=== serial_sub8 ===
Figure 1. Placement view (serial_sub8).
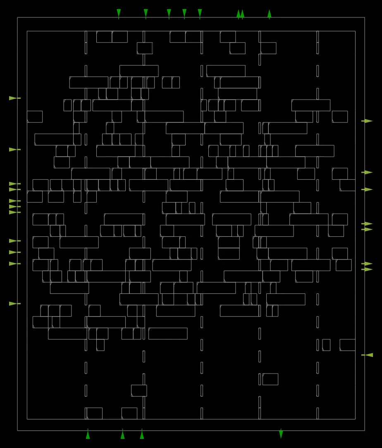

## src/rtl/serial_sub_pkg.sv

```systemverilog
// serial_sub_pkg: shared state encoding and default width for the bit-serial subtractor
package serial_sub_pkg;
    localparam int DEF_WIDTH = 8;
    typedef enum logic [1:0] {
        ST_IDLE  = 2'd0,
        ST_SHIFT = 2'd1,
        ST_DONE  = 2'd2
    } state_t;
endpackage

```

## src/rtl/serial_sub8_full_sub.sv

```systemverilog
// full_sub: 1-bit full subtractor cell, d = x - y - bi with borrow-out bo
module full_sub (
    input  logic x,
    input  logic y,
    input  logic bi,
    output logic d,
    output logic bo
);
    always_comb begin
        d  = x ^ y ^ bi;
        bo = (~x & y) | (~(x ^ y) & bi);
    end
endmodule

```

## src/rtl/serial_sub8.sv

```systemverilog
// serial_sub8: bit-serial A - B - BIN, LSB first, one borrow flop, start/done handshake
module serial_sub8
    import serial_sub_pkg::*;
#(
    parameter int WIDTH = DEF_WIDTH
) (
    input  logic             clk,
    input  logic             rst_n,
    input  logic             start,
    input  logic [WIDTH-1:0] a,
    input  logic [WIDTH-1:0] b,
    input  logic             bin,
    output logic             busy,
    output logic             done,
    output logic [WIDTH-1:0] diff,
    output logic             bout
);
    localparam int CNT_W = $clog2(WIDTH + 1);

    state_t           r_state;
    logic [WIDTH-1:0] r_sa;
    logic [WIDTH-1:0] r_sb;
    logic [WIDTH-1:0] r_part;
    logic             r_br;
    logic [CNT_W-1:0] r_cnt;
    logic             w_d;
    logic             w_bo;

    full_sub u_cell (
        .x  (r_sa[0]),
        .y  (r_sb[0]),
        .bi (r_br),
        .d  (w_d),
        .bo (w_bo)
    );

    // Result is committed on the last shift edge so it is valid throughout DONE.
    always_ff @(posedge clk or negedge rst_n) begin
        if (!rst_n) begin
            r_state <= ST_IDLE;
            r_sa    <= '0;
            r_sb    <= '0;
            r_part  <= '0;
            r_br    <= 1'b0;
            r_cnt   <= '0;
            busy    <= 1'b0;
            done    <= 1'b0;
            diff    <= '0;
            bout    <= 1'b0;
        end else begin
            case (r_state)
                ST_IDLE: if (start) begin
                    r_sa    <= a;
                    r_sb    <= b;
                    r_br    <= bin;
                    r_cnt   <= '0;
                    busy    <= 1'b1;
                    r_state <= ST_SHIFT;
                end
                ST_SHIFT: begin
                    r_sa   <= r_sa >> 1;
                    r_sb   <= r_sb >> 1;
                    r_br   <= w_bo;
                    r_part <= {w_d, r_part[WIDTH-1:1]};
                    r_cnt  <= r_cnt + CNT_W'(1);
                    if (r_cnt == CNT_W'(WIDTH - 1)) begin
                        busy    <= 1'b0;
                        done    <= 1'b1;
                        diff    <= {w_d, r_part[WIDTH-1:1]};
                        bout    <= w_bo;
                        r_state <= ST_DONE;
                    end
                end
                default: begin
                    done    <= 1'b0;
                    r_state <= ST_IDLE;
                end
            endcase
        end
    end
endmodule

```

## config.mk

```make
export PLATFORM = sky130hd
export DESIGN_NAME = serial_sub8
export DESIGN_NICKNAME = d
export VERILOG_FILES = /design/src/rtl/serial_sub_pkg.sv /design/src/rtl/serial_sub8_full_sub.sv /design/src/rtl/serial_sub8.sv
export SDC_FILE = /design/constraint.sdc
export NUM_CORES = 1
export LEC_CHECK = 0
export ABC_CLOCK_PERIOD_IN_PS = 2450
export CORE_ASPECT_RATIO = 1.2
export CORE_MARGIN = 2
export CORE_UTILIZATION = 25
export CTS_BUF_LIST = sky130_fd_sc_hd__clkbuf_8
export DETAILED_ROUTE_END_ITERATION = 10
export HOLD_SLACK_MARGIN = 0.06
export PLACE_DENSITY = 0.49
export SYNTH_ARGS = -nofsm -noshare
export SYNTH_HDL_FRONTEND = slang
export SYNTH_SLANG_ARGS = --single-unit
```

## constraint.sdc

```tcl
create_clock -name clk -period 2.45 [get_ports clk]
set_input_delay 0.3675 -clock clk [delete_from_list [all_inputs] [get_ports clk]]
set_output_delay 0.3675 -clock clk [all_outputs]
set_load 0.03 [all_outputs]
```

=== obstacle_gen_flat ===
### config.mk
export PLATFORM = sky130hd
export DESIGN_NAME = obstacle_gen_flat
export DESIGN_NICKNAME = d
export VERILOG_FILES = /design/src/rtl/obstacle_gen_pkg.sv /design/src/rtl/obstacle_gen_if.sv /design/src/rtl/obstacle_gen_lfsr16.sv /design/src/rtl/obstacle_gen.sv /design/src/flat_wrapper.sv
export SDC_FILE = /design/constraint.sdc
export NUM_CORES = 1
export LEC_CHECK = 0
export CAP_MARGIN = 20
export CORE_MARGIN = 2
export CORE_UTILIZATION = 45
export DETAILED_ROUTE_END_ITERATION = 8
export PLACE_DENSITY_LB_ADDON = 0.12
export SLEW_MARGIN = 20
export SYNTH_ARGS = -nofsm -noshare
export SYNTH_HDL_FRONTEND = slang
export SYNTH_SLANG_ARGS = --single-unit
### constraint.sdc
create_clock -name clk -period 2.75 [get_ports clk]
set_input_delay 0.55 -clock clk [delete_from_list [all_inputs] [get_ports clk]]
set_output_delay 0.55 -clock clk [all_outputs]
set_load 0.02 [all_outputs]
### src/rtl/obstacle_gen_pkg.sv
// Shared types and constants for the obstacle column generator.
// OBST_CEILING_EN turns shape 3 into a ceiling bar; otherwise it aliases shape 2.
package obstacle_pkg;

  localparam int GAP_W = 6;
  localparam int LVL_W = 4;
  localparam int CNT_W = 8;

  typedef enum logic [1:0] {
    IDLE = 2'd0,
    GAP  = 2'd1,
    EMIT = 2'd2
  } state_e;

  localparam logic [15:0] LFSR_TAPS  = 16'hB400;
  localparam logic [15:0] SHAPE_LOW  = 16'h0003;
  localparam logic [15:0] SHAPE_TALL = 16'h000F;
  localparam logic [15:0] SHAPE_CEIL = 16'hC000;
  localparam logic [1:0]  WIDTH_SHORT = 2'd2;
  localparam logic [1:0]  WIDTH_LONG  = 2'd3;

  function automatic logic [15:0] shape_col(input logic [1:0] sel);
    logic [15:0] col;
    case (sel)
      2'd0:    col = SHAPE_LOW;
      2'd1:    col = SHAPE_LOW;
      2'd2:    col = SHAPE_TALL;
`ifdef OBST_CEILING_EN
      2'd3:    col = SHAPE_CEIL;
`else
      2'd3:    col = SHAPE_TALL;
`endif
      default: col = 16'h0000;
    endcase
    return col;
  endfunction

  function automatic logic [1:0] shape_width(input logic [1:0] sel);
    return (sel == 2'd1) ? WIDTH_LONG : WIDTH_SHORT;
  endfunction

endpackage

### src/rtl/obstacle_gen_if.sv
// Control and column-output bundle between the tick source and the obstacle generator.
interface obstacle_gen_if #(parameter int COL_W = 16);

  logic                         tick;
  logic                         run;
  logic                         clear;
  logic [COL_W-1:0]             col_out;
  logic                         col_valid;
  logic [obstacle_pkg::GAP_W-1:0] gap_len;
  logic [obstacle_pkg::LVL_W-1:0] level;
  logic [obstacle_pkg::CNT_W-1:0] obst_cnt;

  modport master (
    output tick, run, clear,
    input  col_out, col_valid, gap_len, level, obst_cnt
  );

  modport slave (
    input  tick, run, clear,
    output col_out, col_valid, gap_len, level, obst_cnt
  );

endinterface

### src/rtl/obstacle_gen_lfsr16.sv
// Free-running 16-bit right-shift Galois LFSR; a zero seed is replaced by 1 so it never locks up.
module lfsr16
  import obstacle_pkg::*;
(
  input  logic        clk,
  input  logic        rst_n,
  input  logic [15:0] seed_i,
  output logic [15:0] q_o
);

  logic [15:0] lfsr_q;
  logic [15:0] lfsr_d;

  // next-state: shift right, fold the taps in when a one falls out
  always_comb begin
    lfsr_d = {1'b0, lfsr_q[15:1]} ^ (lfsr_q[0] ? LFSR_TAPS : 16'h0000);
  end

  // state register
  always_ff @(posedge clk or negedge rst_n) begin
    if (!rst_n) begin
      lfsr_q <= (seed_i == 16'h0000) ? 16'h0001 : seed_i;
    end else begin
      lfsr_q <= lfsr_d;
    end
  end

  assign q_o = lfsr_q;

endmodule

### src/rtl/obstacle_gen.sv
// Produces one playfield column per accepted scroll tick: gaps, LFSR-chosen shapes, difficulty ramp.
// Optional build macro: OBST_CEILING_EN (ceiling-bar shape for sel 3).
module obstacle_gen
  import obstacle_pkg::*;
#(
  parameter int          COL_W    = 16,
  parameter int          GAP_INIT = 50,
  parameter int          GAP_MIN  = 15,
  parameter int          GAP_STEP = 2,
  parameter logic [15:0] SEED     = 16'hACE1
) (
  input  logic           clk,
  input  logic           rst_n,
  obstacle_gen_if.slave  bus
);

  localparam logic [GAP_W-1:0] GAP_INIT_C = GAP_W'(GAP_INIT);
  localparam logic [GAP_W-1:0] GAP_MIN_C  = GAP_W'(GAP_MIN);
  localparam logic [GAP_W-1:0] GAP_STEP_C = GAP_W'(GAP_STEP);
  localparam logic [GAP_W:0]   RAMP_LIMIT = (GAP_W+1)'(GAP_MIN + GAP_STEP);

  state_e           state_q,     state_d;
  logic [GAP_W-1:0] gap_cnt_q,   gap_cnt_d;
  logic [GAP_W-1:0] gap_len_q,   gap_len_d;
  logic [1:0]       w_cnt_q,     w_cnt_d;
  logic [1:0]       sel_q,       sel_d;
  logic [LVL_W-1:0] level_q,     level_d;
  logic [CNT_W-1:0] obst_cnt_q,  obst_cnt_d;
  logic [COL_W-1:0] col_out_q,   col_out_d;
  logic             col_valid_q, col_valid_d;
  logic [15:0]      lfsr_s;
  logic             accept;

  lfsr16 u_lfsr (
    .clk    (clk),
    .rst_n  (rst_n),
    .seed_i (SEED),
    .q_o    (lfsr_s)
  );

  assign accept = bus.tick & bus.run & ~bus.clear;

  // next-state, column and difficulty logic
  always_comb begin
    state_d     = state_q;
    gap_cnt_d   = gap_cnt_q;
    gap_len_d   = gap_len_q;
    w_cnt_d     = w_cnt_q;
    sel_d       = sel_q;
    level_d     = level_q;
    obst_cnt_d  = obst_cnt_q;
    col_out_d   = col_out_q;
    col_valid_d = 1'b0;
    if (bus.clear) begin
      state_d    = IDLE;
      gap_cnt_d  = '0;
      gap_len_d  = GAP_INIT_C;
      w_cnt_d    = 2'd0;
      sel_d      = 2'd0;
      level_d    = '0;
      obst_cnt_d = '0;
      col_out_d  = '0;
    end else if (accept) begin
      col_valid_d = 1'b1;
      case (state_q)
        IDLE: begin
          col_out_d = '0;
          gap_cnt_d = gap_len_q - 6'd1;
          state_d   = GAP;
        end
        GAP: begin
          col_out_d = '0;
          if (gap_cnt_q == 6'd1) begin
            sel_d   = lfsr_s[1:0];
            w_cnt_d = shape_width(lfsr_s[1:0]);
            state_d = EMIT;
          end else begin
            gap_cnt_d = gap_cnt_q - 6'd1;
          end
        end
        EMIT: begin
          col_out_d = COL_W'(shape_col(sel_q));
          w_cnt_d   = w_cnt_q - 2'd1;
          if (w_cnt_q == 2'd1) begin
            obst_cnt_d = (obst_cnt_q == 8'hFF) ? obst_cnt_q : obst_cnt_q + 8'd1;
            // compare against MIN+STEP in 7 bits instead of subtracting first
            if ({1'b0, gap_len_q} >= RAMP_LIMIT) begin
              gap_len_d = gap_len_q - GAP_STEP_C;
            end else begin
              gap_len_d = GAP_MIN_C;
              level_d   = (level_q == 4'hF) ? level_q : level_q + 4'd1;
            end
            gap_cnt_d = gap_len_d;
            state_d   = GAP;
          end else begin
            state_d = EMIT;
          end
        end
        default: begin
          state_d = IDLE;
        end
      endcase
    end else begin
      col_valid_d = 1'b0;
    end
  end

  // state and output registers
  always_ff @(posedge clk or negedge rst_n) begin
    if (!rst_n) begin
      state_q     <= IDLE;
      gap_cnt_q   <= '0;
      gap_len_q   <= GAP_INIT_C;
      w_cnt_q     <= 2'd0;
      sel_q       <= 2'd0;
      level_q     <= '0;
      obst_cnt_q  <= '0;
      col_out_q   <= '0;
      col_valid_q <= 1'b0;
    end else begin
      state_q     <= state_d;
      gap_cnt_q   <= gap_cnt_d;
      gap_len_q   <= gap_len_d;
      w_cnt_q     <= w_cnt_d;
      sel_q       <= sel_d;
      level_q     <= level_d;
      obst_cnt_q  <= obst_cnt_d;
      col_out_q   <= col_out_d;
      col_valid_q <= col_valid_d;
    end
  end

  assign bus.col_out   = col_out_q;
  assign bus.col_valid = col_valid_q;
  assign bus.gap_len   = gap_len_q;
  assign bus.level     = level_q;
  assign bus.obst_cnt  = obst_cnt_q;

endmodule

### src/flat_wrapper.sv
// flat-port wrapper written by rule: the top's interface ports become plain ports
module obstacle_gen_flat import obstacle_pkg::*;
#(
  parameter int          COL_W    = 16,
  parameter int          GAP_INIT = 50,
  parameter int          GAP_MIN  = 15,
  parameter int          GAP_STEP = 2,
  parameter logic [15:0] SEED     = 16'hACE1
)
  (clk, rst_n, bus_tick, bus_run, bus_clear, bus_col_out, bus_col_valid, bus_gap_len, bus_level, bus_obst_cnt);
  obstacle_gen_if #(.COL_W(COL_W)) bus_i ();
  input  logic clk;
  input  logic rst_n;
  input wire logic [$bits(bus_i.tick)-1:0] bus_tick;
  input wire logic [$bits(bus_i.run)-1:0] bus_run;
  input wire logic [$bits(bus_i.clear)-1:0] bus_clear;
  output wire logic [$bits(bus_i.col_out)-1:0] bus_col_out;
  output wire logic [$bits(bus_i.col_valid)-1:0] bus_col_valid;
  output wire logic [$bits(bus_i.gap_len)-1:0] bus_gap_len;
  output wire logic [$bits(bus_i.level)-1:0] bus_level;
  output wire logic [$bits(bus_i.obst_cnt)-1:0] bus_obst_cnt;
  assign bus_i.tick = bus_tick;
  assign bus_i.run = bus_run;
  assign bus_i.clear = bus_clear;
  assign bus_col_out = bus_i.col_out;
  assign bus_col_valid = bus_i.col_valid;
  assign bus_gap_len = bus_i.gap_len;
  assign bus_level = bus_i.level;
  assign bus_obst_cnt = bus_i.obst_cnt;
  obstacle_gen #(.COL_W(COL_W), .GAP_INIT(GAP_INIT), .GAP_MIN(GAP_MIN), .GAP_STEP(GAP_STEP), .SEED(SEED)) u_core (.clk(clk), .rst_n(rst_n), .bus(bus_i));
endmodule
=== exec_sequencer ===
`src/rtl/exec_sequencer.sv`:
```
// -----------------------------------------------------------------------------
// exec_sequencer
//
// Multi-cycle control sequencer for the 16-bit SCC core. Each instruction
// moves through FETCH -> DECODE -> EXECUTE [-> MEMORY [-> WRITEBACK]]. The
// block drives the enables for the PC, IR, register file, flags register and
// data memory. It also runs the req/ack handshakes with instruction and data
// memory and traps into HALT or FAULT.
//
// Parameters
//   TIMEOUT  cycles to wait for imem_ack/dmem_ack before FAULT (2..255)
//   CNT_W    width of the handshake wait counter
//
// Ports
//   clk, rst_n         clock (rising edge), asynchronous active-low reset
//   run                permits a new fetch when high
//   imem_ack           instruction memory data valid (1-cycle pulse)
//   dmem_ack           data memory access complete (1-cycle pulse)
//   special_encoding   decoded: 1 = ALU op
//   first_level[1:0]   decoded first-level field
//   alu_oc[2:0]        decoded op/ALU code
//   b_cond[3:0]        decoded branch condition
//   flags[3:0]         current {N,Z,C,V}
//   imem_req           fetch request
//   ir_load            latch instruction register
//   pc_inc / pc_load   PC <= PC+1 / PC <= branch target
//   rf_we / flags_we   register file / flags register write enables
//   dmem_req/dmem_we   data memory request / write qualifier
//   halted / fault     sticky HALT and handshake-timeout indications
//   state[2:0]         FETCH=0 DECODE=1 EXECUTE=2 MEMORY=3 WRITEBACK=4
//                      HALT=5 FAULT=6
// -----------------------------------------------------------------------------
module exec_sequencer #(
    parameter int TIMEOUT = 16,
    parameter int CNT_W   = 8
) (
    input  logic       clk,
    input  logic       rst_n,
    input  logic       run,
    input  logic       imem_ack,
    input  logic       dmem_ack,
    input  logic       special_encoding,
    input  logic [1:0] first_level,
    input  logic [2:0] alu_oc,
    input  logic [3:0] b_cond,
    input  logic [3:0] flags,
    output logic       imem_req,
    output logic       ir_load,
    output logic       pc_inc,
    output logic       pc_load,
    output logic       rf_we,
    output logic       flags_we,
    output logic       dmem_req,
    output logic       dmem_we,
    output logic       halted,
    output logic       fault,
    output logic [2:0] state
);

    typedef enum logic [2:0] {
        S_FETCH     = 3'd0,
        S_DECODE    = 3'd1,
        S_EXECUTE   = 3'd2,
        S_MEMORY    = 3'd3,
        S_WRITEBACK = 3'd4,
        S_HALT      = 3'd5,
        S_FAULT     = 3'd6
    } state_t;

    typedef enum logic [3:0] {
        OP_ALU,
        OP_MOVE,
        OP_LOAD,
        OP_STORE,
        OP_B,
        OP_BCOND,
        OP_BR,
        OP_HALT,
        OP_NOP
    } op_t;

    // Last counter value before the handshake is declared dead.
    localparam logic [CNT_W-1:0] CNT_LAST = CNT_W'(TIMEOUT - 1);

    state_t           state_q, state_d;
    op_t              op_q, op_d;
    logic [CNT_W-1:0] cnt_q, cnt_d;

    op_t  op_dec;
    logic cond_true;

    // Internal (ungated) outputs
    logic imem_req_c, ir_load_c, pc_inc_c, pc_load_c, rf_we_c, flags_we_c;
    logic dmem_req_c, dmem_we_c, halted_c, fault_c;

    // Instruction class decode; the ALU flag takes priority over first_level.
    always_comb begin
        op_dec = OP_NOP;
        if (special_encoding) begin
            op_dec = OP_ALU;
        end else if (first_level == 2'b00) begin
            op_dec = OP_MOVE;
        end else if (first_level == 2'b01) begin
            op_dec = alu_oc[0] ? OP_STORE : OP_LOAD;
        end else begin
            case (alu_oc)
                3'b000:  op_dec = OP_B;
                3'b001:  op_dec = OP_BCOND;
                3'b010:  op_dec = OP_BR;
                3'b111:  op_dec = OP_HALT;
                default: op_dec = OP_NOP;
            endcase
        end
    end

    // Branch condition against live flags {N,Z,C,V}
    always_comb begin
        logic n, z, c, v;
        {n, z, c, v} = flags;
        cond_true = 1'b0;
        case (b_cond)
            4'b0000: cond_true = z;
            4'b0001: cond_true = !z;
            4'b0010: cond_true = c;
            4'b0011: cond_true = !c;
            4'b0100: cond_true = n;
            4'b0101: cond_true = !n;
            4'b0110: cond_true = v;
            4'b0111: cond_true = !v;
            4'b1000: cond_true = c & !z;
            4'b1001: cond_true = (n == v);
            4'b1010: cond_true = (n != v);
            4'b1011: cond_true = !z & (n == v);
            4'b1110: cond_true = 1'b1;
            default: cond_true = 1'b0;
        endcase
    end

    always_ff @(posedge clk or negedge rst_n) begin
        if (!rst_n) begin
            state_q <= S_FETCH;
            op_q    <= OP_NOP;
            cnt_q   <= '0;
        end else begin
            state_q <= state_d;
            op_q    <= op_d;
            cnt_q   <= cnt_d;
        end
    end

    always_comb begin
        state_d    = state_q;
        op_d       = op_q;
        cnt_d      = '0;
        imem_req_c = 1'b0;
        ir_load_c  = 1'b0;
        pc_inc_c   = 1'b0;
        pc_load_c  = 1'b0;
        rf_we_c    = 1'b0;
        flags_we_c = 1'b0;
        dmem_req_c = 1'b0;
        dmem_we_c  = 1'b0;
        halted_c   = 1'b0;
        fault_c    = 1'b0;

        case (state_q)
            S_FETCH: begin
                imem_req_c = run;
                if (run) begin
                    if (imem_ack) begin
                        ir_load_c = 1'b1;
                        pc_inc_c  = 1'b1;
                        state_d   = S_DECODE;
                    end else if (cnt_q == CNT_LAST) begin
                        state_d = S_FAULT;
                    end else begin
                        cnt_d = cnt_q + 1'b1;
                    end
                end
            end
            S_DECODE: begin
                op_d    = op_dec;
                state_d = S_EXECUTE;
            end
            S_EXECUTE: begin
                state_d = S_FETCH;
                case (op_q)
                    OP_ALU: begin
                        rf_we_c    = 1'b1;
                        flags_we_c = 1'b1;
                    end
                    OP_MOVE:            rf_we_c   = 1'b1;
                    OP_LOAD, OP_STORE:  state_d   = S_MEMORY;
                    OP_B, OP_BR:        pc_load_c = 1'b1;
                    OP_BCOND:           pc_load_c = cond_true;
                    OP_HALT:            state_d   = S_HALT;
                    default:            ;
                endcase
            end
            S_MEMORY: begin
                dmem_req_c = 1'b1;
                dmem_we_c  = (op_q == OP_STORE);
                if (dmem_ack) begin
                    state_d = (op_q == OP_STORE) ? S_FETCH : S_WRITEBACK;
                end else if (cnt_q == CNT_LAST) begin
                    state_d = S_FAULT;
                end else begin
                    cnt_d = cnt_q + 1'b1;
                end
            end
            S_WRITEBACK: begin
                rf_we_c = 1'b1;
                state_d = S_FETCH;
            end
            S_HALT:  halted_c = 1'b1;
            S_FAULT: fault_c  = 1'b1;
            default: state_d  = S_FAULT;
        endcase
    end

    // Gating with rst_n forces every output low while reset is asserted,
    // including imem_req, which would otherwise follow run in FETCH.
    assign imem_req = imem_req_c & rst_n;
    assign ir_load  = ir_load_c  & rst_n;
    assign pc_inc   = pc_inc_c   & rst_n;
    assign pc_load  = pc_load_c  & rst_n;
    assign rf_we    = rf_we_c    & rst_n;
    assign flags_we = flags_we_c & rst_n;
    assign dmem_req = dmem_req_c & rst_n;
    assign dmem_we  = dmem_we_c  & rst_n;
    assign halted   = halted_c   & rst_n;
    assign fault    = fault_c    & rst_n;
    assign state    = state_q;

endmodule

```
`config.mk`:
```
export PLATFORM = sky130hd
export DESIGN_NAME = exec_sequencer
export DESIGN_NICKNAME = d
export VERILOG_FILES = /design/src/rtl/exec_sequencer.sv
export SDC_FILE = /design/constraint.sdc
export NUM_CORES = 1
export LEC_CHECK = 0
export CELL_PAD_IN_SITES_DETAIL_PLACEMENT = 1
export CELL_PAD_IN_SITES_GLOBAL_PLACEMENT = 1
export CORE_MARGIN = 2
export CORE_UTILIZATION = 30
export DETAILED_ROUTE_END_ITERATION = 7
export GPL_TIMING_DRIVEN = 0
export HOLD_SLACK_MARGIN = 0.12
export PLACE_DENSITY = 0.69
export SYNTH_ARGS = -nofsm -noshare
export SYNTH_HDL_FRONTEND = slang
export SYNTH_SLANG_ARGS = --single-unit
export TNS_END_PERCENT = 5
```
`constraint.sdc`:
```
create_clock -name clk -period 1.85 [get_ports clk]
set_clock_uncertainty 0.15 [all_clocks]
set_input_delay 0.37 -clock clk [delete_from_list [all_inputs] [get_ports clk]]
set_output_delay 0.37 -clock clk [all_outputs]
set_load 0.02 [all_outputs]
```
Figure 2. Placement density heat map (exec_sequencer).
7 x 7 tiles, from white (low) to dark blue (high), 0 to 100% covered.
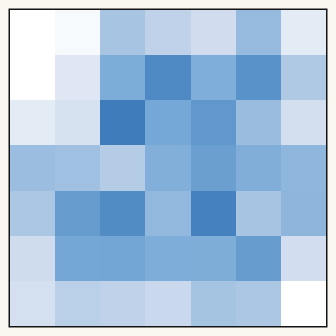
mean over tiles: 36%
fullest tile: 69%
densest ninth of the die: center
nearly empty tiles: 6.1%
emptiest ninth of the die: upper left

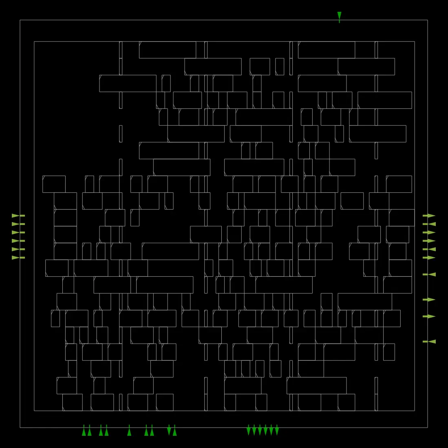
Figure 3: exec_sequencer, placement view.
Core Util, Final: 44.7%
non-filler cells, final: 226

==> impl_metrics.ini, exec_sequencer <==
; flow metrics
[status]
status = finished with violations
violations = setup timing

[final_timing]
tightest_slew_ns = 0.703
period_needed_ns = 2.03
setup_ws_ns = -0.180
setup-violations-final = 5
peak_freq_ghz = 0.493

[routing]
wl_met2_um = 1690
avgRoutedWirePerCell_um = 14.6
finalWirelength_um = 3300
detail_route.wirelength.met1_um = 1470
remaining_drc_errors = 0
detail_route.vias_per_cell = 5.01

[finish]
final-comb-area_um2 = 748
area_dominant_class = multi-input combinational cells
area.sequential_um2 = 379
insertedDiodeCount = 0
most_common_cell_after_layout_fill_and_taps_aside = sky130_fd_sc_hd__nor2_1
area_growth_pct = 42.8
clockNetworkAreaShare_pct = 2.81
post_route_cells_drive_above_1_share_pct = 24.2
inverters = 9
sh_seq_area_pct = 23.0
non_clock_buffer_area_share_pct = 23.0

[power_and_ir_drop]
power.leakage_uw = 0.000747
power_sequential_uw = 402
comb_power_share_pct = 26.6
comb_power_uw = 246
pwr_density_cell_mw_per_mm2 = 561
switching_share_pct = 31.9

[yosys]
synthesis.yosys.warnings = 0
synth_compound_gate_area_share_pct = 17.8
synth_stat.cells = 136
ys_seq_elements = 15
yosysSeqAreaShare_pct = 32.6
yosys.cell_types.count = 45

[floorplanning]
fp.dieArea_mm2 = 0.00436
nWellTaps = 48
core_region_area_mm2 = 0.00369

[worst_setup_path]
timing.critical_path.to = pc_load
critical_path.startpoint_type = flip-flop
timing.reg2reg.worst_path_depth = 5
cp-end-kind = primary output
ff2ff_setup_slack_ns = 0.13

[place]
pre_cts_setup_slack_ns = -1.45

[cts]
worst_skew_pair.late_latency_ns = 0.25
[exec_sequencer: synth_stat cells, drive strengths merged]
cell | number | area [um2]
a211oi | 1 | 12.5
a21o | 2 | 15.0
a21oi | 3 | 15.0
a22o | 3 | 26.3
a31oi | 2 | 12.5
a41oi | 1 | 8.76
and2 | 1 | 6.26
and2b | 1 | 7.51
and3 | 2 | 12.5
and3b | 1 | 8.76
buf | 5 | 40.0
dfrtp | 14 | 350
dfstp | 1 | 26.3
ha | 1 | 12.5
inv | 9 | 36.3
mux2i | 2 | 20.0
nand2 | 15 | 58.8
nand2b | 4 | 32.5
nand3 | 4 | 20.0
nor2 | 17 | 63.8
nor2b | 1 | 6.26
nor3 | 11 | 60.1
nor4 | 3 | 33.8
nor4b | 2 | 32.5
nor4bb | 1 | 10.0
o2111ai | 2 | 17.5
o211a | 1 | 10.0
o211ai | 2 | 15.0
o21ai | 7 | 35.0
o221a | 1 | 11.3
o2bb2ai | 1 | 8.76
o31a | 1 | 8.76
o41ai | 1 | 8.76
or2 | 1 | 6.26
xnor2 | 7 | 61.3
xor2 | 5 | 43.8
[exec_sequencer: state kept, by name, summed over array words and instances, names as in the netlist]
register and flops:
cnt_q 8, op_q 4, state 3
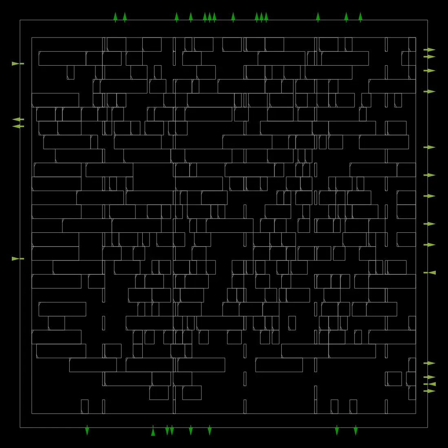
Figure 4: obstacle_gen_flat, placement view.
total number of tap cells: 72
share of the final layout cell area in sequential cells: 41.4%
core outline area: 0.00551 mm2
non-filler cells, final: 353

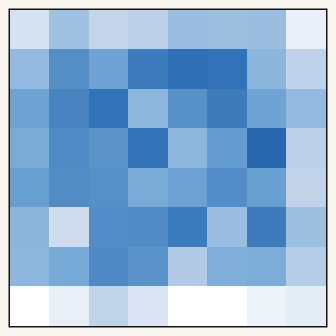
Figure 5: obstacle_gen_flat, placement density heat map.
8 x 8 tiles, from white (low) to dark blue (high), 0 to 100% covered.
mean over tiles: 45%
nearly empty tiles: 4.7%
tiles over 75% full: 1.6%
fullest tile: 77%

==> impl_metrics.ini, obstacle_gen_flat <==
; flow metrics
[yosys]
netlist.top_cell.by_instances = sky130_fd_sc_hd__dfrtp_1
yosys.area.top_type_share_pct = 36.0
ys_top_cells_by_count = sky130_fd_sc_hd__dfrtp_1, sky130_fd_sc_hd__nor2_1, sky130_fd_sc_hd__nand2_1, sky130_fd_sc_hd__a21oi_1, sky130_fd_sc_hd__buf_4
synth_stat.cells = 257
yosys.cell_types.count = 47
yosysSeqAreaShare_pct = 47.3

[worst_setup_path]
critical_path.startpoint_type = flip-flop
worst_r2r_startpoint = u_core.bus.gap_len[1]
crit_path_top_delay_cell = sky130_fd_sc_hd__dfstp_2
timing.critical_path.to = u_core.gap_cnt_q[3]
cp_num_buf_inv = 1
cp_data_required_time_ns = 2.94

[status]
status = completed

[place]
placedCellCount = 345
port-buffer-count = 27

[finish]
final.clkbuf_count = 7
final-comb-area_mm2 = 0.00120
area_dominant_class = registers
final_nets = 297
top_cells_excl_fill_tap = sky130_fd_sc_hd__dfrtp_1, sky130_fd_sc_hd__nor2_1, sky130_fd_sc_hd__clkdlybuf4s50_1, sky130_fd_sc_hd__nand2_1, sky130_fd_sc_hd__a21oi_1
insertedDiodeCount = 0
inverters = 11

[power_and_ir_drop]
total_switching_power_uw = 344
largestPowerGroup = sequential cells
power_frac_clock_pct = 32.6

[final_timing]
slew_viol_final = 0
slew_headroom_pct = 57.7

[cts]
clock_sink_count = 48
cts_htree_levels = 2

[floorplanning]
std_cell_rows = 27
fp.dieArea_mm2 = 0.00633

[global_routing]
met2_use_gr_pct = 28.7

[flow_run]
drv_cap = 0
## obstacle_gen_flat: sequential cells by signal, indices dropped and copies added, names as in the netlist
signal                cells
u_core.bus.col_out        2
u_core.bus.col_valid      1
u_core.bus.gap_len        6
u_core.bus.level          4
u_core.bus.obst_cnt       8
u_core.gap_cnt_q          6
u_core.sel_q              1
u_core.state_q            2
u_core.u_lfsr.q_o        16
u_core.w_cnt_q            2
## obstacle_gen_flat: per-stage QoR
step | instance area, um2 | setup WS [ns] | hold WS, ns
floorplan | 2610 | 0.468 | 0.254
global placement | 2840 | 0.357 | 0.333
detailed placement | 2840 | 0.322 | 0.338
CTS | 2940 | 0.384 | 0.359
global route | 2940 | 0.216 | 0.362
finish | 2940 | 0.396 | 0.332
## obstacle_gen_flat: cell families after synthesis
group | share of synthesized area (%)
AOI/OAI and AO/OA | 14.8
buffers and inverters | 7.74
and+or+nand+nor | 16.5
other | 0.146
adders and majority gates | 5.84
DFF | 47.3
xor gates and xnor gates | 6.13
muxes | 1.56
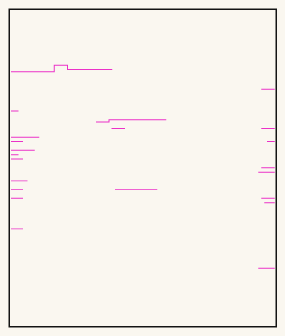
Figure 6: serial_sub8, the metal 3 layer.
wire length on this layer: 146 um
main direction: horizontal
share of all routed wire: 3.6%
longest straight run: 17.7 um

## Picture notes: Figure 1
Rows: 34
Core Util, Final: 32.6%

==> impl_metrics.ini, serial_sub8 <==
; flow metrics
[yosys]
yosys.area.top_type_share_pct = 55.2
xor_area_share_pct = 0
yosys.cell_types.count = 28
netlist.top_cell.by_instances = sky130_fd_sc_hd__dfrtp_1
syn-instance-count = 176
ys_top_cells_by_count = sky130_fd_sc_hd__dfrtp_1, sky130_fd_sc_hd__nand2_1, sky130_fd_sc_hd__o21ai_0, sky130_fd_sc_hd__a21oi_1, sky130_fd_sc_hd__a22oi_1
post_synth.cell_area_avg_um2 = 10.6

[final_timing]
timing.final.crit_share_pct = 70.9
slew_headroom_pct = 54.2
period_needed_ns = 1.74
grt_setup_unrepaired = false
aggregate_negative_setup_slack_ns = 0
fin_worst_skew_ns = 0.00542
holdWs_ns = 0.482

[power_and_ir_drop]
maximum_vdd_ir_drop_mv = 0.426

[cts]
post_cts.repair.setup_buffers = 0
holdBufCountCts = 1
longest_clk_path_bufs = 2
cts-buffers-inserted = 5
clock_sink_count = 41

[global_routing]
globalRoute.busiestLayer = met2
number_of_antenna_violations_at_the_first_check_in_global_routing = 0
grt_pass1_vias = 1356
grt_max_degree = 28

[routing]
drtPass1Iterations = 6
detail_route.wirelength.met1_um = 1960
finalWirelength_um = 4100
avgRoutedWirePerCell_um = 13.7
detail_route.vias_per_cell = 4.63
wl_met2_um = 1970

[place]
gp_routability_congestion = 0.728
dp.final_hpwl_um = 2680

[worst_setup_path]
crit_path_top_delay_cell = sky130_fd_sc_hd__dfrtp_1
cp-end-kind = flip-flop
worst_r2r_startpoint = r_state[0]
path_delay_family = simple AND/OR/NAND/NOR gates

[min_path]
holdCritStartpoint = r_part[1]
min_delay_path_depth = 2

[floorplanning]
fp.dieArea_mm2 = 0.00815
boundaryPins = 31
core_util_floorplan_pct = 25.7

[status]
status = completed
==> serial_sub8: flip-flops by register name (all words and copies together), names as in the netlist <==
register	cells
bout	1
r_part	7
r_sa	8
done	1
r_sb	8
diff	8
r_br	1
r_state	2
busy	1
r_cnt	4
==> serial_sub8: layout make-up <==
| type | instances | area (um2) |
|---|---|---|
| Inverter | 7 | 26.3 |
| Multi-Input combinational cell | 117 | 743 |
| Sequential cell | 41 | 1030 |
| Fill cell | 771 | 4870 |
| Timing Repair Buffer | 37 | 350 |
| Clock buffer | 7 | 96.3 |
| Clock inverter | 1 | 5.00 |
| Tap cell | 90 | 113 |
==> serial_sub8: where the power goes <==
part	switching [uW]	internal, uW	leakage (uW)
Sequential	218	969	0.000522
Combinational	669	546	0.000457
Clock	234	255	0.0000542
==> serial_sub8: metrics by stage <==
step	power [uW]	std cells	area, um2	setup WS [ns]
global placement	2420	291	2250	0.617
global route	3120	300	2360	0.550
floorplan	2000	176	1860	1.06
finish	2890	300	2360	0.713
CTS	2930	300	2360	0.681
detailed placement	2440	291	2250	0.593

=== prio_enc_rr_flat ===
**src/rtl/prio_enc_rr_if.sv**
```systemverilog
`default_nettype none
// ============================================================================
// Module   : prio_enc_rr_if
// Brief    : Request/result handshake bundle for prio_enc_rr.
//            master = producer/consumer side, slave = encoder side.
// Revision : 1.0  initial release
// ============================================================================
interface prio_enc_rr_if #(
  parameter int WIDTH = 16,
  parameter int IDX_W = $clog2(WIDTH)
);
  logic             req_valid;
  logic             req_ready;
  logic [WIDTH-1:0] req;
  logic             out_valid;
  logic             out_ready;
  logic [IDX_W-1:0] out_idx;
  logic             out_none;
  logic             out_multi;

  modport master (
    output req_valid, req, out_ready,
    input  req_ready, out_valid, out_idx, out_none, out_multi
  );

  modport slave (
    input  req_valid, req, out_ready,
    output req_ready, out_valid, out_idx, out_none, out_multi
  );
endinterface
`default_nettype wire

```
**src/rtl/prio_enc_rr.sv**
```systemverilog
`default_nettype none
// ============================================================================
// Module   : prio_enc_rr
// Brief    : Registered priority encoder with valid/ready on both sides.
//            Reports winning index, all-zero and multiple-request flags.
//            Optional round-robin priority rotation, enabled by defining
//            the macro PRIO_ENC_ROUND_ROBIN_EN.
// Revision : 1.0  initial release
// ============================================================================
module prio_enc_rr #(
  parameter  int WIDTH = 16,
  localparam int IDX_W = $clog2(WIDTH)
) (
  input  wire logic        clk,
  input  wire logic        rst_n,
  prio_enc_rr_if.slave     bus
);

  localparam logic [IDX_W-1:0] c_PTR_TOP = IDX_W'(WIDTH - 1);

  logic             w_fire;
  logic             w_none;
  logic             w_multi;
  logic [IDX_W-1:0] w_idx;

  logic             r_valid;
  logic [IDX_W-1:0] r_idx;
  logic             r_none;
  logic             r_multi;

  // Accept whenever the result slot is empty or being drained this cycle.
  assign bus.req_ready = !r_valid || bus.out_ready;
  assign w_fire        = bus.req_valid && bus.req_ready;

  // Zero / multiple-request flags from the raw request vector.
  always_comb begin
    w_none  = 1'b1;
    w_multi = 1'b0;
    for (int i = 0; i < WIDTH; i++) begin
      if (bus.req[i]) begin
        if (!w_none) w_multi = 1'b1;
        w_none = 1'b0;
      end
    end
  end

`ifdef PRIO_ENC_ROUND_ROBIN_EN
  logic [IDX_W-1:0] r_ptr;
  int               w_dist;
  int               w_best;

  // Winner is the set bit closest to r_ptr going downward with wrap.
  always_comb begin
    w_idx  = '0;
    w_best = WIDTH;
    w_dist = 0;
    for (int i = 0; i < WIDTH; i++) begin
      w_dist = int'(r_ptr) - i;
      if (w_dist < 0) w_dist = w_dist + WIDTH;
      if (bus.req[i] && (w_dist < w_best)) begin
        w_best = w_dist;
        w_idx  = IDX_W'(i);
      end
    end
  end

  // Last winner drops to lowest priority; all-zero accepts leave it alone.
  always_ff @(posedge clk or negedge rst_n) begin
    if (!rst_n) begin
      r_ptr <= c_PTR_TOP;
    end else if (w_fire && !w_none) begin
      r_ptr <= (w_idx == '0) ? c_PTR_TOP : (w_idx - 1'b1);
    end
  end
`else
  // Fixed priority: highest set index wins (later iterations override).
  always_comb begin
    w_idx = '0;
    for (int i = 0; i < WIDTH; i++) begin
      if (bus.req[i]) w_idx = IDX_W'(i);
    end
  end
`endif

  // Result register: load on accept, clear valid on drain, else hold.
  always_ff @(posedge clk or negedge rst_n) begin
    if (!rst_n) begin
      r_valid <= 1'b0;
      r_idx   <= '0;
      r_none  <= 1'b0;
      r_multi <= 1'b0;
    end else if (w_fire) begin
      r_valid <= 1'b1;
      r_idx   <= w_idx;
      r_none  <= w_none;
      r_multi <= w_multi;
    end else if (bus.out_ready) begin
      r_valid <= 1'b0;
    end
  end

  assign bus.out_valid = r_valid;
  assign bus.out_idx   = r_idx;
  assign bus.out_none  = r_none;
  assign bus.out_multi = r_multi;

endmodule
`default_nettype wire

```
**src/flat_wrapper.sv**
```systemverilog
// flat-port wrapper written by rule: the top's interface ports become plain ports
module prio_enc_rr_flat 
#(
  parameter  int WIDTH = 16,
  localparam int IDX_W = $clog2(WIDTH)
)
  (clk, rst_n, bus_req_valid, bus_req, bus_out_ready, bus_req_ready, bus_out_valid, bus_out_idx, bus_out_none, bus_out_multi);
  prio_enc_rr_if #(.WIDTH(WIDTH)) bus_i ();
  input  wire logic clk;
  input  wire logic rst_n;
  input wire logic [$bits(bus_i.req_valid)-1:0] bus_req_valid;
  input wire logic [$bits(bus_i.req)-1:0] bus_req;
  input wire logic [$bits(bus_i.out_ready)-1:0] bus_out_ready;
  output wire logic [$bits(bus_i.req_ready)-1:0] bus_req_ready;
  output wire logic [$bits(bus_i.out_valid)-1:0] bus_out_valid;
  output wire logic [$bits(bus_i.out_idx)-1:0] bus_out_idx;
  output wire logic [$bits(bus_i.out_none)-1:0] bus_out_none;
  output wire logic [$bits(bus_i.out_multi)-1:0] bus_out_multi;
  assign bus_i.req_valid = bus_req_valid;
  assign bus_i.req = bus_req;
  assign bus_i.out_ready = bus_out_ready;
  assign bus_req_ready = bus_i.req_ready;
  assign bus_out_valid = bus_i.out_valid;
  assign bus_out_idx = bus_i.out_idx;
  assign bus_out_none = bus_i.out_none;
  assign bus_out_multi = bus_i.out_multi;
  prio_enc_rr #(.WIDTH(WIDTH)) u_core (.clk(clk), .rst_n(rst_n), .bus(bus_i));
endmodule
```
**config.mk**
```make
export PLATFORM = sky130hd
export DESIGN_NAME = prio_enc_rr_flat
export DESIGN_NICKNAME = d
export VERILOG_FILES = /design/src/rtl/prio_enc_rr_if.sv /design/src/rtl/prio_enc_rr.sv /design/src/flat_wrapper.sv
export SDC_FILE = /design/constraint.sdc
export NUM_CORES = 1
export LEC_CHECK = 0
export ABC_AREA = 1
export ABC_CLOCK_PERIOD_IN_PS = 1150
export CELL_PAD_IN_SITES_DETAIL_PLACEMENT = 2
export CELL_PAD_IN_SITES_GLOBAL_PLACEMENT = 2
export CORE_UTILIZATION = 17
export DETAILED_ROUTE_END_ITERATION = 10
export GPL_TIMING_DRIVEN = 0
export HOLD_SLACK_MARGIN = 0.08
export PLACE_DENSITY = 0.79
export SYNTH_ARGS = -nofsm -noshare
export SYNTH_HDL_FRONTEND = slang
export SYNTH_SLANG_ARGS = --single-unit
```
**constraint.sdc**
```tcl
create_clock -name clk -period 1.15 [get_ports clk]
set_clock_uncertainty 0.05 [all_clocks]
set_input_delay 0.1725 -clock clk [delete_from_list [all_inputs] [get_ports clk]]
set_output_delay 0.1725 -clock clk [all_outputs]
set_load 0.02 [all_outputs]
```
=== occupancy_counter ===
**config.mk**
```make
export PLATFORM = sky130hd
export DESIGN_NAME = occupancy_counter
export DESIGN_NICKNAME = d
export VERILOG_FILES = /design/src/rtl/occupancy_pkg.sv /design/src/rtl/gate_fsm.sv /design/src/rtl/occupancy_counter.sv
export SDC_FILE = /design/constraint.sdc
export NUM_CORES = 1
export LEC_CHECK = 0
export CAP_MARGIN = 10
export CORE_ASPECT_RATIO = 2
export CORE_UTILIZATION = 42
export CTS_BUF_LIST = sky130_fd_sc_hd__clkbuf_16
export DETAILED_ROUTE_END_ITERATION = 10
export HOLD_SLACK_MARGIN = 0.02
export PLACE_DENSITY_LB_ADDON = 0.2
export SLEW_MARGIN = 20
export SYNTH_ARGS = -nofsm -noshare
export SYNTH_HDL_FRONTEND = slang
export SYNTH_SLANG_ARGS = --single-unit
```
**constraint.sdc**
```tcl
create_clock -name clk -period 2.2 [get_ports clk]
set_input_delay 0.22 -clock clk [delete_from_list [all_inputs] [get_ports clk]]
set_output_delay 0.22 -clock clk [all_outputs]
set_load 0.01 [all_outputs]
```
**src/rtl/occupancy_pkg.sv**
```systemverilog
// Shared types and constants for the parking-lot occupancy counter.
// No logic; imported by gate_fsm and occupancy_counter.
package occupancy_pkg;

    localparam int DIGIT_W = 5;

    typedef logic [DIGIT_W-1:0] digit_t;

    localparam digit_t BCD_MAX  = digit_t'(9);
    localparam digit_t BCD_ZERO = digit_t'(0);
    localparam digit_t BCD_ONE  = digit_t'(1);

    typedef enum logic [2:0] {
        IDLE = 3'd0,
        EN1  = 3'd1,
        EN2  = 3'd2,
        EN3  = 3'd3,
        EX1  = 3'd4,
        EX2  = 3'd5,
        EX3  = 3'd6,
        WAIT = 3'd7
    } gate_state_t;

    // Sensor pair as seen by the FSM, written {sa, sb}.
    localparam logic [1:0] AB_CLEAR = 2'b00;
    localparam logic [1:0] AB_OUTER = 2'b10;
    localparam logic [1:0] AB_INNER = 2'b01;
    localparam logic [1:0] AB_BOTH  = 2'b11;

endpackage

```
**src/rtl/gate_fsm.sv**
```systemverilog
// Synchronizes the two gate sensors and classifies full passages as enter/exit.
// Pulse appears 3 edges after the raw inputs clear; no backpressure (free-running).
module gate_fsm
    import occupancy_pkg::*;
(
    input  logic clk,
    input  logic reset,
    input  logic a,
    input  logic b,
    output logic car_enter,
    output logic car_exit
);

    logic [1:0]  meta;
    logic [1:0]  sync;
    gate_state_t state;
    gate_state_t state_nxt;
    logic        enter_nxt;
    logic        exit_nxt;

    always_ff @(posedge clk) begin
        if (reset) begin
            meta <= 2'b00;
            sync <= 2'b00;
        end else begin
            meta <= {a, b};
            sync <= meta;
        end
    end

    always_ff @(posedge clk) begin
        if (reset) begin
            state     <= IDLE;
            car_enter <= 1'b0;
            car_exit  <= 1'b0;
        end else begin
            state     <= state_nxt;
            car_enter <= enter_nxt;
            car_exit  <= exit_nxt;
        end
    end

    // Any input not named for a state holds that state.
    always_comb begin
        state_nxt = state;
        enter_nxt = 1'b0;
        exit_nxt  = 1'b0;
        unique case (state)
            IDLE: begin
                if (sync == AB_OUTER)      state_nxt = EN1;
                else if (sync == AB_INNER) state_nxt = EX1;
                else if (sync == AB_BOTH)  state_nxt = WAIT;
            end
            EN1: begin
                if (sync == AB_BOTH)       state_nxt = EN2;
                else if (sync == AB_CLEAR) state_nxt = IDLE;
                else if (sync == AB_INNER) state_nxt = WAIT;
            end
            EN2: begin
                if (sync == AB_INNER)      state_nxt = EN3;
                else if (sync == AB_OUTER) state_nxt = EN1;
                else if (sync == AB_CLEAR) state_nxt = IDLE;
            end
            EN3: begin
                if (sync == AB_CLEAR) begin
                    state_nxt = IDLE;
                    enter_nxt = 1'b1;
                end else if (sync == AB_BOTH) begin
                    state_nxt = EN2;
                end else if (sync == AB_OUTER) begin
                    state_nxt = WAIT;
                end
            end
            EX1: begin
                if (sync == AB_BOTH)       state_nxt = EX2;
                else if (sync == AB_CLEAR) state_nxt = IDLE;
                else if (sync == AB_OUTER) state_nxt = WAIT;
            end
            EX2: begin
                if (sync == AB_OUTER)      state_nxt = EX3;
                else if (sync == AB_INNER) state_nxt = EX1;
                else if (sync == AB_CLEAR) state_nxt = IDLE;
            end
            EX3: begin
                if (sync == AB_CLEAR) begin
                    state_nxt = IDLE;
                    exit_nxt  = 1'b1;
                end else if (sync == AB_BOTH) begin
                    state_nxt = EX2;
                end else if (sync == AB_INNER) begin
                    state_nxt = WAIT;
                end
            end
            WAIT: begin
                if (sync == AB_CLEAR) state_nxt = IDLE;
            end
            default: state_nxt = IDLE;
        endcase
    end

endmodule

```
**src/rtl/occupancy_counter.sv**
```systemverilog
// Saturating occupancy count with registered BCD digits and full/empty flags.
// Count updates one edge after a car_enter/car_exit pulse; no backpressure.
module occupancy_counter
    import occupancy_pkg::*;
#(
    parameter int CAPACITY = 25,
    parameter int CNT_W    = 7
) (
    input  logic               clk,
    input  logic               reset,
    input  logic               a,
    input  logic               b,
    output logic               car_enter,
    output logic               car_exit,
    output logic [CNT_W-1:0]   count,
    output logic [DIGIT_W-1:0] ones_digit,
    output logic [DIGIT_W-1:0] tens_digit,
    output logic               full,
    output logic               empty
);

    localparam logic [CNT_W-1:0] CAP_V = CNT_W'(CAPACITY);
    localparam logic [CNT_W-1:0] ONE_V = CNT_W'(1);

    logic do_inc;
    logic do_dec;

    gate_fsm u_gate_fsm (
        .clk       (clk),
        .reset     (reset),
        .a         (a),
        .b         (b),
        .car_enter (car_enter),
        .car_exit  (car_exit)
    );

    // Saturation: requests at the limits are dropped, never wrapped.
    assign do_inc = car_enter && (count < CAP_V);
    assign do_dec = car_exit && (count != '0);

    always_ff @(posedge clk) begin
        if (reset) begin
            count      <= '0;
            ones_digit <= BCD_ZERO;
            tens_digit <= BCD_ZERO;
            full       <= 1'b0;
            empty      <= 1'b1;
        end else if (do_inc) begin
            count <= count + ONE_V;
            if (ones_digit == BCD_MAX) begin
                ones_digit <= BCD_ZERO;
                tens_digit <= tens_digit + BCD_ONE;
            end else begin
                ones_digit <= ones_digit + BCD_ONE;
            end
            full  <= (count == CAP_V - ONE_V);
            empty <= 1'b0;
        end else if (do_dec) begin
            count <= count - ONE_V;
            if (ones_digit == BCD_ZERO) begin
                ones_digit <= BCD_MAX;
                tens_digit <= tens_digit - BCD_ONE;
            end else begin
                ones_digit <= ones_digit - BCD_ONE;
            end
            full  <= 1'b0;
            empty <= (count == ONE_V);
        end
    end

endmodule

```
=== tim_apb_arbiter ===
$ cat src/rtl/tim_apb_arbiter.sv
// -----------------------------------------------------------------------------
// tim_apb_arbiter
// Two-requester APB master front-end for the timer register slave. Requester 0
// (CPU bridge) and requester 1 (debug/DMA) share one APB port under round-robin
// arbitration. The block runs the APB setup/access phases, waits on tim_pready
// and gives up with an error once TIMEOUT_CYC access cycles pass without it.
//
// Ports
//   sys_clk, sys_rst_n          clock (rising edge), async active-low reset
//   mN_req/write/addr/wdata     requester N transfer (held until mN_ack)
//   mN_ack/err/rdata            one-cycle completion, timeout flag, read data
//   tim_psel/penable/pwrite     APB control to the timer slave
//   tim_paddr/pwdata            APB address / write data
//   tim_prdata/pready           APB read data / ready from the timer slave
//   busy                        high whenever the FSM is not in IDLE
//
// Every output is a flop loaded from next-state logic, so no input reaches an
// output combinationally.
// -----------------------------------------------------------------------------
module tim_apb_arbiter #(
   parameter int AW          = 12,
   parameter int DW          = 32,
   parameter int TIMEOUT_CYC = 16
) (
   input  logic          sys_clk,
   input  logic          sys_rst_n,
   input  logic          m0_req,
   input  logic          m0_write,
   input  logic [AW-1:0] m0_addr,
   input  logic [DW-1:0] m0_wdata,
   output logic          m0_ack,
   output logic          m0_err,
   output logic [DW-1:0] m0_rdata,
   input  logic          m1_req,
   input  logic          m1_write,
   input  logic [AW-1:0] m1_addr,
   input  logic [DW-1:0] m1_wdata,
   output logic          m1_ack,
   output logic          m1_err,
   output logic [DW-1:0] m1_rdata,
   output logic          tim_psel,
   output logic          tim_penable,
   output logic          tim_pwrite,
   output logic [AW-1:0] tim_paddr,
   output logic [DW-1:0] tim_pwdata,
   input  logic [DW-1:0] tim_prdata,
   input  logic          tim_pready,
   output logic          busy
);

   // state    | meaning
   // ---------+-----------------------------------------------------------
   // S_IDLE   | no transfer; arbitrate pending requests
   // S_SETUP  | APB setup phase (psel=1, penable=0)
   // S_ACCESS | APB access phase, waiting on tim_pready or timeout
   // S_DONE   | APB released; winner's ack/err pulse is visible
   typedef enum logic [1:0] {
      S_IDLE   = 2'd0,
      S_SETUP  = 2'd1,
      S_ACCESS = 2'd2,
      S_DONE   = 2'd3
   } state_t;

   localparam logic [7:0] CNT_LAST = 8'(TIMEOUT_CYC - 1);

   state_t     state;
   state_t     next_state;
   logic [7:0] acc_cnt;
   logic       grant;
   logic       last_grant;
   logic       win_valid;
   logic       win_id;
   logic       xfer_ok;
   logic       timeout_hit;
   logic       xfer_end;
   logic       rd_capture;

   always_comb begin
      next_state  = state;
      win_valid   = 1'b0;
      win_id      = 1'b0;
      xfer_ok     = 1'b0;
      timeout_hit = 1'b0;
      case (state)
         S_IDLE: begin
            if (m0_req || m1_req) begin
               win_valid  = 1'b1;
               // On a tie the requester that was not served last goes first.
               win_id     = (m0_req && m1_req) ? ~last_grant : m1_req;
               next_state = S_SETUP;
            end
         end
         S_SETUP: next_state = S_ACCESS;
         S_ACCESS: begin
            // pready on the final allowed cycle still counts as success.
            if (tim_pready) begin
               xfer_ok    = 1'b1;
               next_state = S_DONE;
            end else if (acc_cnt == CNT_LAST) begin
               timeout_hit = 1'b1;
               next_state  = S_DONE;
            end
         end
         S_DONE: next_state = S_IDLE;
         default: next_state = S_IDLE;
      endcase
   end

   assign xfer_end   = xfer_ok | timeout_hit;
   assign rd_capture = xfer_ok & ~tim_pwrite;

   always_ff @(posedge sys_clk or negedge sys_rst_n) begin
      if (!sys_rst_n) begin
         state       <= S_IDLE;
         acc_cnt     <= 8'd0;
         grant       <= 1'b0;
         last_grant  <= 1'b1;
         busy        <= 1'b0;
         tim_psel    <= 1'b0;
         tim_penable <= 1'b0;
         tim_pwrite  <= 1'b0;
         tim_paddr   <= '0;
         tim_pwdata  <= '0;
         m0_ack      <= 1'b0;
         m0_err      <= 1'b0;
         m0_rdata    <= '0;
         m1_ack      <= 1'b0;
         m1_err      <= 1'b0;
         m1_rdata    <= '0;
      end else begin
         state       <= next_state;
         busy        <= (next_state != S_IDLE);
         tim_psel    <= (next_state == S_SETUP) || (next_state == S_ACCESS);
         tim_penable <= (next_state == S_ACCESS);

         if (win_valid) begin
            grant      <= win_id;
            last_grant <= win_id;
            tim_pwrite <= win_id ? m1_write : m0_write;
            tim_paddr  <= win_id ? m1_addr  : m0_addr;
            tim_pwdata <= win_id ? m1_wdata : m0_wdata;
         end

         if (state == S_ACCESS) begin
            acc_cnt <= acc_cnt + 8'd1;
         end else begin
            acc_cnt <= 8'd0;
         end

         m0_ack <= xfer_end    & ~grant;
         m1_ack <= xfer_end    &  grant;
         m0_err <= timeout_hit & ~grant;
         m1_err <= timeout_hit &  grant;

         if (rd_capture && !grant) begin
            m0_rdata <= tim_prdata;
         end
         if (rd_capture && grant) begin
            m1_rdata <= tim_prdata;
         end
      end
   end

endmodule

$ cat config.mk
export PLATFORM = sky130hd
export DESIGN_NAME = tim_apb_arbiter
export DESIGN_NICKNAME = d
export VERILOG_FILES = /design/src/rtl/tim_apb_arbiter.sv
export SDC_FILE = /design/constraint.sdc
export NUM_CORES = 1
export LEC_CHECK = 0
export CORE_ASPECT_RATIO = 1.1
export CORE_UTILIZATION = 46
export CTS_CLUSTER_DIAMETER = 150
export DETAILED_ROUTE_END_ITERATION = 8
export GPL_TIMING_DRIVEN = 0
export PLACE_DENSITY = 0.85
export SLEW_MARGIN = 10
export SYNTH_ARGS = -nofsm -noshare
export SYNTH_HDL_FRONTEND = slang
export SYNTH_SLANG_ARGS = --single-unit
$ cat constraint.sdc
create_clock -name sys_clk -period 4.98 [get_ports sys_clk]
set_input_delay 0.498 -clock sys_clk [delete_from_list [all_inputs] [get_ports sys_clk]]
set_output_delay 0.498 -clock sys_clk [all_outputs]
set_load 0.05 [all_outputs]

==> gallery <==
Placement density heat map.
image #1
11 x 12 tiles, from white (low) to dark blue (high), 0 to 100% covered.
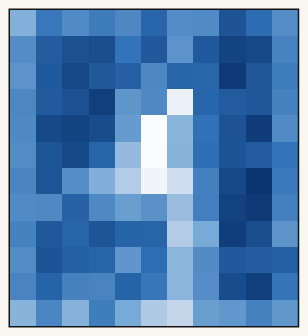
image #2
6 x 6 tiles, from white (low) to dark blue (high), 0 to 100% covered.
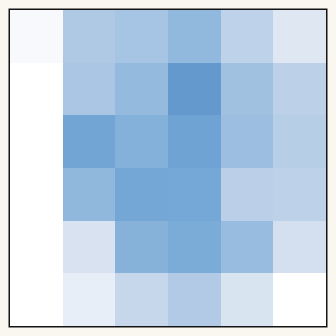
image #3
5 x 10 tiles, from white (low) to dark blue (high), 0 to 100% covered.
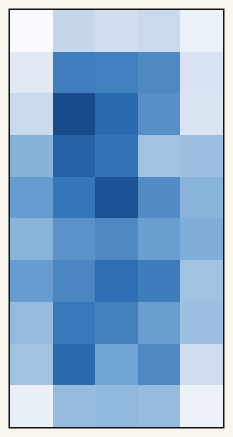
| from | picture |
|---|---|
| prio_enc_rr_flat | image #2 |
| occupancy_counter | image #3 |
| tim_apb_arbiter | image #1 |
The one with the lowest utilization is image #2.
The one with the highest utilization is image #1.

Key to image #2:
mean over tiles: 29%
emptiest ninth of the die: lower left
fullest tile: 57%
densest ninth of the die: center
nearly empty tiles: 17%

Figure 7. Ports around the boundary (prio_enc_rr_flat).
Pins as bars across the die edge, other pins in gray.
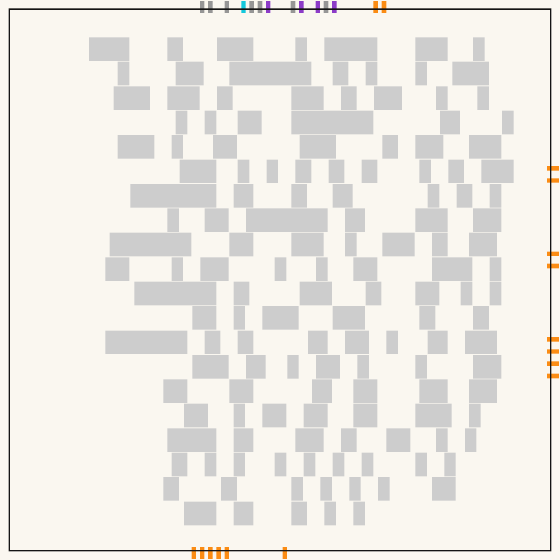
legend:
  clk:
    color: cyan
    pins: 1
    direction: input
    edge: top
  bus_out_idx:
    color: purple
    pins: 4
    direction: output
    edge: top
  bus_req:
    color: orange
    pins: 16
    direction: input
    edge: 8 right, 6 bottom, 2 top
all pins by edge: 14 top, 8 right, 6 bottom

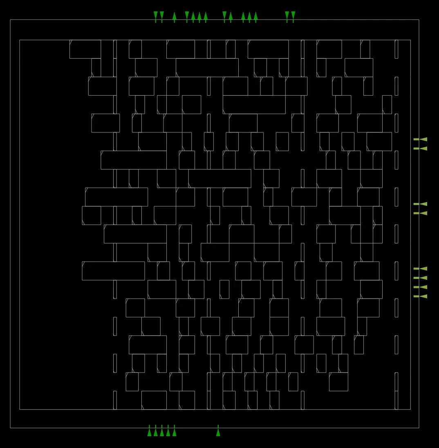
Figure 8: prio_enc_rr_flat, placement view.
Core Util, Final: 35.0%
Flops: 7
number of inserted filler cells in the final layout: 377
non-filler cells, final: 185
share of the final layout cell area in sequential cells: 16.1%

==> impl_metrics.ini, prio_enc_rr_flat <==
; flow metrics
[final_timing]
setup-violations-final = 5
slew_viol_final = 0
setup_ws_ns = -0.129
peak_freq_ghz = 0.782
period_needed_ns = 1.28
timing.final.crit_share_pct = 111
finalHoldViolCount = 0

[worst_setup_path]
rr_endpoint = u_core.bus.out_multi
worst_r2r_startpoint = u_core.bus.out_valid
cp_num_buf_inv = 2
critical_path.cell_chain = dlygate4sd2_1 > nor2_4 > nand3_1 > inv_2 > a21oi_2 > a211oi_2 > nand3_1 > nor2_2 > nor2_1
timing.reg2reg.worst_path_depth = 8

[status]
violations = setup timing
status = finished with violations

[cts]
cts_htree_levels = 1
longest_clk_path_bufs = 2
cts_resized = 65
clock_sink_count = 7

[yosys]
yosys.area.top_type_share_pct = 30.5
synthTopCellsByArea = sky130_fd_sc_hd__dfrtp_1, sky130_fd_sc_hd__nand2_1, sky130_fd_sc_hd__inv_1
post_synth.cell_area_avg_um2 = 5.98
ys_dominant_reg_cell = sky130_fd_sc_hd__dfrtp_1
netlist.top_cell.by_instances = sky130_fd_sc_hd__nand2_1
synthesis.yosys.warnings = 0

[global_routing]
number_of_antenna_violations_at_the_first_check_in_global_routing = 0
globalRoute.busiestLayer = met2
grt_pass1_vias = 887
met2_use_gr_pct = 29.4

[power_and_ir_drop]
power_sequential_uw = 272
internal-power_uw = 527
largestPowerGroup = combinational logic

[floorplanning]
fp.dieArea_mm2 = 0.00361
die_h_um = 60.1

[flow_run]
drv_cap = 0

[finish]
most_common_cell_after_layout_fill_and_taps_aside = sky130_fd_sc_hd__nand2_1
insertedDiodeCount = 0

[routing]
top_signal_layer_used = met4
prio_enc_rr_flat: registers in the layout, indices dropped and copies added, names as in the netlist:
signal,count
u_core.bus.out_valid,1
u_core.bus.out_idx,4
u_core.bus.out_multi,1
u_core.bus.out_none,1
prio_enc_rr_flat: layout make-up:
type / count / area, um2
fill: 377 / 2030
multi-input combinational: 71 / 423
timing repair buffer: 41 / 338
sequential: 7 / 176
inverter: 18 / 75.1
tap: 44 / 55.1
clock buffer: 4 / 26.3
prio_enc_rr_flat: stage by stage:
step / area, um2 / utilization [%] / setup TNS [ns] / setup slack (ns) / hold slack, ns
detailed placement: 918 / 29.4 / -3.57 / -0.847 / 0.408
CTS: 1050 / 33.6 / -0.392 / -0.164 / 0.136
finish: 1090 / 35.0 / -0.382 / -0.129 / 0.131
global placement: 918 / 29.4 / -3.26 / -0.784 / 0.401
global route: 1090 / 35.0 / -0.769 / -0.225 / 0.140
floorplan: 593 / - / -0.211 / -0.122 / -0.173
prio_enc_rr_flat: cell families after synthesis:
group / synth area share [%]
AOI/OAI and AO/OA: 16.8
DFF: 30.5
buffers and inverters: 11.8
and+or+nand+nor: 41.0
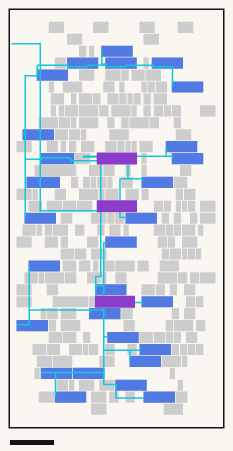
Figure 9: occupancy_counter, clock wires, drivers and flops.
The bar under the picture is 10 um long.
legend:
  clock wires:
    color: cyan
    length: 361 um
  flip-flops:
    color: blue
    count: 28
  cells driving clock nets:
    color: purple
    count: 3
routed clock nets: 4
flops lie: all over the die

==> impl_metrics.ini, occupancy_counter <==
; flow metrics
[final_timing]
setup_ws_ns = 0.0838
tightest_slew_ns = 0.478

[worst_setup_path]
cp.arrival_ns = 2.27
critical_path.cell_chain = o311ai_4 > and2_4 > inv_6 > fa_2 > a21o_1 > a21oi_2 > xnor2_1 > a21oi_1 > a31o_2
timing.critical_path.from = count[0]
path_delay_family = AND-OR/OR-AND gates
crit_path_top_delay_cell = sky130_fd_sc_hd__fa_2
timing.reg2reg.worst_path_depth = 9

[cts]
worst_skew_pair.late_latency_ns = 0.26
clock_tree.root_cell = sky130_fd_sc_hd__clkbuf_16
tritoncts = built

[yosys]
yosys.cell_types.count = 53
synth_stat.cells = 218
synth-edff-count = 0
synth_chip_area_mm2 = 0.00182
yosysSeqAreaShare_pct = 30.8
synth.logic.top_family = simple AND/OR/NAND/NOR gates

[power_and_ir_drop]
power_sequential_uw = 624
total_switching_power_uw = 404
design_power_total_uw = 1330
maximum_vdd_ir_drop_mv = 0.356
power.leakage_uw = 0.000896
pwr_density_cell_mw_per_mm2 = 578

[routing]
route.antenna.remaining_nets = 0
detail_route.iter0.violations = 53
drtPass1Iterations = 4
finalWirelength_um = 4310

[global_routing]
grt-ovfl-total = 0
grt_pass1_vias = 1577
met3_usage_pct = 1.59
grt_max_degree = 15

[floorplanning]
die.size.x_um = 48.5
nWellTaps = 52
core_region_area_mm2 = 0.00413
std_cell_rows = 33

[finish]
comb_area_share_pct = 51.1
final_nets = 271
post_route_cells_drive_above_1_share_pct = 15.7
utilization_pct = 55.6
final-comb-area_mm2 = 0.00117

[place]
pre_cts_setup_slack_ns = 0.0424
gp_routability_congestion = 0.803

[flow_run]
drv_cap = 0

[min_path]
min_delay_path_depth = 1

[status]
status = completed
-- occupancy_counter: synthesized netlist by cell type (all sizes together) (3+ instances only) --
| cell | n | area, um2 |
|---|---|---|
| a211oi | 4 | 30.0 |
| a21o | 3 | 22.5 |
| a21oi | 18 | 90.1 |
| a221oi | 4 | 35.0 |
| buf | 6 | 43.8 |
| clkbuf | 8 | 30.0 |
| dfxtp | 28 | 561 |
| ha | 15 | 188 |
| inv | 10 | 40.0 |
| mux2i | 4 | 40.0 |
| nand2 | 7 | 26.3 |
| nand2b | 5 | 31.3 |
| nand3 | 4 | 20.0 |
| nor2 | 25 | 96.4 |
| nor2b | 5 | 31.3 |
| nor3 | 13 | 70.1 |
| nor3b | 3 | 27.5 |
| o21ai | 12 | 60.1 |
| xnor2 | 7 | 61.3 |
| xor2 | 4 | 35.0 |
-- occupancy_counter: flip-flops by register name (all words and copies together) (netlist names) --
register,cells
tens_digit,5
u_gate_fsm.car_exit,1
empty,1
u_gate_fsm.car_enter,1
u_gate_fsm.sync,2
ones_digit,5
full,1
u_gate_fsm.meta,2
count,7
u_gate_fsm.state,3
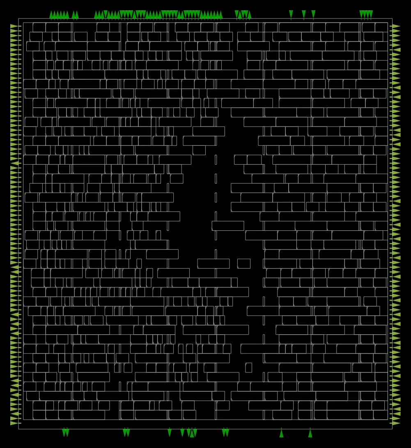
Figure 10: tim_apb_arbiter, placement view.
Flops: 128
non-filler cells, final: 895
Core Util, Final: 74.5%
share of the final layout cell area in sequential cells: 35.9%
core outline area: 0.0120 mm2

==> impl_metrics.ini, tim_apb_arbiter <==
; flow metrics
[worst_setup_path]
crit_path_top_delay_cell = sky130_fd_sc_hd__dfrtp_1
highest_fanout_seen_on_the_critical_path = 10
worst_r2r_startpoint = state[0]
worst-setup-path-type = flip-flop to flip-flop
worst_path_largest_cell_delay_ns = 0.39
timing.reg2reg.worst_path_depth = 8

[finish]
area_growth_pct = 58.3

[routing]
drtPass1Iterations = 4
detailroute.wirelength.met3_um = 1520

[cts]
cts_resized = 0

[power_and_ir_drop]
design_power_total_uw = 6980
comb_power_share_pct = 54.6
power_frac_clock_pct = 19.3
comb_power_uw = 3810

[final_timing]
setup-violations-final = 0

[global_routing]
grt_pass1_wl_um = 25600
met2_use_gr_pct = 45.4

[status]
status = completed

[min_path]
hold_class = input pin to async pin

[flow_run]
openroad_warning_count = 29

[yosys]
synthTopCellsByArea = sky130_fd_sc_hd__dfrtp_1, sky130_fd_sc_hd__mux2_4, sky130_fd_sc_hd__or3b_2
-- tim_apb_arbiter: final cells by class --
class | instances | area (um2) | share of cell area [%]
Sequential cell | 128 | 3200 | 35.9
Inverter | 7 | 26.3 | 0.294
Clock inverter | 15 | 218 | 2.44
Buffer | 39 | 175 | 1.96
Tap cell | 154 | 193 | 2.16
Multi-Input combinational cell | 292 | 2240 | 25.0
Timing Repair Buffer | 243 | 2450 | 27.5
Clock buffer | 17 | 425 | 4.76
-- tim_apb_arbiter: how the worst max path moves through the flow --
stage | startpoint | slack [ns] | endpoint | cells past startpoint
6_report | state[0] | 2.68 | tim_psel | 8
5_1_grt | state[0] | 2.57 | tim_psel | 8
2_1_floorplan | state[0] | 2.95 | tim_psel | 8
3_3_place_gp | sys_rst_n | -1.45 | tim_pwdata[16] | 1
3_5_place_dp | tim_pready | 2.47 | m0_rdata[12] | 5
4_1_cts | state[0] | 2.68 | tim_psel | 8
-- tim_apb_arbiter: cells by family after synthesis --
logic type	Yosys count	synth area share (%)
AOI/OAI and AO/OA	102	10.4
DFF	128	56.8
and+or+nand+nor	116	12.5
adders and majority gates	6	1.33
buffers and inverters	46	3.57
muxes	65	14.9
xor gates and xnor gates	3	0.466

=== dp_ram_port_arbiter ===
Figure 11. Placement density heat map (dp_ram_port_arbiter).
10 x 10 tiles, from white (low) to dark blue (high), 0 to 100% covered.
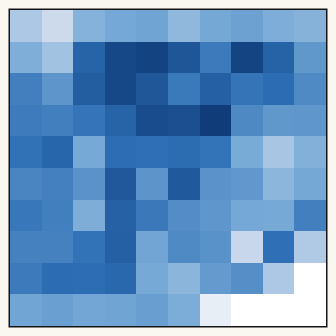

[src/rtl/dp_ram_arb_pkg.sv]
// Shared constants and helpers for the dual-port RAM port arbiter.
package dp_ram_arb_pkg;

  localparam logic [2:0] STARVE_LIMIT = 3'd4;
  localparam int         SLICE_MAX    = 256;

  function automatic int idw_of(input int n);
    return (n > 1) ? $clog2(n) : 1;
  endfunction

  // Callers size-cast both the argument and the result to their own widths.
  function automatic logic [SLICE_MAX-1:0] slice_bits(input logic [SLICE_MAX-1:0] vec,
                                                      input int idx, input int w);
    return vec >> (idx * w);
  endfunction

endpackage

[src/rtl/rr_arbiter.sv]
// Combinational round-robin arbiter: the search starts at ptr_i and wraps at N.
module rr_arbiter #(
  parameter int N   = 4,
  parameter int IDW = 2
) (
  input  logic [N-1:0]   req_i,
  input  logic [IDW-1:0] ptr_i,
  output logic [N-1:0]   gnt_o,
  output logic [IDW-1:0] idx_o
);

  // First asserted request at or after the pointer wins.
  always_comb begin
    logic [IDW:0]   sum;
    logic [IDW-1:0] pos;
    logic           found;
    gnt_o = '0;
    idx_o = '0;
    found = 1'b0;
    sum   = '0;
    pos   = '0;
    for (int k = 0; k < N; k++) begin
      sum = {1'b0, ptr_i} + (IDW+1)'(k);
      sum = (sum >= (IDW+1)'(N)) ? (sum - (IDW+1)'(N)) : sum;
      pos = sum[IDW-1:0];
      if (!found && req_i[pos]) begin
        gnt_o[pos] = 1'b1;
        idx_o      = pos;
        found      = 1'b1;
      end else begin
        found = found;
      end
    end
  end

endmodule

[src/rtl/dp_ram_port_arbiter.sv]
// Shares RAM port A among N requesters, sequences a write-only client onto
// port B, resolves same-address collisions and returns reads one cycle later.
module dp_ram_port_arbiter
  import dp_ram_arb_pkg::*;
#(
  parameter  int N   = 4,
  parameter  int AW  = 6,
  parameter  int DW  = 16,
  localparam int IDW = idw_of(N)
) (
  input  logic            clk,
  input  logic            rst,
  input  logic [N-1:0]    req,
  input  logic [N-1:0]    req_we,
  input  logic [N*AW-1:0] req_addr,
  input  logic [N*DW-1:0] req_wdata,
  output logic [N-1:0]    gnt,
  output logic            rvalid,
  output logic [IDW-1:0]  rid,
  output logic [DW-1:0]   rdata,
  input  logic            bwr_valid,
  input  logic [AW-1:0]   bwr_addr,
  input  logic [DW-1:0]   bwr_data,
  output logic            bwr_ready,
  output logic            ram_ena,
  output logic            ram_wea,
  output logic [AW-1:0]   ram_addra,
  output logic [DW-1:0]   ram_dia,
  input  logic [DW-1:0]   ram_doa,
  output logic            ram_enb,
  output logic [AW-1:0]   ram_addrb,
  output logic [DW-1:0]   ram_dib
);

  logic [AW-1:0]  addr_s [N];
  logic [DW-1:0]  wdata_s [N];
  logic [N-1:0]   req_m_s;
  logic [N-1:0]   gnt_s;
  logic [IDW-1:0] win_s;
  logic           any_gnt_s;
  logic           starve_s;
  logic           same_s;
  logic           b_block_s;
  logic           rd_s;

  logic [IDW-1:0] ptr_q, ptr_d;
  logic           rvalid_q, rvalid_d;
  logic [IDW-1:0] rid_q, rid_d;
  logic           byp_q, byp_d;
  logic [DW-1:0]  byp_data_q, byp_data_d;
  logic [2:0]     starve_q, starve_d;

  // Unpack requester fields and mask requests that would keep starving port B.
  always_comb begin
    starve_s = bwr_valid && (starve_q >= STARVE_LIMIT);
    for (int i = 0; i < N; i++) begin
      addr_s[i]  = AW'(slice_bits(SLICE_MAX'(req_addr), i, AW));
      wdata_s[i] = DW'(slice_bits(SLICE_MAX'(req_wdata), i, DW));
      req_m_s[i] = req[i] && !rst && !(starve_s && (addr_s[i] == bwr_addr));
    end
  end

  rr_arbiter #(.N(N), .IDW(IDW)) u_rr (
    .req_i (req_m_s),
    .ptr_i (ptr_q),
    .gnt_o (gnt_s),
    .idx_o (win_s)
  );

  // Port-A mux and port-B collision resolution.
  always_comb begin
    any_gnt_s = |gnt_s;
    if (any_gnt_s) begin
      ram_wea   = req_we[win_s];
      ram_addra = addr_s[win_s];
      ram_dia   = wdata_s[win_s];
    end else begin
      ram_wea   = 1'b0;
      ram_addra = '0;
      ram_dia   = '0;
    end
    same_s    = any_gnt_s && bwr_valid && (ram_addra == bwr_addr);
    b_block_s = same_s && ram_wea;
    rd_s      = any_gnt_s && !ram_wea;
    bwr_ready = bwr_valid && !rst && !b_block_s;
  end

  assign gnt       = gnt_s;
  assign ram_ena   = any_gnt_s;
  assign ram_enb   = bwr_ready;
  assign ram_addrb = bwr_addr;
  assign ram_dib   = bwr_data;

  // A read that loses the same-address race to port B sees B's data instead.
  assign rvalid = rvalid_q && !rst;
  assign rid    = rst ? '0 : rid_q;
  assign rdata  = rvalid ? (byp_q ? byp_data_q : ram_doa) : '0;

  // Next-state for pointer, read response, bypass and starvation counter.
  always_comb begin
    if (any_gnt_s) begin
      ptr_d = (win_s == IDW'(N-1)) ? '0 : (win_s + IDW'(1));
    end else begin
      ptr_d = ptr_q;
    end
    rvalid_d   = rd_s;
    rid_d      = rd_s ? win_s : rid_q;
    byp_d      = rd_s && same_s;
    byp_data_d = (rd_s && same_s) ? bwr_data : byp_data_q;
    if (b_block_s && (starve_q != 3'd7)) begin
      starve_d = starve_q + 3'd1;
    end else if (bwr_ready) begin
      starve_d = 3'd0;
    end else begin
      starve_d = starve_q;
    end
  end

  // State registers with synchronous reset.
  always_ff @(posedge clk) begin
    if (rst) begin
      ptr_q      <= '0;
      rvalid_q   <= 1'b0;
      rid_q      <= '0;
      byp_q      <= 1'b0;
      byp_data_q <= '0;
      starve_q   <= 3'd0;
    end else begin
      ptr_q      <= ptr_d;
      rvalid_q   <= rvalid_d;
      rid_q      <= rid_d;
      byp_q      <= byp_d;
      byp_data_q <= byp_data_d;
      starve_q   <= starve_d;
    end
  end

endmodule

[config.mk]
export PLATFORM = sky130hd
export DESIGN_NAME = dp_ram_port_arbiter
export DESIGN_NICKNAME = d
export VERILOG_FILES = /design/src/rtl/dp_ram_arb_pkg.sv /design/src/rtl/rr_arbiter.sv /design/src/rtl/dp_ram_port_arbiter.sv
export SDC_FILE = /design/constraint.sdc
export NUM_CORES = 1
export LEC_CHECK = 0
export CORE_MARGIN = 1
export CORE_UTILIZATION = 43
export DETAILED_ROUTE_END_ITERATION = 7
export PLACE_DENSITY = 0.87
export SLEW_MARGIN = 25
export SYNTH_ARGS = -nofsm -noshare
export SYNTH_HDL_FRONTEND = slang
export SYNTH_SLANG_ARGS = --single-unit
[constraint.sdc]
create_clock -name clk -period 16.43 [get_ports clk]
set_input_delay 3.286 -clock clk [delete_from_list [all_inputs] [get_ports clk]]
set_output_delay 3.286 -clock clk [all_outputs]
set_load 0.02 [all_outputs]
=== shift_sequencer ===
==> config.mk <==
export PLATFORM = sky130hd
export DESIGN_NAME = shift_sequencer
export DESIGN_NICKNAME = d
export VERILOG_FILES = /design/src/rtl/shift_sequencer.sv
export SDC_FILE = /design/constraint.sdc
export NUM_CORES = 1
export LEC_CHECK = 0
export CAP_MARGIN = 40
export CELL_PAD_IN_SITES_DETAIL_PLACEMENT = 0
export CELL_PAD_IN_SITES_GLOBAL_PLACEMENT = 1
export CORE_ASPECT_RATIO = 0.6
export CORE_MARGIN = 2
export CORE_UTILIZATION = 36
export CTS_CLUSTER_SIZE = 24
export DETAILED_ROUTE_END_ITERATION = 7
export MAX_ROUTING_LAYER = met4
export PLACE_DENSITY_LB_ADDON = 0.25
export SLEW_MARGIN = 20
export SYNTH_ARGS = -nofsm -noshare
export SYNTH_HDL_FRONTEND = slang
export SYNTH_SLANG_ARGS = --single-unit
==> constraint.sdc <==
create_clock -name clk -period 2.15 [get_ports clk]
set_input_delay 0.43 -clock clk [delete_from_list [all_inputs] [get_ports clk]]
set_output_delay 0.43 -clock clk [all_outputs]
set_load 0.005 [all_outputs]
==> src/rtl/shift_sequencer.sv <==
// Multi-cycle 32-bit shifter: accepts an operation, shifts up to STEP_MAX bits
// per clock, then pulses done for one cycle with the result held afterwards.
//
// state | meaning
// IDLE  | waiting for start; result holds last value
// SHIFT | working register shifting, remaining counts down
// DONE  | one-cycle completion; start here is accepted back-to-back
module shift_sequencer #(
    parameter int STEP_MAX = 2
) (
    input  logic        clk,
    input  logic        reset,
    input  logic        start,
    input  logic [1:0]  op,
    input  logic [4:0]  shamt,
    input  logic [31:0] data_in,
    output logic [31:0] result,
    output logic        busy,
    output logic        done
);

    if (STEP_MAX != 1 && STEP_MAX != 2) begin : g_bad_step_max
        $error("shift_sequencer: STEP_MAX must be 1 or 2");
    end

    localparam logic [1:0] OP_SLL  = 2'b00;
    localparam logic [1:0] OP_SRL  = 2'b01;
    localparam logic [1:0] OP_SRA  = 2'b10;
    localparam logic [1:0] OP_ROTR = 2'b11;

    localparam logic [1:0] STEP_LIM = 2'(STEP_MAX);

    typedef enum logic [1:0] {
        IDLE  = 2'b00,
        SHIFT = 2'b01,
        DONE  = 2'b10
    } state_t;

    state_t      state, state_next;
    logic [31:0] work, work_next;
    logic [1:0]  op_q, op_next;
    logic [4:0]  remaining, remaining_next;
    logic [1:0]  step;

    // One shift step of 1 or 2 bits; amt=0 leaves the value unchanged.
    function automatic logic [31:0] shift_step(input logic [1:0] kind,
                                               input logic [31:0] w,
                                               input logic [1:0] amt);
        logic [31:0] r;
        r = w;
        case (kind)
            OP_SLL:  r = w << amt;
            OP_SRL:  r = w >> amt;
            OP_SRA:  r = $signed(w) >>> amt;
            OP_ROTR: begin
                case (amt)
                    2'd1:    r = {w[0], w[31:1]};
                    2'd2:    r = {w[1:0], w[31:2]};
                    default: r = w;
                endcase
            end
            default: r = w;
        endcase
        return r;
    endfunction

    always_ff @(posedge clk) begin
        if (reset) begin
            state     <= IDLE;
            work      <= 32'd0;
            op_q      <= OP_SLL;
            remaining <= 5'd0;
        end else begin
            state     <= state_next;
            work      <= work_next;
            op_q      <= op_next;
            remaining <= remaining_next;
        end
    end

    // step = min(remaining, STEP_MAX); only used while remaining is nonzero
    assign step = (remaining < {3'b000, STEP_LIM}) ? remaining[1:0] : STEP_LIM;

    always_comb begin
        state_next     = state;
        work_next      = work;
        op_next        = op_q;
        remaining_next = remaining;
        case (state)
            IDLE, DONE: begin
                if (start) begin
                    work_next      = data_in;
                    op_next        = op;
                    remaining_next = shamt;
                    state_next     = SHIFT;
                end else if (state == DONE) begin
                    state_next = IDLE;
                end
            end
            SHIFT: begin
                if (remaining != 5'd0) begin
                    work_next      = shift_step(op_q, work, step);
                    remaining_next = remaining - {3'b000, step};
                end else begin
                    state_next = DONE;
                end
            end
            default: state_next = IDLE;
        endcase
    end

    assign result = work;
    assign busy   = (state == SHIFT);
    assign done   = (state == DONE);

endmodule

=== hsv_div_arbiter ===
`config.mk`:
```
export PLATFORM = sky130hd
export DESIGN_NAME = hsv_div_arbiter
export DESIGN_NICKNAME = d
export VERILOG_FILES = /design/src/rtl/hsv_pkg.sv /design/src/rtl/hsv_tag_pipe.sv /design/src/rtl/hsv_div_arbiter.sv
export SDC_FILE = /design/constraint.sdc
export NUM_CORES = 1
export LEC_CHECK = 0
export ABC_AREA = 1
export CAP_MARGIN = 20
export CORE_ASPECT_RATIO = 1.4
export CORE_MARGIN = 5
export CORE_UTILIZATION = 30
export DETAILED_ROUTE_END_ITERATION = 12
export GPL_TIMING_DRIVEN = 0
export PLACE_DENSITY_LB_ADDON = 0.05
export SYNTH_ARGS = -nofsm -noshare
export SYNTH_HDL_FRONTEND = slang
export SYNTH_HIERARCHICAL = 1
export SYNTH_SLANG_ARGS = --single-unit
```
`constraint.sdc`:
```
create_clock -name rgb_clk_in -period 3.15 [get_ports rgb_clk_in]
set_input_delay 0.63 -clock rgb_clk_in [delete_from_list [all_inputs] [get_ports rgb_clk_in]]
set_output_delay 0.63 -clock rgb_clk_in [all_outputs]
set_load 0.02 [all_outputs]
```
`src/rtl/hsv_pkg.sv`:
```
// Shared types and sizes for the HSV divider arbiter: operand width, divider latency and the
// routing tag that travels alongside each divide.
package hsv_pkg;

  localparam int unsigned HSV_W           = 6;
  localparam int unsigned HSV_DIV_LATENCY = 6;

  typedef logic req_id_t;

  typedef struct packed {
    logic    v;
    req_id_t id;
    logic    dz;
  } hsv_tag_t;

  localparam int unsigned HSV_TAG_W = $bits(hsv_tag_t);

endpackage

```
`src/rtl/hsv_tag_pipe.sv`:
```
// Fixed-depth shift register with async reset and synchronous flush.
// Carries divide tags here; generic enough for sync/valid delay lines.
module hsv_tag_pipe #(
  parameter int unsigned DEPTH = 6,
  parameter int unsigned WIDTH = 3
) (
  input  logic             i_clk,
  input  logic             i_rst_n,
  input  logic             i_flush,
  input  logic [WIDTH-1:0] i_data,
  output logic [WIDTH-1:0] o_data
);

  logic [WIDTH-1:0] r_pipe [DEPTH];

  always_ff @(posedge i_clk or negedge i_rst_n) begin
    if (!i_rst_n) begin
      for (int unsigned i = 0; i < DEPTH; i++) r_pipe[i] <= '0;
    end else if (i_flush) begin
      for (int unsigned i = 0; i < DEPTH; i++) r_pipe[i] <= '0;
    end else begin
      r_pipe[0] <= i_data;
      for (int unsigned i = 1; i < DEPTH; i++) r_pipe[i] <= r_pipe[i-1];
    end
  end

  assign o_data = r_pipe[DEPTH-1];

endmodule

```
`src/rtl/hsv_div_arbiter.sv`:
```
// Round-robin sharing of one pipelined divider between the hue and saturation requesters;
// each issue is tagged so its quotient/remainder returns to the right owner.
module hsv_div_arbiter
  import hsv_pkg::*;
#(
  parameter int unsigned W       = HSV_W,
  parameter int unsigned LATENCY = HSV_DIV_LATENCY
) (
  input  logic                         rgb_clk_in,
  input  logic                         rst_n,
  input  logic                         flush,
  input  logic                         req0_valid,
  output logic                         req0_ready,
  input  logic [W-1:0]                 req0_numer,
  input  logic [W-1:0]                 req0_denom,
  input  logic                         req1_valid,
  output logic                         req1_ready,
  input  logic [W-1:0]                 req1_numer,
  input  logic [W-1:0]                 req1_denom,
  output logic                         div_valid,
  output logic [W-1:0]                 div_numer,
  output logic [W-1:0]                 div_denom,
  input  logic [W-1:0]                 div_quot,
  input  logic [W-1:0]                 div_remain,
  output logic                         rsp0_valid,
  output logic [W-1:0]                 rsp0_quot,
  output logic [W-1:0]                 rsp0_remain,
  output logic                         rsp0_dz,
  output logic                         rsp1_valid,
  output logic [W-1:0]                 rsp1_quot,
  output logic [W-1:0]                 rsp1_remain,
  output logic                         rsp1_dz,
  output logic [$clog2(LATENCY+2):0]   inflight
);

  localparam int unsigned IW = $clog2(LATENCY + 2) + 1;

  logic     w_gnt0, w_gnt1, w_gnt_any, w_dz, w_rsp_any;
  req_id_t  w_gnt_id;
  logic [W-1:0] w_sel_numer, w_sel_denom;
  hsv_tag_t w_out_tag;

  req_id_t  r_last_grant;
  hsv_tag_t r_iss_tag;
  logic [W-1:0] r_div_numer, r_div_denom;
  logic     r_rsp0_valid, r_rsp0_dz, r_rsp1_valid, r_rsp1_dz;
  logic [W-1:0] r_rsp0_quot, r_rsp0_remain, r_rsp1_quot, r_rsp1_remain;
  logic [IW-1:0] r_inflight;

  // Contention goes to whoever was not granted last
  assign w_gnt0      = req0_valid & (~req1_valid | (r_last_grant == req_id_t'(1'b1)));
  assign w_gnt1      = req1_valid & (~req0_valid | (r_last_grant == req_id_t'(1'b0)));
  assign w_gnt_any   = w_gnt0 | w_gnt1;
  assign w_gnt_id    = req_id_t'(w_gnt1);
  assign w_sel_numer = w_gnt1 ? req1_numer : req0_numer;
  assign w_sel_denom = w_gnt1 ? req1_denom : req0_denom;
  assign w_dz        = (w_sel_denom == '0);
  assign req0_ready  = w_gnt0;
  assign req1_ready  = w_gnt1;

  always_ff @(posedge rgb_clk_in or negedge rst_n) begin
    if (!rst_n) begin
      r_last_grant <= req_id_t'(1'b1);
    end else if (w_gnt_any) begin
      r_last_grant <= w_gnt_id;
    end
  end

  // Issue stage; a zero divisor is replaced by a harmless 0/1 and flagged in the tag
  always_ff @(posedge rgb_clk_in or negedge rst_n) begin
    if (!rst_n) begin
      r_iss_tag   <= '0;
      r_div_numer <= '0;
      r_div_denom <= '0;
    end else if (flush) begin
      r_iss_tag   <= '0;
    end else if (w_gnt_any) begin
      r_iss_tag   <= '{v: 1'b1, id: w_gnt_id, dz: w_dz};
      r_div_numer <= w_dz ? '0 : w_sel_numer;
      r_div_denom <= w_dz ? W'(1) : w_sel_denom;
    end else begin
      r_iss_tag   <= '0;
    end
  end

  hsv_tag_pipe #(
    .DEPTH (LATENCY),
    .WIDTH (HSV_TAG_W)
  ) u_tag_pipe (
    .i_clk   (rgb_clk_in),
    .i_rst_n (rst_n),
    .i_flush (flush),
    .i_data  (r_iss_tag),
    .o_data  (w_out_tag)
  );

  // Response stage; data holds between pulses
  always_ff @(posedge rgb_clk_in or negedge rst_n) begin
    if (!rst_n) begin
      r_rsp0_valid  <= 1'b0;
      r_rsp0_quot   <= '0;
      r_rsp0_remain <= '0;
      r_rsp0_dz     <= 1'b0;
      r_rsp1_valid  <= 1'b0;
      r_rsp1_quot   <= '0;
      r_rsp1_remain <= '0;
      r_rsp1_dz     <= 1'b0;
    end else begin
      r_rsp0_valid <= 1'b0;
      r_rsp1_valid <= 1'b0;
      if (!flush && w_out_tag.v) begin
        if (w_out_tag.id == req_id_t'(1'b0)) begin
          r_rsp0_valid  <= 1'b1;
          r_rsp0_quot   <= w_out_tag.dz ? '0 : div_quot;
          r_rsp0_remain <= w_out_tag.dz ? '0 : div_remain;
          r_rsp0_dz     <= w_out_tag.dz;
        end else begin
          r_rsp1_valid  <= 1'b1;
          r_rsp1_quot   <= w_out_tag.dz ? '0 : div_quot;
          r_rsp1_remain <= w_out_tag.dz ? '0 : div_remain;
          r_rsp1_dz     <= w_out_tag.dz;
        end
      end
    end
  end

  assign w_rsp_any = r_rsp0_valid | r_rsp1_valid;

  always_ff @(posedge rgb_clk_in or negedge rst_n) begin
    if (!rst_n) begin
      r_inflight <= '0;
    end else if (flush) begin
      r_inflight <= '0;
    end else begin
      r_inflight <= r_inflight + IW'(w_gnt_any) - IW'(w_rsp_any);
    end
  end

  assign div_valid   = r_iss_tag.v;
  assign div_numer   = r_div_numer;
  assign div_denom   = r_div_denom;
  assign rsp0_valid  = r_rsp0_valid;
  assign rsp0_quot   = r_rsp0_quot;
  assign rsp0_remain = r_rsp0_remain;
  assign rsp0_dz     = r_rsp0_dz;
  assign rsp1_valid  = r_rsp1_valid;
  assign rsp1_quot   = r_rsp1_quot;
  assign rsp1_remain = r_rsp1_remain;
  assign rsp1_dz     = r_rsp1_dz;
  assign inflight    = r_inflight;

endmodule

```
=== mem_write_responder_flat ===
==> src/rtl/mem_write_responder_if.sv <==
// Client-side line-write bus between a requester (master) and the memory responder (slave).
// Latency: the header and first line are presented together; the responder grants no earlier than the next cycle.
// Backpressure: the master holds mem_data/last/mem_last_valid stable until it sees mem_gnt.
interface mem_write_responder_if #(
    parameter int WORD_WIDTH        = 8,
    parameter int NUM_WORDS_IN_LINE = 32,
    parameter int ADDR_WIDTH        = 19
);
    localparam int LW = $clog2(NUM_WORDS_IN_LINE);

    logic                                      mem_req;
    logic [ADDR_WIDTH-1:0]                     mem_start_addr;
    logic [ADDR_WIDTH-1:0]                     mem_size_bytes;
    logic [NUM_WORDS_IN_LINE*WORD_WIDTH-1:0]   mem_data;
    logic                                      last;
    logic [LW-1:0]                             mem_last_valid;
    logic                                      mem_gnt;

    modport master (
        output mem_req, mem_start_addr, mem_size_bytes, mem_data, last, mem_last_valid,
        input  mem_gnt
    );

    modport slave (
        input  mem_req, mem_start_addr, mem_size_bytes, mem_data, last, mem_last_valid,
        output mem_gnt
    );
endinterface

==> src/rtl/mem_write_responder.sv <==
// Memory-side endpoint: accepts line bursts, stages one line, drains it to a line-wide SRAM port.
// Latency: header to first grant 1 cycle; handshake to sram_we 1 cycle; one line per cycle sustained.
// Backpressure: mem_gnt drops while the staging buffer is full and the SRAM is not ready.
module mem_write_responder #(
    parameter int WORD_WIDTH        = 8,
    parameter int NUM_WORDS_IN_LINE = 32,
    parameter int ADDR_WIDTH        = 19,
    localparam int LW  = $clog2(NUM_WORDS_IN_LINE),
    localparam int LAW = ADDR_WIDTH - LW,
    localparam int DW  = NUM_WORDS_IN_LINE * WORD_WIDTH
) (
    input  logic                          clk,
    input  logic                          rst_n,
    mem_write_responder_if.slave          bus,
    output logic                          o_sram_we,
    input  logic                          i_sram_ready,
    output logic [LAW-1:0]                o_sram_addr,
    output logic [DW-1:0]                 o_sram_wdata,
    output logic [NUM_WORDS_IN_LINE-1:0]  o_sram_be,
    output logic                          o_busy,
    output logic                          o_wr_done,
    output logic                          o_err_len,
    output logic                          o_err_align
);
    // Byte-granular enables only make sense with 8-bit words.
    if (WORD_WIDTH != 8) begin : g_bad_word_width
        $error("mem_write_responder: WORD_WIDTH must be 8");
    end

    typedef enum logic {S_IDLE, S_BURST} state_t;

    state_t                         r_state;
    logic [LAW-1:0]                 r_line_ptr;
    logic [LAW:0]                   r_lines_left;
    logic [LW-1:0]                  r_exp_lv;
    logic                           r_err_len;
    logic                           r_err_align;

    logic                           r_buf_valid;
    logic                           r_is_final;
    logic [LAW-1:0]                 r_sram_addr;
    logic [DW-1:0]                  r_sram_wdata;
    logic [NUM_WORDS_IN_LINE-1:0]   r_sram_be;
    logic                           r_wr_done;

    logic                           w_gnt;
    logic                           w_drain;
    logic                           w_final;
    logic                           w_err_len;
    logic                           w_size_zero;
    logic                           w_misaligned;
    logic [ADDR_WIDTH:0]            w_size_rnd;
    logic [LAW:0]                   w_lines_calc;
    logic [LW-1:0]                  w_exp_lv;
    logic [NUM_WORDS_IN_LINE-1:0]   w_be;

    // Grant whenever the buffer is free or is being drained this same edge.
    assign w_gnt   = (r_state == S_BURST) && bus.mem_req && (!r_buf_valid || i_sram_ready);
    assign w_drain = r_buf_valid && i_sram_ready;

    // A line ends the burst on client last or when the byte count runs out, whichever first.
    assign w_final   = bus.last || (r_lines_left == (LAW+1)'(1));
    assign w_err_len = (bus.last && (r_lines_left > (LAW+1)'(1)))
                    || (!bus.last && (r_lines_left == (LAW+1)'(1)))
                    || (w_final && (bus.mem_last_valid != r_exp_lv));

    // Header decode: zero size is treated as one full line.
    assign w_size_zero  = (bus.mem_size_bytes == '0);
    assign w_misaligned = (bus.mem_start_addr[LW-1:0] != '0);
    assign w_size_rnd   = {1'b0, bus.mem_size_bytes} + (ADDR_WIDTH+1)'(NUM_WORDS_IN_LINE - 1);
    assign w_lines_calc = w_size_zero ? (LAW+1)'(1) : w_size_rnd[ADDR_WIDTH:LW];
    assign w_exp_lv     = bus.mem_size_bytes[LW-1:0] - LW'(1);

    // Word enables: final line is truncated at the client's last valid word.
    always_comb begin
        w_be = '1;
        if (w_final) begin
            for (int i = 0; i < NUM_WORDS_IN_LINE; i++) begin
                w_be[i] = (LW'(i) <= bus.mem_last_valid);
            end
        end
    end

    // Burst FSM: header capture in IDLE, line counting and error pulses in BURST.
    always_ff @(posedge clk or negedge rst_n) begin
        if (!rst_n) begin
            r_state      <= S_IDLE;
            r_line_ptr   <= '0;
            r_lines_left <= '0;
            r_exp_lv     <= '0;
            r_err_len    <= 1'b0;
            r_err_align  <= 1'b0;
        end else begin
            r_err_len   <= 1'b0;
            r_err_align <= 1'b0;
            case (r_state)
                S_IDLE: begin
                    if (bus.mem_req) begin
                        r_line_ptr   <= bus.mem_start_addr[ADDR_WIDTH-1:LW];
                        r_lines_left <= w_lines_calc;
                        r_exp_lv     <= w_exp_lv;
                        r_err_align  <= w_misaligned || w_size_zero;
                        r_state      <= S_BURST;
                    end
                end
                S_BURST: begin
                    if (w_gnt) begin
                        r_line_ptr   <= r_line_ptr + LAW'(1);
                        r_lines_left <= r_lines_left - (LAW+1)'(1);
                        r_err_len    <= w_err_len;
                        if (w_final) begin
                            r_state <= S_IDLE;
                        end
                    end
                end
                default: r_state <= S_IDLE;
            endcase
        end
    end

    // Single-entry staging buffer; a handshake on the drain edge replaces the line in place.
    always_ff @(posedge clk or negedge rst_n) begin
        if (!rst_n) begin
            r_buf_valid  <= 1'b0;
            r_is_final   <= 1'b0;
            r_sram_addr  <= '0;
            r_sram_wdata <= '0;
            r_sram_be    <= '0;
            r_wr_done    <= 1'b0;
        end else begin
            r_wr_done <= w_drain && r_is_final;
            if (w_gnt) begin
                r_buf_valid  <= 1'b1;
                r_is_final   <= w_final;
                r_sram_addr  <= r_line_ptr;
                r_sram_wdata <= bus.mem_data;
                r_sram_be    <= w_be;
            end else if (w_drain) begin
                r_buf_valid <= 1'b0;
            end
        end
    end

    assign bus.mem_gnt  = w_gnt;
    assign o_sram_we    = r_buf_valid;
    assign o_sram_addr  = r_sram_addr;
    assign o_sram_wdata = r_sram_wdata;
    assign o_sram_be    = r_sram_be;
    assign o_busy       = (r_state == S_BURST) || r_buf_valid;
    assign o_wr_done    = r_wr_done;
    assign o_err_len    = r_err_len;
    assign o_err_align  = r_err_align;
endmodule

==> src/flat_wrapper.sv <==
// flat-port wrapper written by rule: the top's interface ports become plain ports
module mem_write_responder_flat 
#(
    parameter int WORD_WIDTH        = 8,
    parameter int NUM_WORDS_IN_LINE = 32,
    parameter int ADDR_WIDTH        = 19,
    localparam int LW  = $clog2(NUM_WORDS_IN_LINE),
    localparam int LAW = ADDR_WIDTH - LW,
    localparam int DW  = NUM_WORDS_IN_LINE * WORD_WIDTH
)
  (clk, rst_n, o_sram_we, i_sram_ready, o_sram_addr, o_sram_wdata, o_sram_be, o_busy, o_wr_done, o_err_len, o_err_align, bus_mem_req, bus_mem_start_addr, bus_mem_size_bytes, bus_mem_data, bus_last, bus_mem_last_valid, bus_mem_gnt);
  mem_write_responder_if #(.WORD_WIDTH(WORD_WIDTH), .NUM_WORDS_IN_LINE(NUM_WORDS_IN_LINE), .ADDR_WIDTH(ADDR_WIDTH)) bus_i ();
  input  logic clk;
  input  logic rst_n;
  output logic o_sram_we;
  input  logic i_sram_ready;
  output logic [LAW-1:0] o_sram_addr;
  output logic [DW-1:0] o_sram_wdata;
  output logic [NUM_WORDS_IN_LINE-1:0] o_sram_be;
  output logic o_busy;
  output logic o_wr_done;
  output logic o_err_len;
  output logic o_err_align;
  input wire logic [$bits(bus_i.mem_req)-1:0] bus_mem_req;
  input wire logic [$bits(bus_i.mem_start_addr)-1:0] bus_mem_start_addr;
  input wire logic [$bits(bus_i.mem_size_bytes)-1:0] bus_mem_size_bytes;
  input wire logic [$bits(bus_i.mem_data)-1:0] bus_mem_data;
  input wire logic [$bits(bus_i.last)-1:0] bus_last;
  input wire logic [$bits(bus_i.mem_last_valid)-1:0] bus_mem_last_valid;
  output wire logic [$bits(bus_i.mem_gnt)-1:0] bus_mem_gnt;
  assign bus_i.mem_req = bus_mem_req;
  assign bus_i.mem_start_addr = bus_mem_start_addr;
  assign bus_i.mem_size_bytes = bus_mem_size_bytes;
  assign bus_i.mem_data = bus_mem_data;
  assign bus_i.last = bus_last;
  assign bus_i.mem_last_valid = bus_mem_last_valid;
  assign bus_mem_gnt = bus_i.mem_gnt;
  mem_write_responder #(.WORD_WIDTH(WORD_WIDTH), .NUM_WORDS_IN_LINE(NUM_WORDS_IN_LINE), .ADDR_WIDTH(ADDR_WIDTH)) u_core (.clk(clk), .rst_n(rst_n), .bus(bus_i), .o_sram_we(o_sram_we), .i_sram_ready(i_sram_ready), .o_sram_addr(o_sram_addr), .o_sram_wdata(o_sram_wdata), .o_sram_be(o_sram_be), .o_busy(o_busy), .o_wr_done(o_wr_done), .o_err_len(o_err_len), .o_err_align(o_err_align));
endmodule
==> config.mk <==
export PLATFORM = sky130hd
export DESIGN_NAME = mem_write_responder_flat
export DESIGN_NICKNAME = d
export VERILOG_FILES = /design/src/rtl/mem_write_responder_if.sv /design/src/rtl/mem_write_responder.sv /design/src/flat_wrapper.sv
export SDC_FILE = /design/constraint.sdc
export NUM_CORES = 1
export LEC_CHECK = 0
export ABC_AREA = 1
export CELL_PAD_IN_SITES_DETAIL_PLACEMENT = 0
export CELL_PAD_IN_SITES_GLOBAL_PLACEMENT = 1
export CORE_AREA = 2 2 241 243
export CTS_CLUSTER_SIZE = 25
export DETAILED_ROUTE_END_ITERATION = 6
export DIE_AREA = 0 0 243 245
export PLACE_DENSITY_LB_ADDON = 0.25
export SLEW_MARGIN = 20
export SYNTH_ARGS = -nofsm -noshare
export SYNTH_HDL_FRONTEND = slang
export SYNTH_SLANG_ARGS = --single-unit
==> constraint.sdc <==
create_clock -name clk -period 1.4 [get_ports clk]
set_input_delay 0.28 -clock clk [delete_from_list [all_inputs] [get_ports clk]]
set_output_delay 0.28 -clock clk [all_outputs]
set_load 0.05 [all_outputs]
Figure 12. Ports around the boundary (dp_ram_port_arbiter).
Pins as bars across the die edge, other pins in gray.
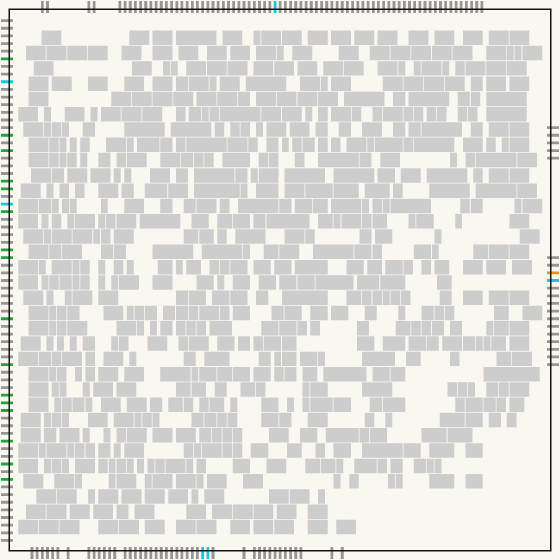
legend:
  rst:
    color: orange
    pins: 1
    direction: input
    edge: right
  ram_addra:
    color: cyan
    pins: 6
    direction: output
    edge: 2 left, 2 bottom, 1 top, 1 right
  ram_dia:
    color: green
    pins: 16
    direction: output
    edge: left
all pins by edge: 75 top, 69 left, 44 bottom, 20 right

## Picture notes: Figure 11
mean over tiles: 60%
tiles over 75% full: 25%
emptiest ninth of the die: lower right
fullest tile: 95%

==> impl_metrics.ini, dp_ram_port_arbiter <==
; flow metrics
[power_and_ir_drop]
power_sequential_uw = 71.8
seq_power_share_pct = 7.8

[worst_setup_path]
worst_path_largest_cell_delay_ns = 0.67
ff2ff_setup_slack_ns = 10.86

[yosys]
xor_area_share_pct = 6.18
yosys.cell_types.count = 77
ys_seq_elements = 25
syn-instance-count = 537

[finish]
non_clock_buffer_area_share_pct = 37.1

[min_path]
min_delay_path_depth = 2

[final_timing]
grt_setup_unrepaired = false

[status]
status = completed

[global_routing]
globalRouteTotalUtil_pct = 31.2
number_of_antenna_violations_at_the_first_check_in_global_routing = 0

[cts]
post_cts.repair.setup_buffers = 0
## dp_ram_port_arbiter: through the flow
stage          setup slack (ns)  std cells  power [uW]
5_1_grt                    4.11        794         980
2_1_floorplan              6.16        537         588
6_report                   4.48        794         921
3_5_place_dp               4.52        790         871
4_1_cts                    4.51        794         914
3_3_place_gp               4.63        790         862
## dp_ram_port_arbiter: per-layer routing
| layer | vias to the layer above | wire length, um | GRT usage (%) |
|---|---|---|---|
| li1 | 2246 | - | - |
| met1 | 2186 | 5790 | 37.3 |
| met2 | 225 | 7310 | 55.2 |
| met3 | 32 | 1160 | 6.40 |
| met4 | 0 | 482 | 10.6 |
| met5 | - | 0 | 0 |
## dp_ram_port_arbiter: sequential cells by signal (all words and copies together) (netlist names)
name / flops
ptr_q: 2
byp_q: 1
byp_data_q: 16
starve_q: 3
rid_q: 2
rvalid_q: 1
## dp_ram_port_arbiter: how the worst max path moves through the flow
stage,start,end,slack [ns],cells past startpoint
2_1_floorplan,bwr_addr[2],ram_enb,6.16,17
6_report,rst,bwr_ready,4.48,15
5_1_grt,rst,bwr_ready,4.11,15
4_1_cts,rst,bwr_ready,4.51,15
3_3_place_gp,rst,bwr_ready,4.63,15
3_5_place_dp,rst,bwr_ready,4.52,15
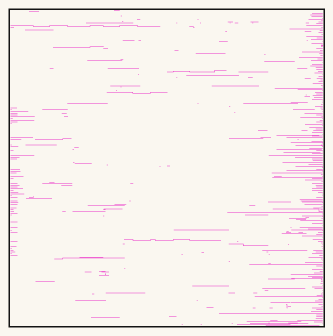
Figure 13: mem_write_responder_flat, the metal 3 layer.
wire length on this layer: 3840 um
longest straight run: 80.3 um
main direction: horizontal
nets with wire on the layer: 312
share of all routed wire: 5.8%

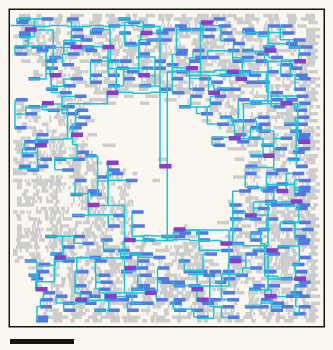
Figure 14: mem_write_responder_flat, clock wires, drivers and flops.
The bar under the picture is 50 um long.
legend:
  flip-flops:
    color: blue
    count: 342
  clock wires:
    color: cyan
    length: 5390 um
  cells driving clock nets:
    color: purple
    count: 42
flops lie: all over the die

==> impl_metrics.ini, mem_write_responder_flat <==
; flow metrics
[routing]
route.antenna.remaining_nets = 0
drtPass1Iterations = 5
route.vias.total = 14800
detail_route.wirelength.met1_um = 27600
detailroute.wirelength.met3_um = 3840

[floorplanning]
core_util_floorplan_pct = 25.2

[worst_setup_path]
ff2ff_setup_slack_ns = -0.24
worst_r2r_startpoint = u_core.r_state
critical_path.startpoint_type = flip-flop

[status]
status = finished with violations
violations = setup timing

[yosys]
synth.largest_area_cell = sky130_fd_sc_hd__dfrtp_1
ys_seq_elements = 342
synth_stat.cells = 1753
yosysSeqAreaShare_pct = 59.6
synth_area_mm2 = 0.0143

[finish]
seq_cells = 342
area_dominant_class = non-clock buffers
non_clock_buffer_area_share_pct = 42.7
final-comb-area_mm2 = 0.00543

[final_timing]
setup_ws_ns = -0.329
aggregate_negative_setup_slack_ns = -53.48
finalHoldViolCount = 0
setup-violations-final = 582

[cts]
longest_clk_path_bufs = 3
clock_sink_count = 342

[power_and_ir_drop]
switching_share_pct = 44.4
comb_power_uw = 48300

[global_routing]
globalRouteTotalUtil_pct = 20.2
grt_util_met1_pct = 24.6

[place]
placedCellCount = 3216
-- mem_write_responder_flat: critical path, stage by stage (launching register included) --
cell and delay (ns):
sky130_fd_sc_hd__dfrtp_1 0.40, sky130_fd_sc_hd__buf_4 0.15, sky130_fd_sc_hd__inv_4 0.06, sky130_fd_sc_hd__buf_12 0.10
sky130_fd_sc_hd__nand2_4 0.05, sky130_fd_sc_hd__buf_12 0.14
-- mem_write_responder_flat: flip-flops by register name (all words and copies together) (netlist names), 5 cells and up --
register	flops
u_core.r_exp_lv	5
u_core.r_line_ptr	14
u_core.r_lines_left	15
u_core.o_sram_be	32
u_core.o_sram_wdata	256
u_core.o_sram_addr	14
-- mem_write_responder_flat: stage by stage --
step           utilization (%)  power [uW]  cell area (um2)  hold slack, ns
6_report                  50.9       78600            29000           0.252
3_3_place_gp              45.1       63800            25700           0.325
2_1_floorplan                -       38700            14700         -0.0156
5_1_grt                   50.9       81800            29000           0.230
3_5_place_dp              45.1       64300            25700           0.325
4_1_cts                   49.0       77000            28000           0.216
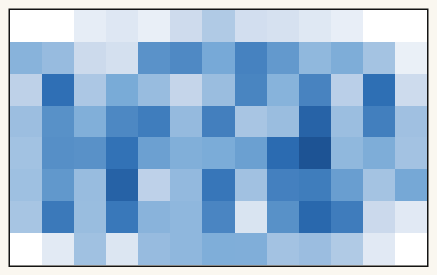
Figure 15: shift_sequencer, placement density heat map.
13 x 8 tiles, from white (low) to dark blue (high), 0 to 100% covered.
fullest tile: 86%
tiles over 75% full: 4.8%
nearly empty tiles: 5.8%
mean over tiles: 42%

==> impl_metrics.ini, shift_sequencer <==
; flow metrics
[global_routing]
met3_usage_pct = 3.75
grt-ovfl-total = 0
met2_use_gr_pct = 32.2
grt_pass1_wl_um = 19100

[status]
status = completed

[final_timing]
setup-violations-final = 0
tightest_slew_ns = 0.517
finalHoldViolCount = 0

[worst_setup_path]
timing.critical_path.to = busy
cp_num_buf_inv = 2
highest_fanout_seen_on_the_critical_path = 6
worst-setup-path-type = flip-flop to primary output

[cts]
post_cts.repair.setup_buffers = 0

[routing]
route.antenna.remaining_nets = 0
route.vias.total = 3823
## shift_sequencer: logic make-up after synthesis
| family | count (synthesis) | synth area share (%) |
|---|---|---|
| AOI/OAI and AO/OA | 182 | 35.5 |
| and+or+nand+nor | 163 | 22.2 |
| buffers and inverters | 51 | 7.44 |
| DFF | 41 | 24.9 |
| muxes | 31 | 9.49 |
| adders and majority gates | 1 | 0.380 |
| other | 1 | 0.114 |
## shift_sequencer: sequential cells by signal, summed over array words and instances (netlist names)
name,cells
result,32
remaining,5
op_q,2
state,2
## shift_sequencer: cell type report
type / instances / share of cell area [%]
clock buffer: 6 / 2.96
tap: 112 / 3.22
inverter: 3 / 0.259
clock inverter: 2 / 0.230
sequential: 41 / 18.9
timing repair buffer: 105 / 23.0
multi-input combinational: 378 / 51.4
## shift_sequencer: stage by stage
stage	total power, uW	area, um2	hold slack [ns]	cells	util [%]
2_1_floorplan	1990	3300	0.512	470	-
3_3_place_gp	2560	4210	0.525	639	48.5
3_5_place_dp	2580	4210	0.540	639	48.5
4_1_cts	3340	4350	0.549	647	50.1
5_1_grt	3570	4350	0.571	647	50.1
6_report	3350	4350	0.549	647	50.1
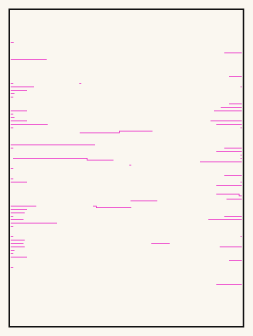
Figure 16: hsv_div_arbiter, the metal 3 layer.
main direction: horizontal
nets with wire on the layer: 59

==> impl_metrics.ini, hsv_div_arbiter <==
; flow metrics
[status]
status = completed

[min_path]
hold_class = input pin to async pin

[yosys]
synthTopCellsByArea = sky130_fd_sc_hd__dfrtp_1, sky130_fd_sc_hd__nand2_1, sky130_fd_sc_hd__nor2_1
yosys.area.top_type_share_pct = 56.1
post_synth.cell_area_avg_um2 = 8.83
synth_nets = 374
synth.largest_area_cell = sky130_fd_sc_hd__dfrtp_1
synth_area_mm2 = 0.00290

[finish]
insertedDiodeCount = 0
non_clock_buffer_area_share_pct = 22.9
largest_register_by_flop_count = u_tag_pipe/r_pipe

[cts]
longest_clk_path_bufs = 2

[final_timing]
setup-violations-final = 0
setup_ws_ns = 0.225

[routing]
detail_route.vias_per_cell = 4.21

[power_and_ir_drop]
power.leakage_uw = 0.00209

[worst_setup_path]
cp.arrival_ns = 2.29
highest_fanout_seen_on_the_critical_path = 10

[floorplanning]
fp.dieArea_mm2 = 0.0118
==> hsv_div_arbiter: routing by layer <==
layer	global-route usage, %	share of wire (%)	wire [um]
met4	5.61	1.8	113
met5	0	0	0
met1	13.7	42	2690
met2	19.8	49	3100
met3	3.73	7.0	445
==> hsv_div_arbiter: logic make-up (layout without fill, tap and decap cells) <==
family                     count (synthesis)  in the layout  synth area share [%]
DFF                                       66             66                  57.0
adders and majority gates                  5              5                  2.42
AOI/OAI and AO/OA                         20             20                  3.97
buffers and inverters                     59            159                  9.50
xor gates and xnor gates                   2              2                 0.605
and+or+nand+nor                          176            176                  26.5
==> hsv_div_arbiter: where the power goes <==
part / leakage, uW / switching (uW) / internal [uW]
clock network: 0.000152 / 331 / 671
logic: 0.00107 / 226 / 216
registers: 0.000867 / 37.5 / 915
total: 0.00209 / 595 / 1800
==> hsv_div_arbiter: worst max path at each step <==
stage,startpoint,end,slack (ns),cells past startpoint
after global routing,req0_valid,req1_ready,0.14,6
after CTS,req0_valid,req1_ready,0.21,6
after global placement,rst_n,div_numer[3],-0.91,1
after floorplan,req1_valid,inflight[2],1.13,8
final,req0_valid,req1_ready,0.23,6
after detailed placement,req0_valid,req1_ready,0.21,6

=== rom_read_arbiter_flat ===
`config.mk`:
```
export PLATFORM = sky130hd
export DESIGN_NAME = rom_read_arbiter_flat
export DESIGN_NICKNAME = d
export VERILOG_FILES = /design/src/rtl/day11_pkg.sv /design/src/rtl/rom_read_arbiter_if.sv /design/src/rtl/rr_arbiter.sv /design/src/rtl/rom_read_arbiter.sv /design/src/flat_wrapper.sv
export SDC_FILE = /design/constraint.sdc
export NUM_CORES = 1
export LEC_CHECK = 0
export ABC_AREA = 1
export CORE_MARGIN = 5
export CORE_UTILIZATION = 39
export DETAILED_ROUTE_END_ITERATION = 7
export PLACE_DENSITY_LB_ADDON = 0.2
export SLEW_MARGIN = 40
export SYNTH_ARGS = -nofsm -noshare
export SYNTH_HDL_FRONTEND = slang
export SYNTH_SLANG_ARGS = --single-unit
```
`constraint.sdc`:
```
create_clock -name clk -period 2.01 [get_ports clk]
set_input_delay 0.3015 -clock clk [delete_from_list [all_inputs] [get_ports clk]]
set_output_delay 0.3015 -clock clk [all_outputs]
set_load 0.05 [all_outputs]
```
`src/rtl/day11_pkg.sv`:
```
// Shared constants and width helpers for the puzzle-input ROM path.
// Imported by the arbiter, its interface and the testbench.
package day11_pkg;

  localparam int ROM_DATA_W = 8;

  function automatic int addr_w(input int n);
    return n + 1;
  endfunction

  function automatic int clog2(input int n);
    int r;
    r = 0;
    for (int i = 0; i < 31; i++) begin
      if ((1 << i) < n) r = i + 1;
    end
    return r;
  endfunction

  function automatic int idx_w(input int n);
    return (n < 2) ? 1 : clog2(n);
  endfunction

endpackage

```
`src/rtl/rom_read_arbiter_if.sv`:
```
// Client-side request/response bundle of the ROM read arbiter.
// master = read client side, slave = arbiter side.
interface rom_read_arbiter_if
  import day11_pkg::*;
#(
  parameter int N_REQ  = 2,
  parameter int ADDR_W = 17
);

  logic [N_REQ-1:0]        req;
  logic [N_REQ*ADDR_W-1:0] req_addr;
  logic [N_REQ-1:0]        gnt;
  logic [N_REQ-1:0]        rsp_valid;
  logic [ROM_DATA_W-1:0]   rsp_data;
  logic                    rsp_eof;

  modport master (
    output req, req_addr,
    input  gnt, rsp_valid, rsp_data, rsp_eof
  );

  modport slave (
    input  req, req_addr,
    output gnt, rsp_valid, rsp_data, rsp_eof
  );

endinterface

```
`src/rtl/rr_arbiter.sv`:
```
// Combinational round-robin pick: first requester at or after ptr,
// wrapping from N_REQ-1 back to 0.
module rr_arbiter #(
  parameter int N_REQ = 2,
  parameter int IDX_W = 1
) (
  input  logic [N_REQ-1:0] req_i,
  input  logic [IDX_W-1:0] ptr_i,
  output logic [N_REQ-1:0] gnt_o,
  output logic [IDX_W-1:0] gnt_idx_o
);

  logic found;

  function automatic logic [IDX_W-1:0] wrap(
    input logic [IDX_W-1:0] p,
    input int               k
  );
    int j;
    j = int'(p) + k;
    if (j >= N_REQ) j = j - N_REQ;
    return j[IDX_W-1:0];
  endfunction

  // scan from the pointer, take the first live request
  always_comb begin
    found     = 1'b0;
    gnt_idx_o = '0;
    for (int k = 0; k < N_REQ; k++) begin
      if (!found && req_i[wrap(ptr_i, k)]) begin
        found     = 1'b1;
        gnt_idx_o = wrap(ptr_i, k);
      end
    end
    gnt_o = found ? ({{(N_REQ-1){1'b0}}, 1'b1} << gnt_idx_o) : '0;
  end

endmodule

```
`src/rtl/rom_read_arbiter.sv`:
```
// Shares one sync-read ROM among N_REQ clients: round-robin grant,
// one read per cycle, tagged responses routed back in issue order.
module rom_read_arbiter
  import day11_pkg::*;
#(
  parameter  int N_ADDR_BITS = 16,
  parameter  int N_REQ       = 2,
  parameter  int ROM_LATENCY = 1,
  localparam int ADDR_W      = addr_w(N_ADDR_BITS),
  localparam int IDX_W       = idx_w(N_REQ)
) (
  input  logic                  clk,
  input  logic                  rst,
  rom_read_arbiter_if.slave     cif,
  output logic                  busy,
  output logic [ADDR_W-1:0]     rom_addr,
  input  logic [ROM_DATA_W-1:0] rom_data,
  input  logic                  rom_valid
);

  logic [N_REQ-1:0]       arb_gnt;
  logic [IDX_W-1:0]       gnt_idx;
  logic                   any_gnt;
  logic [ADDR_W-1:0]      gnt_addr;
  logic [IDX_W-1:0]       ptr_q, ptr_d;
  logic [ADDR_W-1:0]      last_addr_q;
  logic [ROM_LATENCY-1:0] vld_q;
  logic [IDX_W-1:0]       idx_q [ROM_LATENCY];
  logic                   rsp_vld;

  rr_arbiter #(
    .N_REQ (N_REQ),
    .IDX_W (IDX_W)
  ) u_rr (
    .req_i     (cif.req),
    .ptr_i     (ptr_q),
    .gnt_o     (arb_gnt),
    .gnt_idx_o (gnt_idx)
  );

  // no grant may escape while held in reset
  assign cif.gnt  = rst ? '0 : arb_gnt;
  assign any_gnt  = |cif.gnt;
  assign gnt_addr = cif.req_addr[gnt_idx*ADDR_W +: ADDR_W];
  assign rom_addr = any_gnt ? gnt_addr : last_addr_q;

  assign ptr_d = (int'(gnt_idx) == N_REQ - 1) ? '0 : gnt_idx + 1'b1;

  // response side: last tag stage meets ROM output this cycle
  assign rsp_vld       = vld_q[ROM_LATENCY-1];
  assign cif.rsp_valid = rsp_vld ?
    ({{(N_REQ-1){1'b0}}, 1'b1} << idx_q[ROM_LATENCY-1]) : '0;
  assign cif.rsp_data  = rsp_vld ? rom_data : '0;
  assign cif.rsp_eof   = rsp_vld & ~rom_valid;
  assign busy          = |vld_q;

  // pointer, held address and tag pipeline advance every cycle
  always_ff @(posedge clk or posedge rst) begin
    if (rst) begin
      ptr_q       <= '0;
      last_addr_q <= '0;
      vld_q       <= '0;
      for (int s = 0; s < ROM_LATENCY; s++) idx_q[s] <= '0;
    end else begin
      if (any_gnt) begin
        ptr_q       <= ptr_d;
        last_addr_q <= gnt_addr;
      end
      vld_q[0] <= any_gnt;
      idx_q[0] <= gnt_idx;
      for (int s = 1; s < ROM_LATENCY; s++) begin
        vld_q[s] <= vld_q[s-1];
        idx_q[s] <= idx_q[s-1];
      end
    end
  end

endmodule
```
`src/flat_wrapper.sv`:
```
// flat-port wrapper written by rule: the top's interface ports become plain ports
module rom_read_arbiter_flat import day11_pkg::*;
#(
  parameter  int N_ADDR_BITS = 16,
  parameter  int N_REQ       = 2,
  parameter  int ROM_LATENCY = 1,
  localparam int ADDR_W      = addr_w(N_ADDR_BITS),
  localparam int IDX_W       = idx_w(N_REQ)
)
  (clk, rst, busy, rom_addr, rom_data, rom_valid, cif_req, cif_req_addr, cif_gnt, cif_rsp_valid, cif_rsp_data, cif_rsp_eof);
  rom_read_arbiter_if #(.N_REQ(N_REQ)) cif_i ();
  input  logic clk;
  input  logic rst;
  output logic busy;
  output logic [ADDR_W-1:0] rom_addr;
  input  logic [ROM_DATA_W-1:0] rom_data;
  input  logic rom_valid;
  input wire logic [$bits(cif_i.req)-1:0] cif_req;
  input wire logic [$bits(cif_i.req_addr)-1:0] cif_req_addr;
  output wire logic [$bits(cif_i.gnt)-1:0] cif_gnt;
  output wire logic [$bits(cif_i.rsp_valid)-1:0] cif_rsp_valid;
  output wire logic [$bits(cif_i.rsp_data)-1:0] cif_rsp_data;
  output wire logic [$bits(cif_i.rsp_eof)-1:0] cif_rsp_eof;
  assign cif_i.req = cif_req;
  assign cif_i.req_addr = cif_req_addr;
  assign cif_gnt = cif_i.gnt;
  assign cif_rsp_valid = cif_i.rsp_valid;
  assign cif_rsp_data = cif_i.rsp_data;
  assign cif_rsp_eof = cif_i.rsp_eof;
  rom_read_arbiter #(.N_ADDR_BITS(N_ADDR_BITS), .N_REQ(N_REQ), .ROM_LATENCY(ROM_LATENCY)) u_core (.clk(clk), .rst(rst), .cif(cif_i), .busy(busy), .rom_addr(rom_addr), .rom_data(rom_data), .rom_valid(rom_valid));
endmodule
```
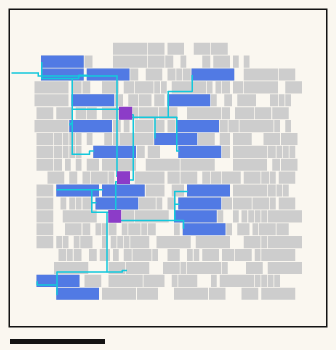
Figure 17: rom_read_arbiter_flat, clock wires, drivers and flops.
The bar under the picture is 20 um long.
legend:
  clock wires:
    color: cyan
    length: 238 um
  flip-flops:
    color: blue
    count: 20
  cells driving clock nets:
    color: purple
    count: 3
routed clock nets: 4

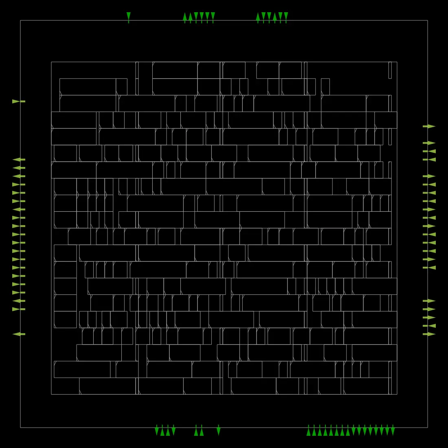
Figure 18: rom_read_arbiter_flat, placement view.
core outline area: 0.00308 mm2
number of inserted filler cells in the final layout: 207
share of the final layout cell area in sequential cells: 19.9%

==> impl_metrics.ini <==
; flow metrics
[status]
status = completed

[final_timing]
setup_ws_ns = 0.0818
slew_viol_final = 0

[cts]
longest_clk_path_bufs = 2
clock_tree.root_cell = sky130_fd_sc_hd__clkbuf_4

[power_and_ir_drop]
switching_share_pct = 41.8
internal-power_uw = 1180

[global_routing]
grt-ovfl-total = 0

[finish]
most_common_cell_after_layout_fill_and_taps_aside = sky130_fd_sc_hd__nand2_1
insertedDiodeCount = 0
inverters = 15
design_area_mm2 = 0.00251
largest_register_ffs = 17

[yosys]
synth_nets = 211
xor_area_share_pct = 0
async_reset_ff_share_pct = 100

[routing]
route.antenna.remaining_nets = 0
## layer usage
layer	GRT usage [%]	share of wire, %	vias up	wire (um)
li1	-	-	689	-
met1	20.3	38	630	1540
met2	33.8	52	48	2080
met3	5.40	9.1	2	365
met4	5.58	0.52	0	21
met5	0	0	-	0
## path summary, 6_finish.rpt
check | endpoint | depth (start not counted)
setup / recovery | rom_addr[16] | 8
hold / removal | u_core.ptr_q | 2
setup reg to reg | u_core.last_addr_q[5] | 7
hold reg to reg | u_core.last_addr_q[14] | 2
max in group asynchronous | u_core.busy | 3
min in group clk | u_core.idx_q | 4
## cell families after synthesis
logic type,count (synthesis)
compound gates,1
buf+inv,24
flops,20
simple gates,119
## critical path, stage by stage
cell	delay, ns
sky130_fd_sc_hd__clkdlybuf4s50_1	0.42
sky130_fd_sc_hd__inv_2	0.11
sky130_fd_sc_hd__nand3_2	0.17
sky130_fd_sc_hd__nand2_8	0.15
sky130_fd_sc_hd__buf_2	0.16
sky130_fd_sc_hd__nand2_1	0.08
sky130_fd_sc_hd__nand2_2	0.09
sky130_fd_sc_hd__buf_12	0.14


==> layout pictures side by side <==
Placement view.
picture 1
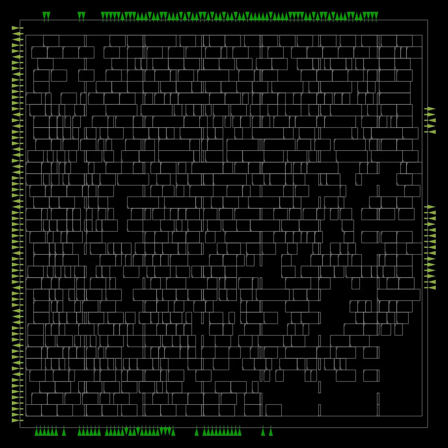
picture 2
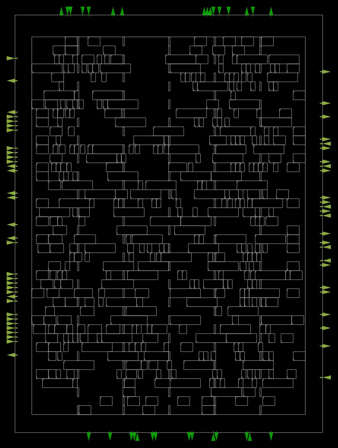
picture 3
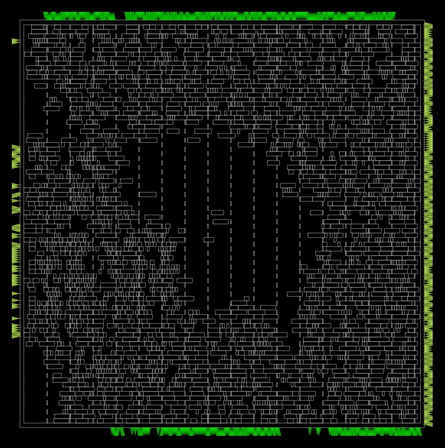
picture 4
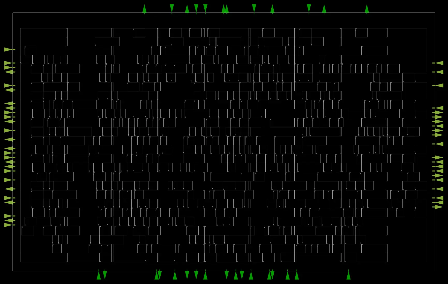
picture 5
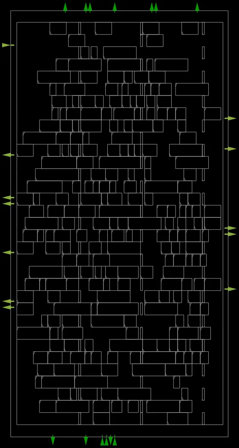
- picture 4 = shift_sequencer
- picture 5 = occupancy_counter
- picture 3 = mem_write_responder_flat
- picture 1 = dp_ram_port_arbiter
- picture 2 = hsv_div_arbiter
- highest utilization: picture 1


==> layout pictures side by side <==
Ports around the boundary.
Pins as bars across the die edge, other pins in gray.
(a)
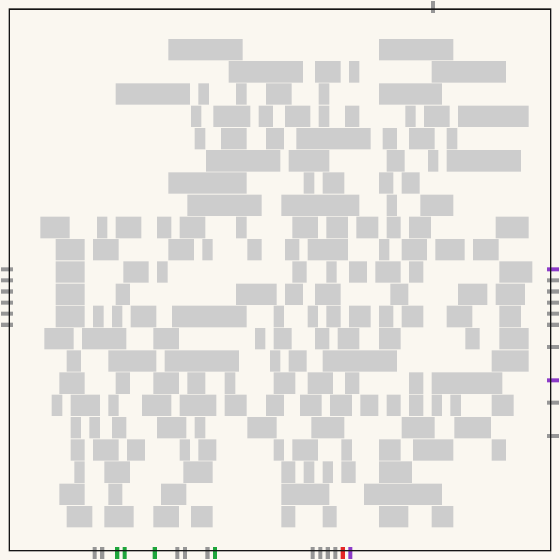
(b)
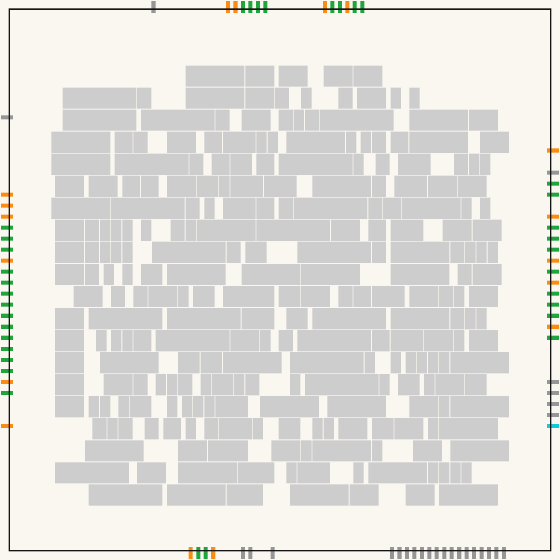
(c)
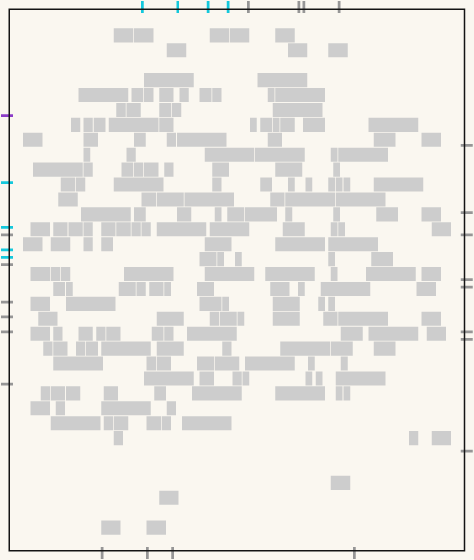
(d)
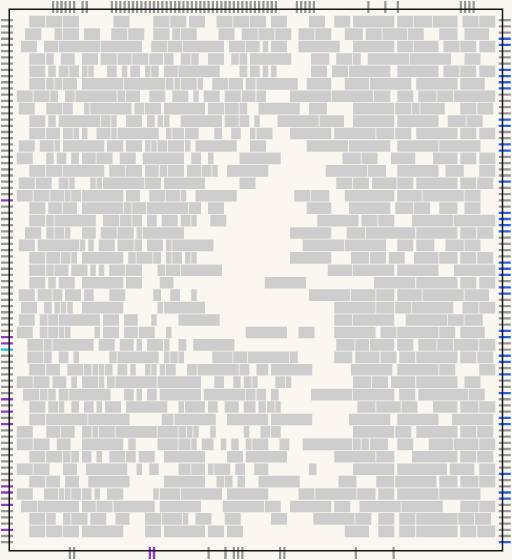
(e)
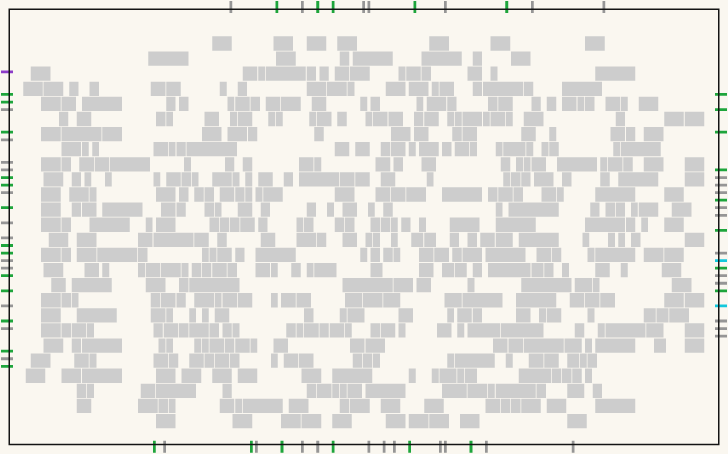
(f)
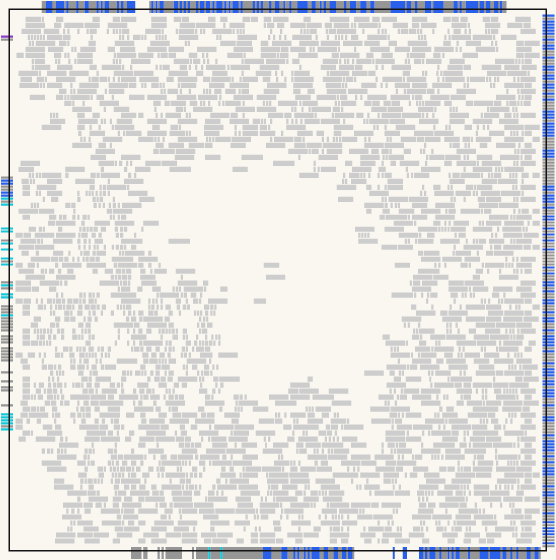
The one with the most pins is (f).
| from | picture |
|---|---|
| rom_read_arbiter_flat | (b) |
| exec_sequencer | (a) |
| tim_apb_arbiter | (d) |
| shift_sequencer | (e) |
| serial_sub8 | (c) |
| mem_write_responder_flat | (f) |

Key to (e):
legend:
  clk:
    color: purple
    pins: 1
    direction: input
    edge: left
  data_in:
    color: green
    pins: 32
    direction: input
    edge: 13 left, 8 right, 6 bottom, 5 top
  op:
    color: cyan
    pins: 2
    direction: input
    edge: right
all pins by edge: 26 left, 21 right, 17 bottom, 12 top

No activity file was given, so power comes from the tool's default toggle rates.
